######## alu_batch_scheduler_flat ########
File: config.mk
export PLATFORM = sky130hd
export DESIGN_NAME = alu_batch_scheduler_flat
export DESIGN_NICKNAME = d
export VERILOG_FILES = /design/src/rtl/alu_batch_scheduler_if.sv /design/src/rtl/alu_batch_scheduler.sv /design/src/flat_wrapper.sv
export SDC_FILE = /design/constraint.sdc
export NUM_CORES = 1
export LEC_CHECK = 0
export ABC_AREA = 1
export CORE_ASPECT_RATIO = 0.7
export CORE_MARGIN = 4
export CORE_UTILIZATION = 25
export CTS_CLUSTER_SIZE = 16
export DETAILED_ROUTE_END_ITERATION = 6
export SETUP_SLACK_MARGIN = 0.15
export SYNTH_ARGS = -nofsm -noshare
export SYNTH_HDL_FRONTEND = slang
export SYNTH_SLANG_ARGS = --single-unit
File: constraint.sdc
create_clock -name clk -period 1.9 [get_ports clk]
set_input_delay 0.38 -clock clk [delete_from_list [all_inputs] [get_ports clk]]
set_output_delay 0.38 -clock clk [all_outputs]
set_load 0.02 [all_outputs]
File: src/rtl/alu_batch_scheduler_if.sv
// Operand-memory read port and ALU start/done handshake seen by the batch scheduler.
interface alu_batch_scheduler_if #(
    parameter int ADDR_W = 5,
    parameter int DATA_W = 8
);
    logic [ADDR_W-1:0]        mem_addr;
    logic [31:0]              mem_rdata;
    logic [1:0]               alu_op;
    logic signed [DATA_W-1:0] alu_a;
    logic signed [DATA_W-1:0] alu_b;
    logic                     alu_start;
    logic                     alu_done;
    logic signed [DATA_W-1:0] alu_result;
    logic                     alu_ovf;
    logic                     alu_unf;

    modport master (
        output mem_addr, alu_op, alu_a, alu_b, alu_start,
        input  mem_rdata, alu_done, alu_result, alu_ovf, alu_unf
    );

    modport slave (
        input  mem_addr, alu_op, alu_a, alu_b, alu_start,
        output mem_rdata, alu_done, alu_result, alu_ovf, alu_unf
    );
endinterface

File: src/rtl/alu_batch_scheduler.sv
// Walks operand memory from first to last address, issues each word to the ALU and strobes results.
// Optional ALU_TIMEOUT_EN: abandon an entry with error status after TIMEOUT cycles without alu_done.
module alu_batch_scheduler #(
    parameter int ADDR_W  = 5,
    parameter int DATA_W  = 8,
    parameter int TIMEOUT = 255
) (
    input  logic                     clk,
    input  logic                     rst,
    input  logic                     i_start,
    input  logic                     i_abort,
    input  logic [ADDR_W-1:0]        i_first_addr,
    input  logic [ADDR_W-1:0]        i_last_addr,
    alu_batch_scheduler_if.master    bus,
    output logic                     o_res_valid,
    output logic [ADDR_W-1:0]        o_res_addr,
    output logic signed [DATA_W-1:0] o_res_data,
    output logic [1:0]               o_res_status,
    output logic                     o_busy,
    output logic                     o_batch_done,
    output logic [ADDR_W:0]          o_err_count
);
    typedef enum logic [3:0] {
        S_IDLE, S_FETCH, S_WAIT_MEM, S_ISSUE, S_WAIT_ALU, S_WRITE, S_NEXT, S_FINISH
    } state_t;

    localparam logic [1:0] ST_OK  = 2'd0;
    localparam logic [1:0] ST_OVF = 2'd1;
    localparam logic [1:0] ST_UNF = 2'd2;
    localparam logic [1:0] ST_ERR = 2'd3;

    state_t                   r_state;
    state_t                   w_next;
    logic [ADDR_W-1:0]        r_cur;
    logic [ADDR_W-1:0]        r_end;
    logic [3:0]               r_op;
    logic signed [DATA_W-1:0] r_a;
    logic signed [DATA_W-1:0] r_b;
    logic signed [DATA_W-1:0] r_res;
    logic [1:0]               r_status;
    logic [ADDR_W:0]          r_err;
    logic                     r_abort;
    logic                     w_bad_op;
    logic                     w_tmo;
    logic                     w_unused_bits;

    function automatic logic [1:0] f_status(input logic ovf, input logic unf);
        if (ovf) return ST_OVF;
        if (unf) return ST_UNF;
        return ST_OK;
    endfunction

`ifdef ALU_TIMEOUT_EN
    localparam int TMO_W = $clog2(TIMEOUT + 1);
    logic [TMO_W-1:0] r_tmo;

    always_ff @(posedge clk) begin
        if (!rst || r_state != S_WAIT_ALU) r_tmo <= '0;
        else                              r_tmo <= r_tmo + 1'b1;
    end

    assign w_tmo = (r_state == S_WAIT_ALU) && !bus.alu_done && (r_tmo == TMO_W'(TIMEOUT - 1));
`else
    assign w_tmo = 1'b0;
`endif

    assign w_unused_bits = ^{bus.mem_rdata[31:24], bus.mem_rdata[7:4], (TIMEOUT > 0)};
    assign w_bad_op      = (r_op > 4'd3);

    assign bus.mem_addr = r_cur;
    assign bus.alu_op   = r_op[1:0];
    assign bus.alu_a    = r_a;
    assign bus.alu_b    = r_b;
    assign o_res_addr   = r_cur;
    assign o_res_data   = r_res;
    assign o_res_status = r_status;
    assign o_err_count  = r_err;

    always_comb begin
        w_next        = r_state;
        bus.alu_start = 1'b0;
        o_res_valid   = 1'b0;
        o_batch_done  = 1'b0;
        o_busy        = 1'b1;
        case (r_state)
            S_IDLE: begin
                o_busy = 1'b0;
                if (i_start) w_next = S_FETCH;
            end
            S_FETCH:    w_next = S_WAIT_MEM;
            S_WAIT_MEM: w_next = S_ISSUE;
            S_ISSUE: begin
                bus.alu_start = !w_bad_op;
                w_next        = w_bad_op ? S_WRITE : S_WAIT_ALU;
            end
            S_WAIT_ALU: if (bus.alu_done || w_tmo) w_next = S_WRITE;
            S_WRITE: begin
                o_res_valid = 1'b1;
                w_next      = S_NEXT;
            end
            S_NEXT: w_next = (r_abort || i_abort || r_cur == r_end) ? S_FINISH : S_FETCH;
            S_FINISH: begin
                o_busy       = 1'b0;
                o_batch_done = 1'b1;
                w_next       = S_IDLE;
            end
            default: w_next = S_IDLE;
        endcase
    end

    always_ff @(posedge clk) begin
        if (!rst) begin
            r_state  <= S_IDLE;
            r_cur    <= '0;
            r_end    <= '0;
            r_op     <= '0;
            r_a      <= '0;
            r_b      <= '0;
            r_res    <= '0;
            r_status <= ST_OK;
            r_err    <= '0;
            r_abort  <= 1'b0;
        end else begin
            r_state <= w_next;
            case (r_state)
                S_IDLE: if (i_start) begin
                    r_cur <= i_first_addr;
                    r_end <= i_last_addr;
                    r_err <= '0;
                end
                S_WAIT_MEM: begin
                    r_op <= bus.mem_rdata[3:0];
                    r_a  <= $signed(bus.mem_rdata[8 +: DATA_W]);
                    r_b  <= $signed(bus.mem_rdata[16 +: DATA_W]);
                end
                S_ISSUE: if (w_bad_op) begin
                    r_res    <= '0;
                    r_status <= ST_ERR;
                end
                S_WAIT_ALU: if (bus.alu_done) begin
                    r_res    <= bus.alu_result;
                    r_status <= f_status(bus.alu_ovf, bus.alu_unf);
                end else if (w_tmo) begin
                    r_res    <= '0;
                    r_status <= ST_ERR;
                end
                S_WRITE: if (r_status == ST_ERR) r_err <= r_err + 1'b1;
                S_NEXT:  if (w_next == S_FETCH) r_cur <= r_cur + 1'b1;
                default: ;
            endcase
            // Abort is only meaningful inside a batch; an abort coincident with start is dropped.
            if (r_state == S_IDLE || r_state == S_FINISH) r_abort <= 1'b0;
            else if (i_abort)                             r_abort <= 1'b1;
        end
    end
endmodule
File: src/flat_wrapper.sv
// flat-port wrapper written by rule: the top's interface ports become plain ports
module alu_batch_scheduler_flat 
#(
    parameter int ADDR_W  = 5,
    parameter int DATA_W  = 8,
    parameter int TIMEOUT = 255
)
  (clk, rst, i_start, i_abort, i_first_addr, i_last_addr, o_res_valid, o_res_addr, o_res_data, o_res_status, o_busy, o_batch_done, o_err_count, bus_mem_addr, bus_alu_op, bus_alu_a, bus_alu_b, bus_alu_start, bus_mem_rdata, bus_alu_done, bus_alu_result, bus_alu_ovf, bus_alu_unf);
  alu_batch_scheduler_if #(.ADDR_W(ADDR_W), .DATA_W(DATA_W)) bus_i ();
  input  logic clk;
  input  logic rst;
  input  logic i_start;
  input  logic i_abort;
  input  logic [ADDR_W-1:0] i_first_addr;
  input  logic [ADDR_W-1:0] i_last_addr;
  output logic o_res_valid;
  output logic [ADDR_W-1:0] o_res_addr;
  output logic signed [DATA_W-1:0] o_res_data;
  output logic [1:0] o_res_status;
  output logic o_busy;
  output logic o_batch_done;
  output logic [ADDR_W:0] o_err_count;
  output wire logic [$bits(bus_i.mem_addr)-1:0] bus_mem_addr;
  output wire logic [$bits(bus_i.alu_op)-1:0] bus_alu_op;
  output wire logic [$bits(bus_i.alu_a)-1:0] bus_alu_a;
  output wire logic [$bits(bus_i.alu_b)-1:0] bus_alu_b;
  output wire logic [$bits(bus_i.alu_start)-1:0] bus_alu_start;
  input wire logic [$bits(bus_i.mem_rdata)-1:0] bus_mem_rdata;
  input wire logic [$bits(bus_i.alu_done)-1:0] bus_alu_done;
  input wire logic [$bits(bus_i.alu_result)-1:0] bus_alu_result;
  input wire logic [$bits(bus_i.alu_ovf)-1:0] bus_alu_ovf;
  input wire logic [$bits(bus_i.alu_unf)-1:0] bus_alu_unf;
  assign bus_mem_addr = bus_i.mem_addr;
  assign bus_alu_op = bus_i.alu_op;
  assign bus_alu_a = bus_i.alu_a;
  assign bus_alu_b = bus_i.alu_b;
  assign bus_alu_start = bus_i.alu_start;
  assign bus_i.mem_rdata = bus_mem_rdata;
  assign bus_i.alu_done = bus_alu_done;
  assign bus_i.alu_result = bus_alu_result;
  assign bus_i.alu_ovf = bus_alu_ovf;
  assign bus_i.alu_unf = bus_alu_unf;
  alu_batch_scheduler #(.ADDR_W(ADDR_W), .DATA_W(DATA_W), .TIMEOUT(TIMEOUT)) u_core (.clk(clk), .rst(rst), .i_start(i_start), .i_abort(i_abort), .i_first_addr(i_first_addr), .i_last_addr(i_last_addr), .bus(bus_i), .o_res_valid(o_res_valid), .o_res_addr(o_res_addr), .o_res_data(o_res_data), .o_res_status(o_res_status), .o_busy(o_busy), .o_batch_done(o_batch_done), .o_err_count(o_err_count));
endmodule
######## wb_port_arbiter ########
===== src/rtl/wb_arb_pkg.sv =====
// Shared types and constants for the register-file write-port arbiter.
package wb_arb_pkg;

  localparam logic [4:0] REG_ZERO = 5'd0;
  localparam int NUM_REGS = 32;

  // Queue entry bookkeeping. The data word is kept next to this record in the
  // FIFO because its width is a module parameter.
  typedef struct packed {
    logic       live;
    logic [4:0] rd;
  } entryTag_t;

  function automatic logic [NUM_REGS-1:0] regOneHot(input logic [4:0] r);
    return NUM_REGS'(1) << r;
  endfunction

endpackage


===== src/rtl/wb_llu_fifo.sv =====
// Small LLU result queue: pointer/count FIFO with per-entry kill by destination
// register and a mask of registers still targeted by live entries.
module wb_llu_fifo
  import wb_arb_pkg::*;
#(
  parameter int WIDTH = 32,
  parameter int DEPTH = 2,
  localparam int PW = $clog2(DEPTH),
  localparam int CW = PW + 1
) (
  input  logic                clk,
  input  logic                reset,
  input  logic                push,
  input  logic [4:0]          pushReg,
  input  logic [WIDTH-1:0]    pushData,
  input  logic                pop,
  input  logic                killEn,
  input  logic [4:0]          killReg,
  output logic [CW-1:0]       count,
  output entryTag_t           headTag,
  output logic [WIDTH-1:0]    headData,
  output logic [NUM_REGS-1:0] liveMask
);

  typedef struct packed {
    entryTag_t        tag;
    logic [WIDTH-1:0] data;
  } entry_t;

  entry_t        mem [DEPTH];
  logic [PW-1:0] rdPtr;
  logic [PW-1:0] wrPtr;

  // Slots outside the occupied window always hold live=0, so the head tag of
  // an empty queue reads as dead and the mask can OR over every slot.
  always_ff @(posedge clk) begin
    if (!reset) begin
      rdPtr <= '0;
      wrPtr <= '0;
      count <= '0;
      for (int i = 0; i < DEPTH; i++) mem[i].tag.live <= 1'b0;
    end else begin
      for (int i = 0; i < DEPTH; i++)
        if (killEn && mem[i].tag.rd == killReg) mem[i].tag.live <= 1'b0;
      if (pop) begin
        mem[rdPtr].tag.live <= 1'b0;
        rdPtr <= rdPtr + 1'b1;
      end
      // Push only lands when count<DEPTH, so the tail slot is never the head.
      if (push) begin
        mem[wrPtr].tag.live <= 1'b1;
        mem[wrPtr].tag.rd   <= pushReg;
        mem[wrPtr].data     <= pushData;
        wrPtr <= wrPtr + 1'b1;
      end
      case ({push, pop})
        2'b10:   count <= count + 1'b1;
        2'b01:   count <= count - 1'b1;
        default: ;
      endcase
    end
  end

  assign headTag  = mem[rdPtr].tag;
  assign headData = mem[rdPtr].data;

  // Busy mask: one-hot destination of every live entry.
  always_comb begin
    liveMask = '0;
    for (int i = 0; i < DEPTH; i++)
      if (mem[i].tag.live) liveMask = liveMask | regOneHot(mem[i].tag.rd);
  end

endmodule


===== src/rtl/wb_port_arbiter.sv =====
// Register-file write-port arbiter between pipeline writeback and a
// long-latency unit. Optional starvation guard: WB_STARVE_GUARD_EN.
module wb_port_arbiter
  import wb_arb_pkg::*;
#(
  parameter int width    = 32,
  parameter int DEPTH    = 2,
  parameter int MAX_WAIT = 4
) (
  input  logic                clk,
  input  logic                reset,
  input  logic                wb_valid,
  input  logic [4:0]          wb_reg,
  input  logic [width-1:0]    wb_data,
  input  logic                llu_valid,
  input  logic [4:0]          llu_reg,
  input  logic [width-1:0]    llu_data,
  output logic                llu_ready,
  output logic                rf_we,
  output logic [4:0]          rf_wa,
  output logic [width-1:0]    rf_wd,
  output logic                stall_req,
  output logic [NUM_REGS-1:0] busy_mask
);

  localparam int CW = $clog2(DEPTH) + 1;

  logic [CW-1:0]       count;
  entryTag_t           headTag;
  logic [width-1:0]    headData;
  logic [NUM_REGS-1:0] liveMask;
  logic                lluAcc, push, pop, popLive, killEn, bypass, starve;
  logic                portWe;
  logic [4:0]          portWa;
  logic [width-1:0]    portWd;

  wb_llu_fifo #(.WIDTH(width), .DEPTH(DEPTH)) uFifo (
    .clk      (clk),
    .reset    (reset),
    .push     (push),
    .pushReg  (llu_reg),
    .pushData (llu_data),
    .pop      (pop),
    .killEn   (killEn),
    .killReg  (wb_reg),
    .count    (count),
    .headTag  (headTag),
    .headData (headData),
    .liveMask (liveMask)
  );

  // No same-cycle pop credit: acceptance depends on registered count only.
  assign llu_ready = !reset || (count < CW'(DEPTH));
  assign lluAcc    = llu_valid && llu_ready;

`ifdef WB_STARVE_GUARD_EN
  localparam int AW = $clog2(MAX_WAIT + 1);
  logic [AW-1:0] age;

  assign starve = headTag.live && (age == AW'(MAX_WAIT));

  // Age of the live head; dead heads and pops restart it, saturates at MAX_WAIT.
  always_ff @(posedge clk) begin
    if (!reset || !headTag.live || pop) age <= '0;
    else if (age != AW'(MAX_WAIT))      age <= age + 1'b1;
  end
`else
  assign starve = 1'b0;
`endif

  assign stall_req = reset && starve;

  // Port priority: starved head, pipeline, live head, then empty-queue bypass.
  always_comb begin
    portWe  = 1'b0;
    portWa  = REG_ZERO;
    portWd  = '0;
    popLive = 1'b0;
    killEn  = 1'b0;
    bypass  = 1'b0;
    if (stall_req) begin
      portWe  = 1'b1;
      portWa  = headTag.rd;
      portWd  = headData;
      popLive = 1'b1;
    end else if (wb_valid && wb_reg != REG_ZERO) begin
      portWe  = 1'b1;
      portWa  = wb_reg;
      portWd  = wb_data;
      killEn  = 1'b1;
    end else if (headTag.live) begin
      portWe  = 1'b1;
      portWa  = headTag.rd;
      portWd  = headData;
      popLive = 1'b1;
    end else if (count == '0 && lluAcc && llu_reg != REG_ZERO) begin
      portWe  = 1'b1;
      portWa  = llu_reg;
      portWd  = llu_data;
      bypass  = 1'b1;
    end
    // A same-cycle pipeline write to the same register supersedes the older
    // LLU result, so it is accepted but never queued.
    push = lluAcc && llu_reg != REG_ZERO && !bypass && !(killEn && wb_reg == llu_reg);
    // Dead heads drain at one per cycle without touching the port.
    pop  = popLive || (count != '0 && !headTag.live);
  end

  assign rf_we     = reset && portWe;
  assign rf_wa     = rf_we ? portWa : REG_ZERO;
  assign rf_wd     = rf_we ? portWd : '0;
  assign busy_mask = reset ? liveMask : '0;

endmodule


===== config.mk =====
export PLATFORM = sky130hd
export DESIGN_NAME = wb_port_arbiter
export DESIGN_NICKNAME = d
export VERILOG_FILES = /design/src/rtl/wb_arb_pkg.sv /design/src/rtl/wb_llu_fifo.sv /design/src/rtl/wb_port_arbiter.sv
export SDC_FILE = /design/constraint.sdc
export NUM_CORES = 1
export LEC_CHECK = 0
export CORE_MARGIN = 2
export CORE_UTILIZATION = 30
export CTS_CLUSTER_DIAMETER = 120
export CTS_CLUSTER_SIZE = 25
export DETAILED_ROUTE_END_ITERATION = 6
export PLACE_DENSITY = 0.66
export SLEW_MARGIN = 20
export SYNTH_ARGS = -nofsm -noshare
export SYNTH_HDL_FRONTEND = slang
export SYNTH_HIERARCHICAL = 1
export SYNTH_SLANG_ARGS = --single-unit

===== constraint.sdc =====
create_clock -name clk -period 5.1 [get_ports clk]
set_input_delay 0.51 -clock clk [delete_from_list [all_inputs] [get_ports clk]]
set_output_delay 0.51 -clock clk [all_outputs]
set_load 0.02 [all_outputs]

==> wb_port_arbiter/layer_met2.png <==
Cells faint in the background.
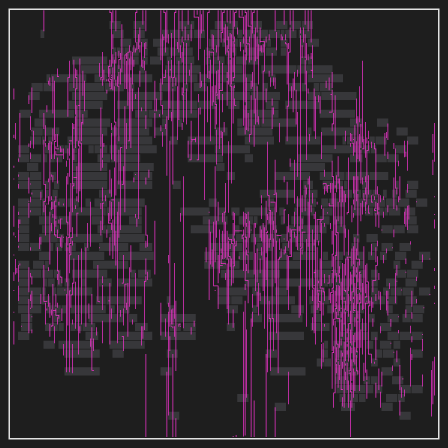
main direction: vertical
share of all routed wire: 48%
wire length on this layer: 6810 microns
vias: 4227
WL final: 14.12 mm
met2 usage: 27.58%

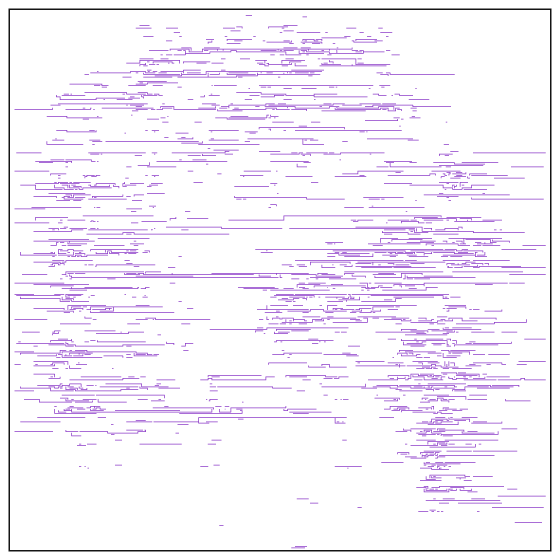
(wb_port_arbiter/layer_met1.png)
main direction: horizontal
wire length on this layer: 6180 microns
grt met1 use: 21.35%

==> results.ini, wb_port_arbiter <==
[run_status]
run_status = complete, no violations

[setup_path]
path_max_fanout = 36
crit_top_cell = clkdlybuf4s50_1
slowest_stage = or4_4
start_kind = input port
critPathTopFamily = buffers and inverters
cp.arrival_ns = 3.95

[drt]
met3_length_microns = 994
wl_per_cell_microns = 17.32

[die]
core_area_sq_um = 15830

[pwr]
p_leak_nw = 2.136
pwr-share-comb_pct = 37.7
seqPwrFrac_pct = 36.7

[grt]
grt-ovfl-total = 0

[layout]
largest_register_ffs = 76
top_register = uFifo/mem
diodes = 0

[timing]
setup_violations = 0
max_slew_margin_pct = 34.50

[flow_run]
cap_violations = 0

[synthesis]
ys_sh_mux_pct = 8.835
synth-main-ff-cell = edfxtp_1

wb_port_arbiter: cell type report:
class                   count  share of cell area (%)
multi-input cells         340                   33.84
clock inverters             7                  0.8309
well taps                 216                   3.988
repair buffers            157                   22.86
clock buffers               9                   3.323
inverters                   5                  0.2770
flip-flops and latches     81                   34.88
wb_port_arbiter: power by group through the flow:
stage               clock network [mW]  logic [mW]  registers (mW)
finish                           0.592       0.876           0.852
global route                     0.636       0.954           0.860
CTS                              0.609       0.883           0.852
detailed placement                   0       0.878           0.866
global placement                     0       0.862           0.861
floorplan                            0       0.578           0.848
wb_port_arbiter: how the worst max path moves through the flow:
stage | start | to | slack, ns | cells after the start
3_5_place_dp | wb_reg[1] | rf_wd[27] | 0.61 | 8
4_1_cts | wb_reg[1] | rf_wd[27] | 0.60 | 8
3_3_place_gp | wb_reg[0] | rf_wa[4] | 0.70 | 8
6_report | wb_reg[1] | rf_wd[31] | 0.64 | 8
2_1_floorplan | wb_reg[0] | uFifo/mem[0][37] | 1.82 | 8
5_1_grt | wb_reg[0] | rf_wd[29] | 0.44 | 8
wb_port_arbiter: tightest hold or removal path, cell delays in order, from the launching register on:
cell and delay (ns):
dfxtp_1 0.32, nand2b_1 0.10, a21oi_1 0.06
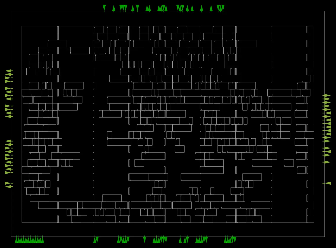
(alu_batch_scheduler_flat/placement.png)
# Taps: 120
Util after Layout: 40.00%
Seq area share: 29.62%

==> results.ini, alu_batch_scheduler_flat <==
[synthesis]
top_area_share_pct = 45.31
synth-main-ff-cell = dfxtp_1
async_flop_share_pct = 0
yosys_warnings = 0
area_leaders = dfxtp_1 (45%), nor2_1 (11%), nand2_1 (9.2%)
yosys_register_bits = 51
fp_nets = 371
synth_stat.cells = 312
ys_sh_simple_pct = 30.04
ys_sh_mux_pct = 0.4442

[run_status]
run_status = complete, no violations

[timing]
clock_skew_ns = 0.004772
timing.final.ws_setup_ns = 0.1961
worst_slew_pin_slew_ns = 0.6579
rsz0062_at_grt = no
period_used_pct = 89.68

[die]
ios = 105
rows = 28

[grt]
grt_max_degree = 27
grt_pass1_vias = 2143

[setup_path]
r2r_cells = 9
timing.rr.start = u_core.r_state[1]
setup.worst_path.class = flop to output port
r2r_slack_ns = 0.33
r2r-end = u_core.bus.mem_addr[0]

[layout]
comb_share_pct = 29.91
drive_gt1_share_pct = 8.706
num-nonclk-inverters = 28
syn2layout_area_growth_pct = 52.97
nets = 460
final_cell_mix = clkdlybuf4s50_1 (78), nor2_1 (65), nand2_1 (54)
logic_gate_count = 213

[clock_network]
cts_buffers = 5
hold_buffers = 0
postCtsSetupBuffers = 0
cts_tree = built

[drt]
vias = 2213
initialDrtViolationCount = 108

[placement]
pre_cts_slack_ns = 0.1394

[pwr]
power_density_nw_per_um2 = 666.2
power.total_mw = 2.297

[worst_hold_path]
min_path_cells = 2

-- alu_batch_scheduler_flat: worst max path at each step --
stage                                 startpoint       endpoint
after floorplan                u_core.r_state[1]  bus_alu_start
after global placement         u_core.r_state[0]  bus_alu_start
after detailed placement       u_core.r_state[0]  bus_alu_start
after CTS                      u_core.r_state[0]  bus_alu_start
after global routing      u_core.bus.mem_addr[2]  o_res_addr[2]
final                     u_core.bus.mem_addr[2]  o_res_addr[2]
-- alu_batch_scheduler_flat: worst register-to-register path, delay by kind of cell (launching register included) --
family                 cells  cell delay [ns]
AND/OR/NAND/NOR            7             0.86
flip-flops                 1             0.37
buffers and inverters      2             0.24
-- alu_batch_scheduler_flat: metal layers --
metal,wire length (microns),vias to the layer above,global-route usage [%]
met5,0,-,0
met4,59,0,3.561
li1,-,1167,-
met2,2767,57,19.60
met3,396,5,3.636
met1,2988,984,15.27
-- alu_batch_scheduler_flat: power by group --
group / switching, mW / leakage, nW / internal, mW
Clock: 0.396 / 0.0733 / 0.482
Combinational: 0.140 / 1.04 / 0.161
Sequential: 0.0226 / 0.414 / 1.09
Total: 0.558 / 1.53 / 1.74

==> layout pictures side by side <==
Where the registers sit.
Other sequential cells in the stronger gray, the rest of the logic in the fainter gray.
shot_01.png
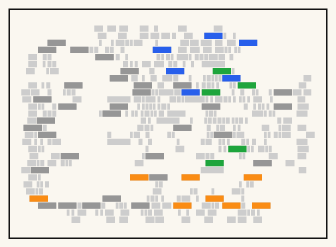
shot_02.png
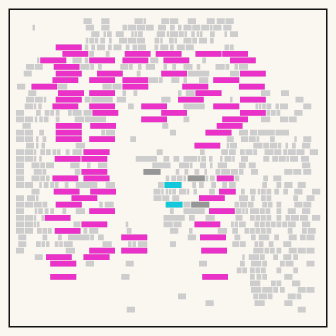
The one with the most cells is shot_02.png.
The one with the most sequential cells is shot_02.png.
shot_02.png -> wb_port_arbiter
shot_01.png -> alu_batch_scheduler_flat


######## alu_issue_ctrl ########
==> alu_issue_ctrl/layer_met1.png <==
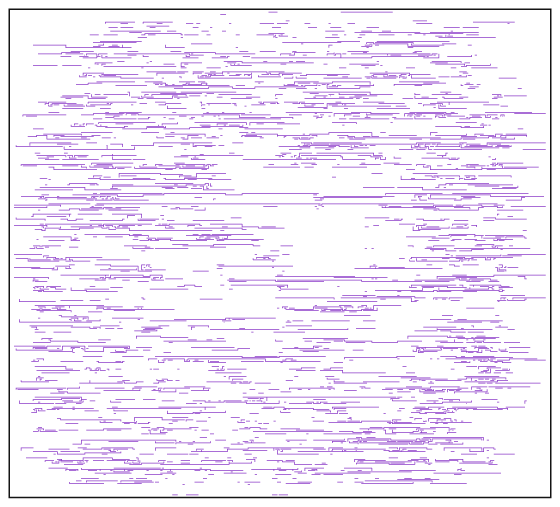

**config.mk**
```make
export PLATFORM = sky130hd
export DESIGN_NAME = alu_issue_ctrl
export DESIGN_NICKNAME = d
export VERILOG_FILES = /design/src/rtl/alu_issue_ctrl_pkg.sv /design/src/rtl/alu_issue_ctrl_op_decode.sv /design/src/rtl/alu_issue_ctrl.sv
export SDC_FILE = /design/constraint.sdc
export NUM_CORES = 1
export LEC_CHECK = 0
export CAP_MARGIN = 20
export CORE_ASPECT_RATIO = 0.9
export CORE_UTILIZATION = 40
export CTS_BUF_LIST = sky130_fd_sc_hd__clkbuf_8
export CTS_CLUSTER_DIAMETER = 50
export DETAILED_ROUTE_END_ITERATION = 8
export HOLD_SLACK_MARGIN = 0.1
export PLACE_DENSITY_LB_ADDON = 0.25
export SYNTH_ARGS = -nofsm -noshare
export SYNTH_HDL_FRONTEND = slang
export SYNTH_SLANG_ARGS = --single-unit
```
**constraint.sdc**
```tcl
create_clock -name clk -period 6.8 [get_ports clk]
set_clock_uncertainty 0.15 [all_clocks]
set_input_delay 1.7 -clock clk [delete_from_list [all_inputs] [get_ports clk]]
set_output_delay 1.7 -clock clk [all_outputs]
set_load 0.02 [all_outputs]
```
**src/rtl/alu_issue_ctrl_pkg.sv**
```systemverilog
// Shared encodings for the execute-stage ALU issue controller: opselect codes,
// supported MIPS R-type funct codes and the controller FSM states.
package alu_issue_ctrl_pkg;

    // ALU opselect codes
    localparam logic [3:0] OP_ADD  = 4'b0000;
    localparam logic [3:0] OP_SUB  = 4'b0001;
    localparam logic [3:0] OP_MULT = 4'b0010;
    localparam logic [3:0] OP_DIV  = 4'b0011;
    localparam logic [3:0] OP_SLL1 = 4'b0100;
    localparam logic [3:0] OP_SRL1 = 4'b0101;
    localparam logic [3:0] OP_SLT  = 4'b0111;
    localparam logic [3:0] OP_AND  = 4'b1001;
    localparam logic [3:0] OP_OR   = 4'b1010;
    localparam logic [3:0] OP_NOR  = 4'b1100;
    localparam logic [3:0] OP_XOR  = 4'b1101;
    localparam logic [3:0] OP_NONE = 4'b1111;

    // MIPS R-type funct codes
    localparam logic [5:0] FN_SLL  = 6'h00;
    localparam logic [5:0] FN_SRL  = 6'h02;
    localparam logic [5:0] FN_MULT = 6'h18;
    localparam logic [5:0] FN_DIV  = 6'h1A;
    localparam logic [5:0] FN_ADD  = 6'h20;
    localparam logic [5:0] FN_SUB  = 6'h22;
    localparam logic [5:0] FN_AND  = 6'h24;
    localparam logic [5:0] FN_OR   = 6'h25;
    localparam logic [5:0] FN_XOR  = 6'h26;
    localparam logic [5:0] FN_NOR  = 6'h27;
    localparam logic [5:0] FN_SLT  = 6'h2A;

    typedef enum logic [1:0] {
        ST_IDLE  = 2'd0,
        ST_EXEC  = 2'd1,
        ST_SHIFT = 2'd2,
        ST_DONE  = 2'd3
    } state_t;

endpackage

```
**src/rtl/alu_issue_ctrl_op_decode.sv**
```systemverilog
// Purpose: combinational MIPS funct -> ALU opselect / shift / illegal decode.
// Latency: zero cycles (pure combinational).
// Backpressure: none; the caller samples the outputs only on its own handshake.
module alu_issue_ctrl_op_decode
    import alu_issue_ctrl_pkg::*;
(
    input  logic [5:0] funct,
    output logic [3:0] opselect,
    output logic       is_shift,
    output logic       illegal
);

    always_comb begin
        opselect = OP_NONE;
        is_shift = 1'b0;
        illegal  = 1'b0;
        case (funct)
            FN_ADD:  opselect = OP_ADD;
            FN_SUB:  opselect = OP_SUB;
            FN_MULT: opselect = OP_MULT;
            FN_DIV:  opselect = OP_DIV;
            FN_SLT:  opselect = OP_SLT;
            FN_AND:  opselect = OP_AND;
            FN_OR:   opselect = OP_OR;
            FN_NOR:  opselect = OP_NOR;
            FN_XOR:  opselect = OP_XOR;
            FN_SLL: begin
                opselect = OP_SLL1;
                is_shift = 1'b1;
            end
            FN_SRL: begin
                opselect = OP_SRL1;
                is_shift = 1'b1;
            end
            default: illegal = 1'b1;
        endcase
    end

endmodule

```
**src/rtl/alu_issue_ctrl.sv**
```systemverilog
// Purpose: issues one decoded R-type op to an external ALU, iterating shift-by-one for sll/srl.
// Latency: accept edge to out_valid = 2 cycles (non-shift), shamt+1 (shift), 1 (shift by 0).
// Backpressure: in_ready only in IDLE; result held in DONE until out_ready.
module alu_issue_ctrl
    import alu_issue_ctrl_pkg::*;
#(
    parameter int DATA_W  = 32,
    parameter int SHAMT_W = 5
) (
    input  logic               clk,
    input  logic               rst_n,
    input  logic               in_valid,
    output logic               in_ready,
    input  logic [5:0]         in_funct,
    input  logic [DATA_W-1:0]  in_a,
    input  logic [DATA_W-1:0]  in_b,
    input  logic [SHAMT_W-1:0] in_shamt,
    output logic [3:0]         alu_opselect,
    output logic [DATA_W-1:0]  alu_x,
    output logic [DATA_W-1:0]  alu_y,
    input  logic [DATA_W-1:0]  alu_res,
    input  logic               alu_v,
    input  logic               alu_c_out,
    input  logic               alu_zero,
    output logic               out_valid,
    input  logic               out_ready,
    output logic [DATA_W-1:0]  out_res,
    output logic               out_v,
    output logic               out_c,
    output logic               out_zero,
    output logic               out_illegal
);

    state_t              state;
    logic [3:0]          op_q;
    logic                illegal_q;
    logic [DATA_W-1:0]   a_q;
    logic [DATA_W-1:0]   b_q;
    logic [DATA_W-1:0]   acc_q;
    logic [SHAMT_W-1:0]  cnt_q;

    logic [3:0]          dec_op;
    logic                dec_shift;
    logic                dec_illegal;

    alu_issue_ctrl_op_decode u_decode (
        .funct    (in_funct),
        .opselect (dec_op),
        .is_shift (dec_shift),
        .illegal  (dec_illegal)
    );

    assign in_ready = (state == ST_IDLE);

    // The ALU sees a neutral op whenever nothing is being computed.
    always_comb begin
        alu_opselect = OP_NONE;
        alu_x        = '0;
        alu_y        = '0;
        case (state)
            ST_EXEC: begin
                alu_opselect = op_q;
                alu_x        = a_q;
                alu_y        = b_q;
            end
            ST_SHIFT: begin
                alu_opselect = op_q;
                alu_x        = acc_q;
            end
            default: ;
        endcase
    end

    always_ff @(posedge clk or negedge rst_n) begin
        if (!rst_n) begin
            state       <= ST_IDLE;
            op_q        <= OP_NONE;
            illegal_q   <= 1'b0;
            a_q         <= '0;
            b_q         <= '0;
            acc_q       <= '0;
            cnt_q       <= '0;
            out_valid   <= 1'b0;
            out_res     <= '0;
            out_v       <= 1'b0;
            out_c       <= 1'b0;
            out_zero    <= 1'b0;
            out_illegal <= 1'b0;
        end else begin
            case (state)
                ST_IDLE: begin
                    if (in_valid) begin
                        op_q      <= dec_op;
                        illegal_q <= dec_illegal;
                        a_q       <= in_a;
                        b_q       <= in_b;
                        if (dec_shift && (in_shamt != '0)) begin
                            acc_q <= in_a;
                            cnt_q <= in_shamt;
                            state <= ST_SHIFT;
                        end else if (dec_shift) begin
                            // Shift by zero is a pass-through; the ALU is never used.
                            out_res     <= in_a;
                            out_zero    <= (in_a == '0);
                            out_v       <= 1'b0;
                            out_c       <= 1'b0;
                            out_illegal <= 1'b0;
                            out_valid   <= 1'b1;
                            state       <= ST_DONE;
                        end else begin
                            state <= ST_EXEC;
                        end
                    end
                end
                ST_EXEC: begin
                    out_res     <= alu_res;
                    out_v       <= alu_v;
                    out_c       <= alu_c_out;
                    out_zero    <= alu_zero;
                    out_illegal <= illegal_q;
                    out_valid   <= 1'b1;
                    state       <= ST_DONE;
                end
                ST_SHIFT: begin
                    if (cnt_q == SHAMT_W'(1)) begin
                        out_res     <= alu_res;
                        out_zero    <= alu_zero;
                        out_v       <= 1'b0;
                        out_c       <= 1'b0;
                        out_illegal <= 1'b0;
                        out_valid   <= 1'b1;
                        state       <= ST_DONE;
                    end else begin
                        acc_q <= alu_res;
                        cnt_q <= cnt_q - SHAMT_W'(1);
                    end
                end
                ST_DONE: begin
                    if (out_ready) begin
                        out_valid <= 1'b0;
                        state     <= ST_IDLE;
                    end
                end
                default: state <= ST_IDLE;
            endcase
        end
    end

endmodule
```
######## button_wb_controller_flat ########
$ cat src/rtl/button_wb_controller_if.sv
// Wishbone pipelined bus between the button controller and the LED output device.
// Signal suffixes are from the controller's point of view.
interface wishbone #(
  parameter int unsigned AddrWidth = 32,
  parameter int unsigned DataWidth = 32
) ();
  logic                   cyc_o;
  logic                   stb_o;
  logic                   we_o;
  logic [AddrWidth-1:0]   adr_o;
  logic [DataWidth-1:0]   dat_o;
  logic [DataWidth/8-1:0] sel_o;
  logic                   ack_i;
  logic                   err_i;
  logic                   rty_i;
  logic                   stall_i;

  modport controller (
    output cyc_o, stb_o, we_o, adr_o, dat_o, sel_o,
    input  ack_i, err_i, rty_i, stall_i
  );

  modport device (
    input  cyc_o, stb_o, we_o, adr_o, dat_o, sel_o,
    output ack_i, err_i, rty_i, stall_i
  );
endinterface

$ cat src/rtl/button_wb_controller.sv
// Debounces push buttons into an 8-bit LED pattern and mirrors every pattern change to the
// LED device with single-beat Wishbone pipelined writes, retrying on err/rty/timeout.
module button_wb_controller #(
  parameter int unsigned NUM_BUTTONS     = 4,
  parameter int unsigned DEBOUNCE_CYCLES = 100000,
  parameter logic [31:0] LED_ADDR        = 32'h0,
  parameter int unsigned TIMEOUT_CYCLES  = 16,
  parameter int unsigned MAX_RETRIES     = 3
) (
  input  logic                   clk_i,
  input  logic                   rst_ni,
  input  logic [NUM_BUTTONS-1:0] buttons_i,
  wishbone.controller            wb,
  output logic [7:0]             pattern_o,
  output logic                   busy_o,
  output logic                   bus_error_o
);

  localparam int unsigned DbW  = (DEBOUNCE_CYCLES > 1) ? $clog2(DEBOUNCE_CYCLES) : 1;
  localparam int unsigned TmoW = $clog2(TIMEOUT_CYCLES + 1);
  localparam int unsigned RetW = (MAX_RETRIES > 0) ? $clog2(MAX_RETRIES + 1) : 1;

  typedef enum logic [1:0] {StIdle, StReq, StWait, StBackoff} state_e;

  state_e                 state_q, state_d;
  logic [NUM_BUTTONS-1:0] sync1_q, sync2_q, stable_q, stable_d, press_q, press_d;
  logic [DbW-1:0]         db_cnt_q [NUM_BUTTONS];
  logic [DbW-1:0]         db_cnt_d [NUM_BUTTONS];
  logic [7:0]             pattern_q, pattern_d, latch_q;
  logic                   pending_q, pending_d, take;
  logic [TmoW-1:0]        tmo_q, tmo_d;
  logic [RetW-1:0]        retry_q, retry_d;
  logic                   ack_q, err_q, rty_q;
  logic                   bus_error_q, err_set;
  logic [3:0]             press_ext, press_cnt;

  // Per-button debounce: a level change is accepted after DEBOUNCE_CYCLES stable samples.
  always_comb begin
    stable_d = stable_q;
    press_d  = '0;
    for (int i = 0; i < NUM_BUTTONS; i++) begin
      db_cnt_d[i] = '0;
      if (sync2_q[i] != stable_q[i]) begin
        if (db_cnt_q[i] == DbW'(DEBOUNCE_CYCLES - 1)) begin
          stable_d[i] = sync2_q[i];
          press_d[i]  = sync2_q[i];
        end else begin
          db_cnt_d[i] = db_cnt_q[i] + 1'b1;
        end
      end
    end
  end

  always_comb begin
    press_ext                  = '0;
    press_ext[NUM_BUTTONS-1:0] = press_q;
    press_cnt                  = '0;
    for (int i = 0; i < 4; i++) begin
      press_cnt = press_cnt + 4'(press_ext[i]);
    end
    pattern_d = {pattern_q[7:4] + press_cnt, pattern_q[3:0] ^ press_ext};
    // A press landing in the same cycle as the IDLE hand-off keeps pending set.
    pending_d = (pending_q & ~take) | (|press_q);
  end

  // FSM next state
  always_comb begin
    state_d = state_q;
    retry_d = retry_q;
    tmo_d   = '0;
    take    = 1'b0;
    err_set = 1'b0;
    unique case (state_q)
      StIdle: begin
        if (pending_q) begin
          take    = 1'b1;
          state_d = StReq;
        end
      end
      StReq: begin
        tmo_d = tmo_q + 1'b1;
        if (tmo_q == TmoW'(TIMEOUT_CYCLES - 1)) begin
          state_d = StBackoff;
        end else if (!wb.stall_i) begin
          state_d = StWait;
        end
      end
      StWait: begin
        tmo_d = tmo_q + 1'b1;
        if (err_q || rty_q) begin
          state_d = StBackoff;
        end else if (ack_q) begin
          state_d = StIdle;
          retry_d = '0;
        end else if (tmo_q == TmoW'(TIMEOUT_CYCLES - 1)) begin
          state_d = StBackoff;
        end
      end
      StBackoff: begin
        if (retry_q < RetW'(MAX_RETRIES)) begin
          retry_d = retry_q + 1'b1;
          state_d = StReq;
        end else begin
          retry_d = '0;
          err_set = 1'b1;
          state_d = StIdle;
        end
      end
      default: state_d = StIdle;
    endcase
  end

  // FSM outputs
  always_comb begin
    wb.cyc_o = 1'b0;
    wb.stb_o = 1'b0;
    unique case (state_q)
      StReq: begin
        wb.cyc_o = 1'b1;
        wb.stb_o = 1'b1;
      end
      StWait:  wb.cyc_o = 1'b1;
      default: ;
    endcase
  end

  assign wb.we_o      = wb.cyc_o;
  assign wb.adr_o     = LED_ADDR;
  assign wb.sel_o     = '1;
  assign wb.dat_o     = {24'h0, latch_q};
  assign pattern_o    = pattern_q;
  assign busy_o       = (state_q != StIdle);
  assign bus_error_o  = bus_error_q;

  always_ff @(posedge clk_i or negedge rst_ni) begin
    if (!rst_ni) begin
      state_q     <= StIdle;
      sync1_q     <= '0;
      sync2_q     <= '0;
      stable_q    <= '0;
      press_q     <= '0;
      for (int i = 0; i < NUM_BUTTONS; i++) db_cnt_q[i] <= '0;
      pattern_q   <= '0;
      latch_q     <= '0;
      pending_q   <= 1'b1;
      tmo_q       <= '0;
      retry_q     <= '0;
      ack_q       <= 1'b0;
      err_q       <= 1'b0;
      rty_q       <= 1'b0;
      bus_error_q <= 1'b0;
    end else begin
      state_q     <= state_d;
      sync1_q     <= buttons_i;
      sync2_q     <= sync1_q;
      stable_q    <= stable_d;
      press_q     <= press_d;
      for (int i = 0; i < NUM_BUTTONS; i++) db_cnt_q[i] <= db_cnt_d[i];
      pattern_q   <= pattern_d;
      pending_q   <= pending_d;
      tmo_q       <= tmo_d;
      retry_q     <= retry_d;
      // Responses are registered; only those seen while waiting count.
      ack_q       <= (state_q == StWait) & wb.ack_i;
      err_q       <= (state_q == StWait) & wb.err_i;
      rty_q       <= (state_q == StWait) & wb.rty_i;
      if (take)    latch_q     <= pattern_q;
      if (err_set) bus_error_q <= 1'b1;
    end
  end

endmodule

$ cat src/flat_wrapper.sv
// flat-port wrapper written by rule: the top's interface ports become plain ports
module button_wb_controller_flat 
#(
  parameter int unsigned NUM_BUTTONS     = 4,
  parameter int unsigned DEBOUNCE_CYCLES = 100000,
  parameter logic [31:0] LED_ADDR        = 32'h0,
  parameter int unsigned TIMEOUT_CYCLES  = 16,
  parameter int unsigned MAX_RETRIES     = 3
)
  (clk_i, rst_ni, buttons_i, pattern_o, busy_o, bus_error_o, wb_cyc_o, wb_stb_o, wb_we_o, wb_adr_o, wb_dat_o, wb_sel_o, wb_ack_i, wb_err_i, wb_rty_i, wb_stall_i);
  wishbone wb_i ();
  input  logic clk_i;
  input  logic rst_ni;
  input  logic [NUM_BUTTONS-1:0] buttons_i;
  output logic [7:0] pattern_o;
  output logic busy_o;
  output logic bus_error_o;
  output wire logic [$bits(wb_i.cyc_o)-1:0] wb_cyc_o;
  output wire logic [$bits(wb_i.stb_o)-1:0] wb_stb_o;
  output wire logic [$bits(wb_i.we_o)-1:0] wb_we_o;
  output wire logic [$bits(wb_i.adr_o)-1:0] wb_adr_o;
  output wire logic [$bits(wb_i.dat_o)-1:0] wb_dat_o;
  output wire logic [$bits(wb_i.sel_o)-1:0] wb_sel_o;
  input wire logic [$bits(wb_i.ack_i)-1:0] wb_ack_i;
  input wire logic [$bits(wb_i.err_i)-1:0] wb_err_i;
  input wire logic [$bits(wb_i.rty_i)-1:0] wb_rty_i;
  input wire logic [$bits(wb_i.stall_i)-1:0] wb_stall_i;
  assign wb_cyc_o = wb_i.cyc_o;
  assign wb_stb_o = wb_i.stb_o;
  assign wb_we_o = wb_i.we_o;
  assign wb_adr_o = wb_i.adr_o;
  assign wb_dat_o = wb_i.dat_o;
  assign wb_sel_o = wb_i.sel_o;
  assign wb_i.ack_i = wb_ack_i;
  assign wb_i.err_i = wb_err_i;
  assign wb_i.rty_i = wb_rty_i;
  assign wb_i.stall_i = wb_stall_i;
  button_wb_controller #(.NUM_BUTTONS(NUM_BUTTONS), .DEBOUNCE_CYCLES(DEBOUNCE_CYCLES), .LED_ADDR(LED_ADDR), .TIMEOUT_CYCLES(TIMEOUT_CYCLES), .MAX_RETRIES(MAX_RETRIES)) u_core (.clk_i(clk_i), .rst_ni(rst_ni), .buttons_i(buttons_i), .wb(wb_i), .pattern_o(pattern_o), .busy_o(busy_o), .bus_error_o(bus_error_o));
endmodule
$ cat config.mk
export PLATFORM = sky130hd
export DESIGN_NAME = button_wb_controller_flat
export DESIGN_NICKNAME = d
export VERILOG_FILES = /design/src/rtl/button_wb_controller_if.sv /design/src/rtl/button_wb_controller.sv /design/src/flat_wrapper.sv
export SDC_FILE = /design/constraint.sdc
export NUM_CORES = 1
export LEC_CHECK = 0
export ABC_AREA = 1
export CORE_MARGIN = 5
export CORE_UTILIZATION = 50
export CTS_CLUSTER_SIZE = 10
export DETAILED_ROUTE_END_ITERATION = 6
export HOLD_SLACK_MARGIN = 0.08
export PLACE_DENSITY = 0.77
export RECOVER_POWER = 100
export SLEW_MARGIN = 10
export SYNTH_ARGS = -nofsm -noshare
export SYNTH_HDL_FRONTEND = slang
export SYNTH_SLANG_ARGS = --single-unit
$ cat constraint.sdc
create_clock -name clk_i -period 2 [get_ports clk_i]
set_clock_uncertainty 0.05 [all_clocks]
set_input_delay 0.4 -clock clk_i [delete_from_list [all_inputs] [get_ports clk_i]]
set_output_delay 0.4 -clock clk_i [all_outputs]
set_load 0.02 [all_outputs]
######## shoe_controller ########
==> config.mk <==
export PLATFORM = sky130hd
export DESIGN_NAME = shoe_controller
export DESIGN_NICKNAME = d
export VERILOG_FILES = /design/src/rtl/shoe_pkg.sv /design/src/rtl/shoe_rank_picker.sv /design/src/rtl/shoe_controller.sv
export SDC_FILE = /design/constraint.sdc
export NUM_CORES = 1
export LEC_CHECK = 0
export CELL_PAD_IN_SITES_DETAIL_PLACEMENT = 0
export CELL_PAD_IN_SITES_GLOBAL_PLACEMENT = 2
export CORE_ASPECT_RATIO = 1.2
export CORE_MARGIN = 4
export CORE_UTILIZATION = 34
export DETAILED_ROUTE_END_ITERATION = 6
export MAX_ROUTING_LAYER = met4
export PLACE_DENSITY_LB_ADDON = 0.1
export SETUP_SLACK_MARGIN = 0.4
export SLEW_MARGIN = 5
export SYNTH_ARGS = -nofsm -noshare
export SYNTH_HDL_FRONTEND = slang
export SYNTH_HIERARCHICAL = 1
export SYNTH_SLANG_ARGS = --single-unit
==> constraint.sdc <==
create_clock -name slow_clock -period 8.6 [get_ports slow_clock]
set_input_delay 0.86 -clock slow_clock [delete_from_list [all_inputs] [get_ports slow_clock]]
set_output_delay 0.86 -clock slow_clock [all_outputs]
set_load 0.05 [all_outputs]
==> src/rtl/shoe_pkg.sv <==
// rtl/shoe_pkg.sv - shared types and constants for the baccarat shoe controller
package shoe_pkg;

    localparam int NUM_RANKS = 13;

    localparam logic [3:0] CARD_ACE   = 4'd1;
    localparam logic [3:0] CARD_TWO   = 4'd2;
    localparam logic [3:0] CARD_THREE = 4'd3;
    localparam logic [3:0] CARD_FOUR  = 4'd4;
    localparam logic [3:0] CARD_FIVE  = 4'd5;
    localparam logic [3:0] CARD_SIX   = 4'd6;
    localparam logic [3:0] CARD_SEVEN = 4'd7;
    localparam logic [3:0] CARD_EIGHT = 4'd8;
    localparam logic [3:0] CARD_NINE  = 4'd9;
    localparam logic [3:0] CARD_TEN   = 4'd10;
    localparam logic [3:0] CARD_JACK  = 4'd11;
    localparam logic [3:0] CARD_QUEEN = 4'd12;
    localparam logic [3:0] CARD_KING  = 4'd13;

    // Right-shifting Galois form of x^8+x^6+x^5+x^4+1
    localparam logic [7:0] LFSR_TAPS = 8'hB8;

    localparam int LOAD_PCARD1 = 5;
    localparam int LOAD_DCARD1 = 4;
    localparam int LOAD_PCARD2 = 3;
    localparam int LOAD_DCARD2 = 2;
    localparam int LOAD_PCARD3 = 1;
    localparam int LOAD_DCARD3 = 0;

    typedef enum logic [1:0] {
        ST_FILL      = 2'd0,
        ST_READY     = 2'd1,
        ST_EXHAUSTED = 2'd2,
        ST_BURN      = 2'd3
    } shoe_state_e;

    function automatic logic [7:0] lfsr_step(input logic [7:0] value);
        return {1'b0, value[7:1]} ^ (value[0] ? LFSR_TAPS : 8'h00);
    endfunction

endpackage

==> src/rtl/shoe_rank_picker.sv <==
// rtl/shoe_rank_picker.sv - first non-empty rank at or after start, wrapping King to Ace
module shoe_rank_picker
    import shoe_pkg::*;
(
    input  logic [3:0]           start_rank,
    input  logic [NUM_RANKS-1:0] nonzero,
    output logic [3:0]           rank,
    output logic                 found
);

    logic [4:0] start_idx;
    logic [4:0] idx;

    always_comb begin
        rank      = 4'd0;
        found     = 1'b0;
        idx       = 5'd0;
        start_idx = {1'b0, start_rank - CARD_ACE};
        for (int i = 0; i < NUM_RANKS; i++) begin
            idx = start_idx + 5'(i);
            if (idx >= 5'(NUM_RANKS)) begin
                idx = idx - 5'(NUM_RANKS);
            end
            if (!found && nonzero[idx[3:0]]) begin
                found = 1'b1;
                rank  = idx[3:0] + CARD_ACE;
            end
        end
    end

endmodule

==> src/rtl/shoe_controller.sv <==
// rtl/shoe_controller.sv - finite baccarat shoe with cut-card reshuffle; SHOE_BURN_CARD_EN adds a burn state
module shoe_controller
    import shoe_pkg::*;
#(
    parameter int         NUM_DECKS = 1,
    parameter int         CUT_LEFT  = 15,
    parameter logic [7:0] LFSR_SEED = 8'hA5
) (
    input  logic       slow_clock,
    input  logic       resetb,
    input  logic [5:0] load_req,
    input  logic       round_start,
    output logic [3:0] next_card,
    output logic       card_valid,
    output logic [8:0] cards_remaining,
    output logic       shoe_low,
    output logic       reshuffle_busy,
    output logic       load_err
);

    localparam logic [5:0] FULL_RANK = 6'(4 * NUM_DECKS);
    localparam logic [8:0] FULL_SHOE = 9'(52 * NUM_DECKS);
    localparam logic [8:0] CUT_LEVEL = 9'(CUT_LEFT);
    localparam logic [7:0] SEED_EFF  = (LFSR_SEED == 8'h00) ? 8'h01 : LFSR_SEED;

    shoe_state_e state;
    logic [7:0]  lfsr;
    logic [5:0]  counts      [NUM_RANKS];
    logic [5:0]  counts_post [NUM_RANKS];
    logic [8:0]  rem_post;
    logic [NUM_RANKS-1:0] nonzero;
    logic        take;
    logic [3:0]  take_idx;
    logic        multi_hot;
    logic        bad_load;
    logic [3:0]  start_rank;
    logic [3:0]  pick_rank;
    logic        pick_found;
    logic [3:0]  pick_card;

    assign multi_hot  = |(load_req & (load_req - 6'd1));
    assign bad_load   = (|load_req) && ((state != ST_READY) || multi_hot);
    assign take_idx   = next_card - CARD_ACE;
    assign start_rank = 4'(lfsr % 8'd13) + CARD_ACE;
    assign pick_card  = pick_found ? pick_rank : 4'd0;

    // Counts as they will stand after this edge; the pick must see them, not the old ones
    always_comb begin
        take     = 1'b0;
        rem_post = cards_remaining;
        nonzero  = '0;
        for (int i = 0; i < NUM_RANKS; i++) begin
            counts_post[i] = counts[i];
        end
        case (state)
            ST_FILL: begin
                for (int i = 0; i < NUM_RANKS; i++) begin
                    counts_post[i] = FULL_RANK;
                end
                rem_post = FULL_SHOE;
            end
            ST_READY: take = |load_req;
            ST_BURN:  take = 1'b1;
            default:  take = 1'b0;
        endcase
        if (take) begin
            rem_post = cards_remaining - 9'd1;
            for (int i = 0; i < NUM_RANKS; i++) begin
                if (4'(i) == take_idx) begin
                    counts_post[i] = counts[i] - 6'd1;
                end
            end
        end
        for (int i = 0; i < NUM_RANKS; i++) begin
            nonzero[i] = (counts_post[i] != 6'd0);
        end
    end

    shoe_rank_picker u_picker (
        .start_rank (start_rank),
        .nonzero    (nonzero),
        .rank       (pick_rank),
        .found      (pick_found)
    );

    always_ff @(posedge slow_clock) begin
        if (!resetb) begin
            state           <= ST_FILL;
            lfsr            <= SEED_EFF;
            cards_remaining <= 9'd0;
            next_card       <= 4'd0;
            card_valid      <= 1'b0;
            shoe_low        <= 1'b0;
            reshuffle_busy  <= 1'b1;
            load_err        <= 1'b0;
            for (int i = 0; i < NUM_RANKS; i++) begin
                counts[i] <= 6'd0;
            end
        end else begin
            lfsr            <= lfsr_step(lfsr);
            cards_remaining <= rem_post;
            shoe_low        <= (rem_post <= CUT_LEVEL);
            for (int i = 0; i < NUM_RANKS; i++) begin
                counts[i] <= counts_post[i];
            end
            if (bad_load) begin
                load_err <= 1'b1;
            end
            case (state)
                ST_FILL: begin
                    next_card <= pick_card;
`ifdef SHOE_BURN_CARD_EN
                    card_valid     <= 1'b0;
                    reshuffle_busy <= 1'b1;
                    state          <= ST_BURN;
`else
                    card_valid     <= 1'b1;
                    reshuffle_busy <= 1'b0;
                    state          <= ST_READY;
`endif
                end
`ifdef SHOE_BURN_CARD_EN
                ST_BURN: begin
                    next_card      <= pick_card;
                    card_valid     <= 1'b1;
                    reshuffle_busy <= 1'b0;
                    state          <= ST_READY;
                end
`endif
                ST_READY: begin
                    if (take) begin
                        next_card <= pick_card;
                    end
                    // A same-cycle load is already reflected in rem_post for the cut compare
                    if (round_start && (rem_post <= CUT_LEVEL)) begin
                        card_valid     <= 1'b0;
                        reshuffle_busy <= 1'b1;
                        state          <= ST_FILL;
                    end else if (rem_post == 9'd0) begin
                        card_valid <= 1'b0;
                        state      <= ST_EXHAUSTED;
                    end
                end
                ST_EXHAUSTED: begin
                    card_valid <= 1'b0;
                    if (round_start) begin
                        reshuffle_busy <= 1'b1;
                        state          <= ST_FILL;
                    end
                end
                default: state <= ST_FILL;
            endcase
        end
    end

endmodule
######## mem_stream_ctrl ########
$ cat src/rtl/mem_stream_ctrl.sv
// mem_stream_ctrl: packs a valid/ready word stream into syn_mem from address 0
// and replays the stored words in address order as a valid-qualified stream,
// absorbing the memory's one-cycle registered read latency.
module mem_stream_ctrl #(
    parameter int unsigned ADDR_SIZE = 4,
    parameter int unsigned WORD_SIZE = 8
) (
    input  logic                 I_clk,
    input  logic                 I_rst,
    input  logic                 I_wr_valid,
    input  logic [WORD_SIZE-1:0] I_wr_data,
    output logic                 O_wr_ready,
    input  logic                 I_clear,
    input  logic                 I_rd_start,
    output logic                 O_rd_valid,
    output logic [WORD_SIZE-1:0] O_rd_data,
    output logic                 O_busy,
    output logic [ADDR_SIZE:0]   O_count,
    output logic                 O_full,
    output logic                 O_mem_wen,
    output logic [WORD_SIZE-1:0] O_mem_wdata,
    output logic [ADDR_SIZE-1:0] O_mem_addr,
    input  logic [WORD_SIZE-1:0] I_mem_rdata
);

    localparam int unsigned CW    = ADDR_SIZE + 1;
    localparam int unsigned DEPTH = 1 << ADDR_SIZE;

    typedef enum logic [1:0] {
        IDLE  = 2'd0,
        READ  = 2'd1,
        DRAIN = 2'd2
    } state_t;

    state_t          state;
    logic [CW-1:0]   count;
    logic [CW-1:0]   rd_ptr;
    logic [CW-1:0]   rd_len;
    logic            rd_valid_q;

    logic            clear_c;
    logic            wr_acc_c;
    logic [CW-1:0]   base_count_c;
    logic [CW-1:0]   next_count_c;

    // Write handshake, memory pin muxing and status outputs
    always_comb begin
        O_full       = (count == CW'(DEPTH));
        O_wr_ready   = (state == IDLE) & ~O_full & ~I_rst;
        wr_acc_c     = I_wr_valid & O_wr_ready;
        clear_c      = (state == IDLE) & I_clear;
        // A clear in the same cycle as a write redirects that word to address 0
        base_count_c = clear_c ? '0 : count;
        next_count_c = base_count_c + CW'(wr_acc_c);

        O_mem_wen    = wr_acc_c;
        O_mem_wdata  = I_wr_data;
        O_mem_addr   = rd_ptr[ADDR_SIZE-1:0];
        if (state == IDLE) begin
            O_mem_addr = base_count_c[ADDR_SIZE-1:0];
        end

        O_busy       = (state != IDLE);
        O_rd_valid   = rd_valid_q;
        O_rd_data    = I_mem_rdata;
        O_count      = count;
    end

    // Replay FSM with word count and read pointer; reset aborts any replay
    always_ff @(posedge I_clk or posedge I_rst) begin
        if (I_rst) begin
            state      <= IDLE;
            count      <= '0;
            rd_ptr     <= '0;
            rd_len     <= '0;
            rd_valid_q <= 1'b0;
        end else begin
            // Memory data for the address presented in READ appears one cycle later
            rd_valid_q <= (state == READ);
            case (state)
                IDLE: begin
                    count <= next_count_c;
                    if (I_rd_start && (next_count_c != '0)) begin
                        state  <= READ;
                        rd_len <= next_count_c;
                        rd_ptr <= '0;
                    end
                end
                READ: begin
                    // Pointer stays on the last address so DRAIN keeps presenting it
                    if (rd_ptr == (rd_len - CW'(1))) begin
                        state <= DRAIN;
                    end else begin
                        rd_ptr <= rd_ptr + CW'(1);
                    end
                end
                DRAIN: begin
                    state <= IDLE;
                end
                default: begin
                    state <= IDLE;
                end
            endcase
        end
    end

endmodule

$ cat config.mk
export PLATFORM = sky130hd
export DESIGN_NAME = mem_stream_ctrl
export DESIGN_NICKNAME = d
export VERILOG_FILES = /design/src/rtl/mem_stream_ctrl.sv
export SDC_FILE = /design/constraint.sdc
export NUM_CORES = 1
export LEC_CHECK = 0
export CORE_ASPECT_RATIO = 0.9
export CORE_UTILIZATION = 40
export DETAILED_ROUTE_END_ITERATION = 12
export PLACE_DENSITY = 0.81
export SETUP_SLACK_MARGIN = 0.05
export SYNTH_ARGS = -nofsm -noshare
export SYNTH_HDL_FRONTEND = slang
export SYNTH_SLANG_ARGS = --single-unit
$ cat constraint.sdc
create_clock -name I_clk -period 2.62 [get_ports I_clk]
set_clock_uncertainty 0.15 [all_clocks]
set_input_delay 0.393 -clock I_clk [delete_from_list [all_inputs] [get_ports I_clk]]
set_output_delay 0.393 -clock I_clk [all_outputs]
set_load 0.01 [all_outputs]
==> shoe_controller/placement.png <==
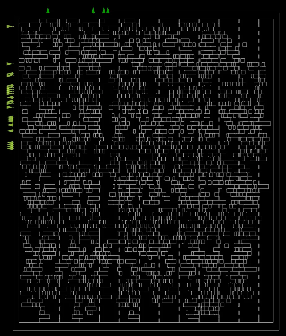
# Taps: 474
Non-Filler Instances: 2280
flip-flops: 105
core area: 36800 sq um

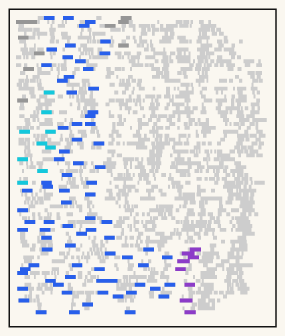
(shoe_controller/flops_by_reg.png)
Other sequential cells in the stronger gray, the rest of the logic in the fainter gray.
| color | netlist name | sequential cells |
|---|---|---|
| cyan | cards_remaining | 9 |
| blue | counts | 78 |
| purple | lfsr | 8 |
Register Area: 2117 sq um
Util after Layout: 39.82%
Seq area share: 14.44%

==> results.ini, shoe_controller <==
[setup_path]
cp.arrival_ns = 8.20
cpPeakStageDelay_ns = 0.57
r2r_slack_ns = 0.70
timing.rr.start = lfsr[5]
crit_required_ns = 8.90

[layout]
bufAreaShareNonClock_pct = 8.238
syn2layout_area_growth_pct = 16.08
layout_top_cell_excl_fill_tap = nor2_1
drive_gt1_share_pct = 17.17

[grt]
grt_busiest_layer = met2

[die]
initCoreUtil_pct = 34.31
rows = 77

[worst_hold_path]
min-delay-start = counts[1][23]

[timing]
hold_slack_ns = 0.4483
max_slew_margin_pct = 31.39

[clock_network]
post_cts_resized = 19
htree_levels = 3

[flow_run]
cap_violations = 0

[run_status]
run_status = complete, no violations

[synthesis]
synth-main-ff-cell = dfxtp_1
adder_share_pct = 5.232

[placement]
place_congestion = 0.9267

## shoe_controller: worst max-delay path by stage
stage                       start      endpoint  slack, ns  cells past startpoint
final                     lfsr[5]  next_card[2]       0.70                     34
after global routing      lfsr[5]  next_card[3]       0.34                     35
after CTS                 lfsr[2]  next_card[0]       0.41                     37
after floorplan           lfsr[5]  next_card[3]       0.39                     43
after global placement    lfsr[6]  next_card[0]       0.13                     36
after detailed placement  lfsr[6]  next_card[0]      -0.02                     35
## shoe_controller: flip-flops by register name, indices dropped and copies added, names as in the netlist
register	flops
card_valid	1
counts	78
cards_remaining	9
shoe_low	1
load_err	1
reshuffle_busy	1
next_card	4
lfsr	8
state	2
## shoe_controller: layer usage
metal | wire (microns) | up-vias
met4 | 1587 | 0
met5 | 0 | -
li1 | - | 6567
met3 | 1733 | 88
met2 | 23260 | 330
met1 | 21030 | 6529
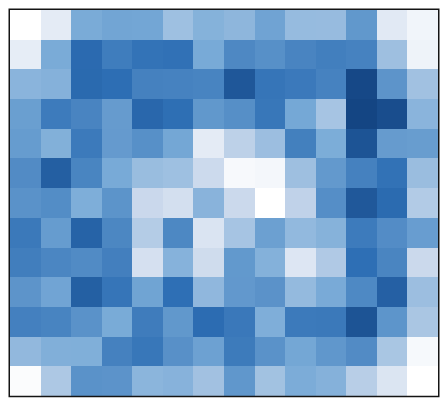
(alu_issue_ctrl/cell_density.png)
The die is cut into 14 by 13 equal tiles; white is low, dark blue is high, 0 to 100% covered.
nearly empty tiles: 1.6%
tiles over 75% full: 8.8%
mean over tiles: 52%
emptiest ninth of the die: center
fullest tile: 92%
Util after Layout: 56.95%
core area: 17730 sq um
Init Core Util: 41.24%

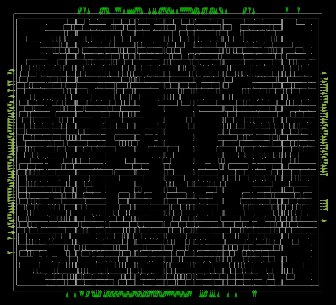
(alu_issue_ctrl/placement.png)
# Taps: 240
Fill cells: 1626

## Picture notes: alu_issue_ctrl/layer_met1.png
main direction: horizontal
longest straight run: 59.8 microns
wire length on this layer: 9370 microns
nets with wire on the layer: 932
WL final: 19.97 mm
grt met1 use: 29.72%
vias: 6096

==> results.ini, alu_issue_ctrl <==
[run_status]
run_status = complete, no violations

[synthesis]
ys_chip_area_sq_um = 7311
top_area_share_pct = 48.26
avgSynthCellArea_sq_um = 9.557
synthXorXnorAreaFrac_pct = 0
yosys.area_share.aoi_pct = 8.780
area_leaders = dfrtp_1 (48%), nand2_1 (10%), mux2_2 (9.9%)
fp_nets = 886

[setup_path]
critPathTopFamily = buffers and inverters
r2r_cells = 5
crit_cells = 6

[drt]
highest_layer = met4
met2_length_mm = 9.217
wl_per_cell_microns = 16.50

[layout]
ff_count = 145
nNonClkBuffers = 225
ff_latch_area_sq_um = 3633
syn2layout_area_growth_pct = 38.08
comb_share_pct = 34.04

[worst_hold_path]
hold_path.class = flop to flop
min_path_cells = 2

[clock_network]
postCtsSetupBuffers = 0
cts_max_path_buffers = 2
hold_buffers = 0
cts_root_buffer = clkbuf_8

[timing]
setup_violations = 0
rsz0062_at_grt = no
setup_tns_ns = 0
period_used_pct = 72.85

[die]
die_width_microns = 144.5

[grt]
grt_pass1_vias = 5906
grt_busiest_layer = met2

[placement]
dpl.hpwl_mm = 12.74

[flow_run]
warning_count = 33

-- alu_issue_ctrl: state kept, by name, indices dropped and copies added, names as in the netlist, 2 cells and up --
| register | cells |
|---|---|
| acc_q | 32 |
| a_q | 32 |
| state | 2 |
| b_q | 32 |
| out_res | 32 |
| op_q | 4 |
| cnt_q | 5 |
-- alu_issue_ctrl: cells in the final DEF, fill, tap and decap left out, types with 11 or more instances in the layout --
cell type,synthesis,routed
nor2b_1,38,38
nor2_1,40,40
mux2_2,64,64
dfrtp_1,141,141
and2_1,33,32
mux2i_1,37,37
inv_1,12,13
clkbuf_8,0,17
a21oi_1,40,40
clkdlybuf4s50_1,0,218
a22oi_1,33,33
o21ai_0,11,11
nand2_1,199,198
-- alu_issue_ctrl: worst min-delay path: cells and delay by family, from the launching register on --
kind	cells	cell delay (ns)
and+or+nand+nor	2	0.10
DFF	1	0.34
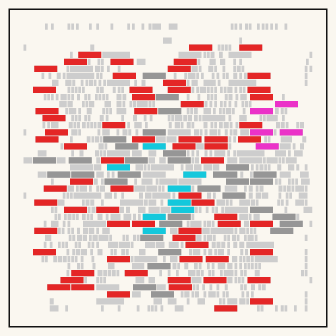
(button_wb_controller_flat/flops_by_reg.png)
Other sequential cells in the stronger gray, the rest of the logic in the fainter gray.
| color | netlist name | sequential cells | where |
|---|---|---|---|
| cyan | u_core.pattern_o | 8 | center |
| magenta | u_core.tmo_q | 5 | middle right |
| red | u_core.db_cnt_q | 68 | widely spread |
Util after Layout: 58.03%
Seq area share: 39.45%
Register Area: 2854 sq um

==> results.ini, button_wb_controller_flat <==
[layout]
combGateArea_sq_um = 2882
bufAreaShareNonClock_pct = 4.739
final-clk-cell-share_pct = 9.633
num-nonclk-inverters = 65
top_register = u_core.db_cnt_q

[die]
initCoreUtil_pct = 50.32
rows = 41

[setup_path]
end_kind = flop
crit_start = u_core.press_ext[0]
path_buffers = 4
critPathTopFamily = adder cells
slowest_stage = fa_1

[drt]
initialDrtViolationCount = 258
met2_length_mm = 5.923
drtAntennaViolNets = 0
highest_layer = met4
wl_met1_mm = 5.189

[flow_run]
warning_count = 34

[worst_hold_path]
min_path_cells = 0

[timing]
setup_violations = 3
rsz0062_at_grt = yes
timing.final.ws_setup_ns = -0.07090

[grt]
use_met1_pct = 20.16
grt_pass1_wl_mm = 19.93
track_usage_pct = 16.92

[synthesis]
syn_inst = 754
yosys-top-cells-count = nand2_1 (152), nor2_1 (149), dfrtp_1 (113), buf_4 (61), inv_1 (61)
async_flop_share_pct = 100.0
most_common_cell = nand2_1

[run_status]
violations = negative setup slack
run_status = finished with violations

[clock_network]
cts_tree = built

[placement]
port_buffers = 30

==> button_wb_controller_flat: cell families after synthesis <==
| group | after synthesis | share of synthesized area [%] |
|---|---|---|
| AND-OR/OR-AND | 36 | 3.950 |
| XOR/XNOR | 32 | 4.468 |
| multiplexers | 7 | 1.257 |
| AND/OR/NAND/NOR | 417 | 29.28 |
| other | 2 | 0.1197 |
| buffers and inverters | 126 | 11.19 |
| flip-flops | 114 | 45.50 |
| adder cells (fa/ha/maj) | 20 | 4.229 |
==> button_wb_controller_flat: per-stage QoR <==
stage	std cells	hold slack, ns	utilization (%)	area [sq um]
6_report	993	0.2944	58.03	7234
5_1_grt	993	0.2973	58.03	7234
4_1_cts	992	0.2965	58.85	7336
3_5_place_dp	959	0.2847	53.07	6615
3_3_place_gp	959	0.2826	53.07	6615
2_1_floorplan	812	0.05441	-	6490
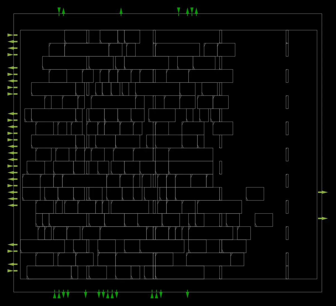
(mem_stream_ctrl/placement.png)
Site Rows: 19
flip-flops: 18
Fill cells: 281
Seq area share: 25.23%
Non-Filler Instances: 217

==> results.ini, mem_stream_ctrl <==
[run_status]
run_status = finished with violations
violations = negative setup slack

[synthesis]
adder_share_pct = 3.613
async_flop_share_pct = 100.0
yosys.area_share.aoi_pct = 16.35

[timing]
setup_violations = 4
rsz0062_at_grt = yes
timing.final.ws_setup_ns = -0.05833

[grt]
grt_max_degree = 19
track_usage_pct = 20.87

[drt]
wl_per_cell_microns = 16.35
routed_wl_mm = 3.548
first_pass_iters = 4

[flow_run]
warning_count = 29

[layout]
logic_gate_count = 108

[setup_path]
path_max_fanout = 4
r2r_slack_ns = -0.06

==> mem_stream_ctrl: routing by layer <==
| layer | vias up | GRT usage, % |
|---|---|---|
| met5 | - | 0 |
| met4 | 0 | 6.818 |
| met3 | 11 | 3.740 |
| met2 | 37 | 38.30 |
| met1 | 615 | 24.66 |
| li1 | 564 | - |
==> mem_stream_ctrl: how the worst max path moves through the flow <==
stage / slack [ns] / startpoint / endpoint
after floorplan: -0.24 / O_count[3] / rd_len[2]
after global placement: -0.44 / I_clear / rd_len[2]
after detailed placement: -0.54 / I_clear / rd_ptr[3]
after CTS: -0.02 / O_count[0] / rd_len[2]
after global routing: -0.13 / O_count[3] / rd_len[2]
final: -0.06 / O_count[3] / rd_len[2]
==> mem_stream_ctrl: worst max-delay path: cells and delay by family (launching register included) <==
kind,cells,cell delay [ns]
simple gates,6,0.96
flops,1,0.37
fa+ha+maj,2,0.35
mux,1,0.29
buf+inv,1,0.18
xor+xnor,1,0.15
compound gates,1,0.11
==> mem_stream_ctrl: what timing repair did <==
| action | in CTS | in global routing |
|---|---|---|
| setup buffers | 3 | 2 |
| gates resized | 16 | 12 |
| pin swaps | 9 | 11 |
| setup endpoints to repair | 11 | 10 |


==> gallery <==
M2 wires.
Cells faint in the background.
(a)
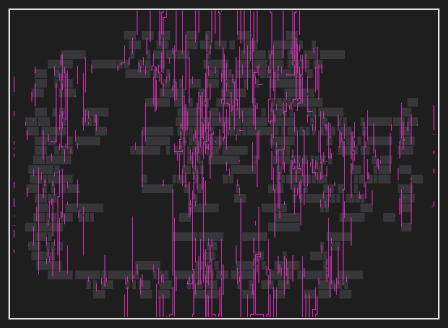
(b)
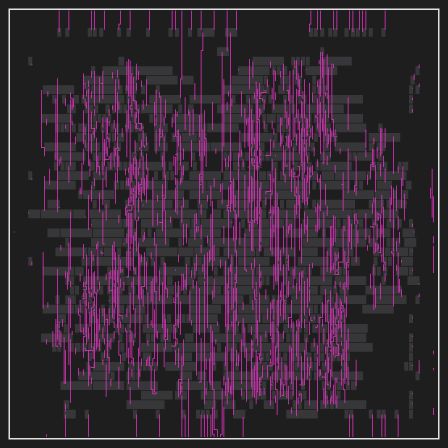
(c)
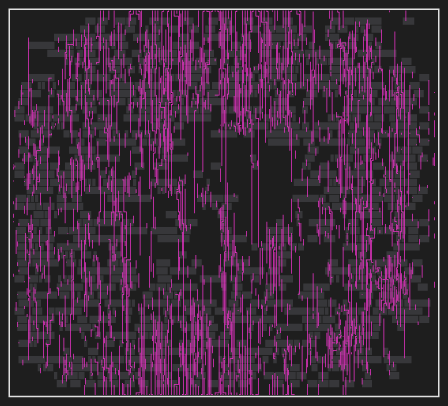
(d)
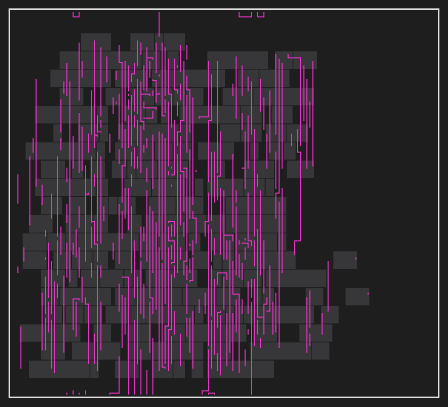
(e)
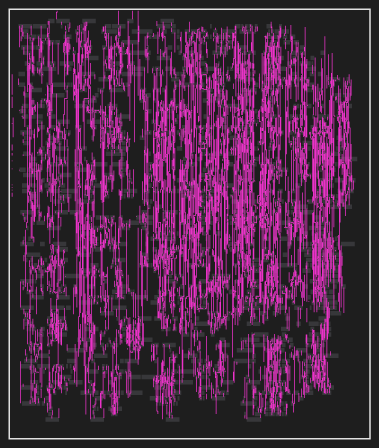
- (b) = button_wb_controller_flat
- (e) = shoe_controller
- (a) = alu_batch_scheduler_flat
- (d) = mem_stream_ctrl
- (c) = alu_issue_ctrl


==> gallery <==
The metal 1 layer.
picture 1
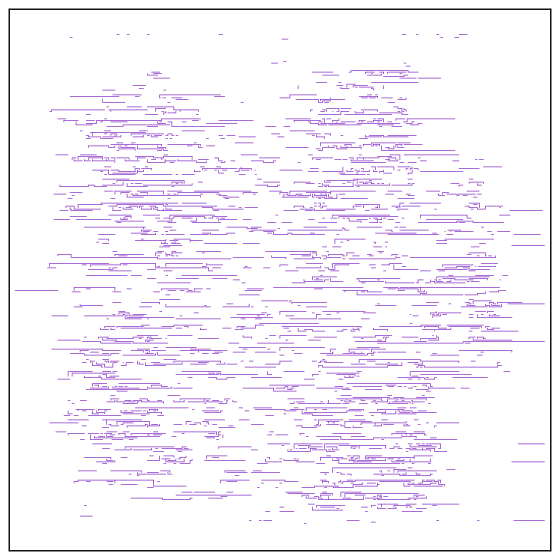
picture 2
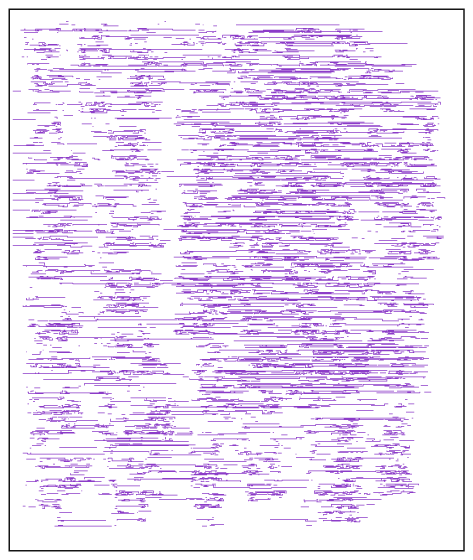
picture 3
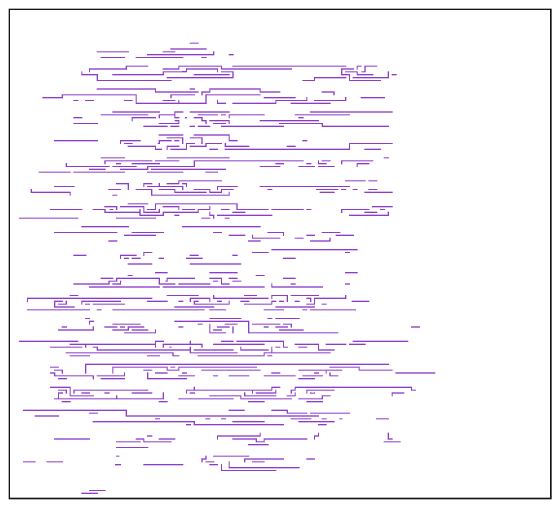
picture 4
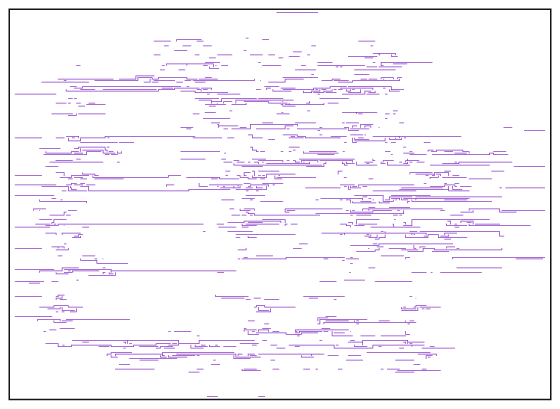
Picture 2 comes from shoe_controller.
Picture 4 comes from alu_batch_scheduler_flat.
Picture 3 comes from mem_stream_ctrl.
Picture 1 comes from button_wb_controller_flat.

Power is estimated from default activity; no workload was simulated.
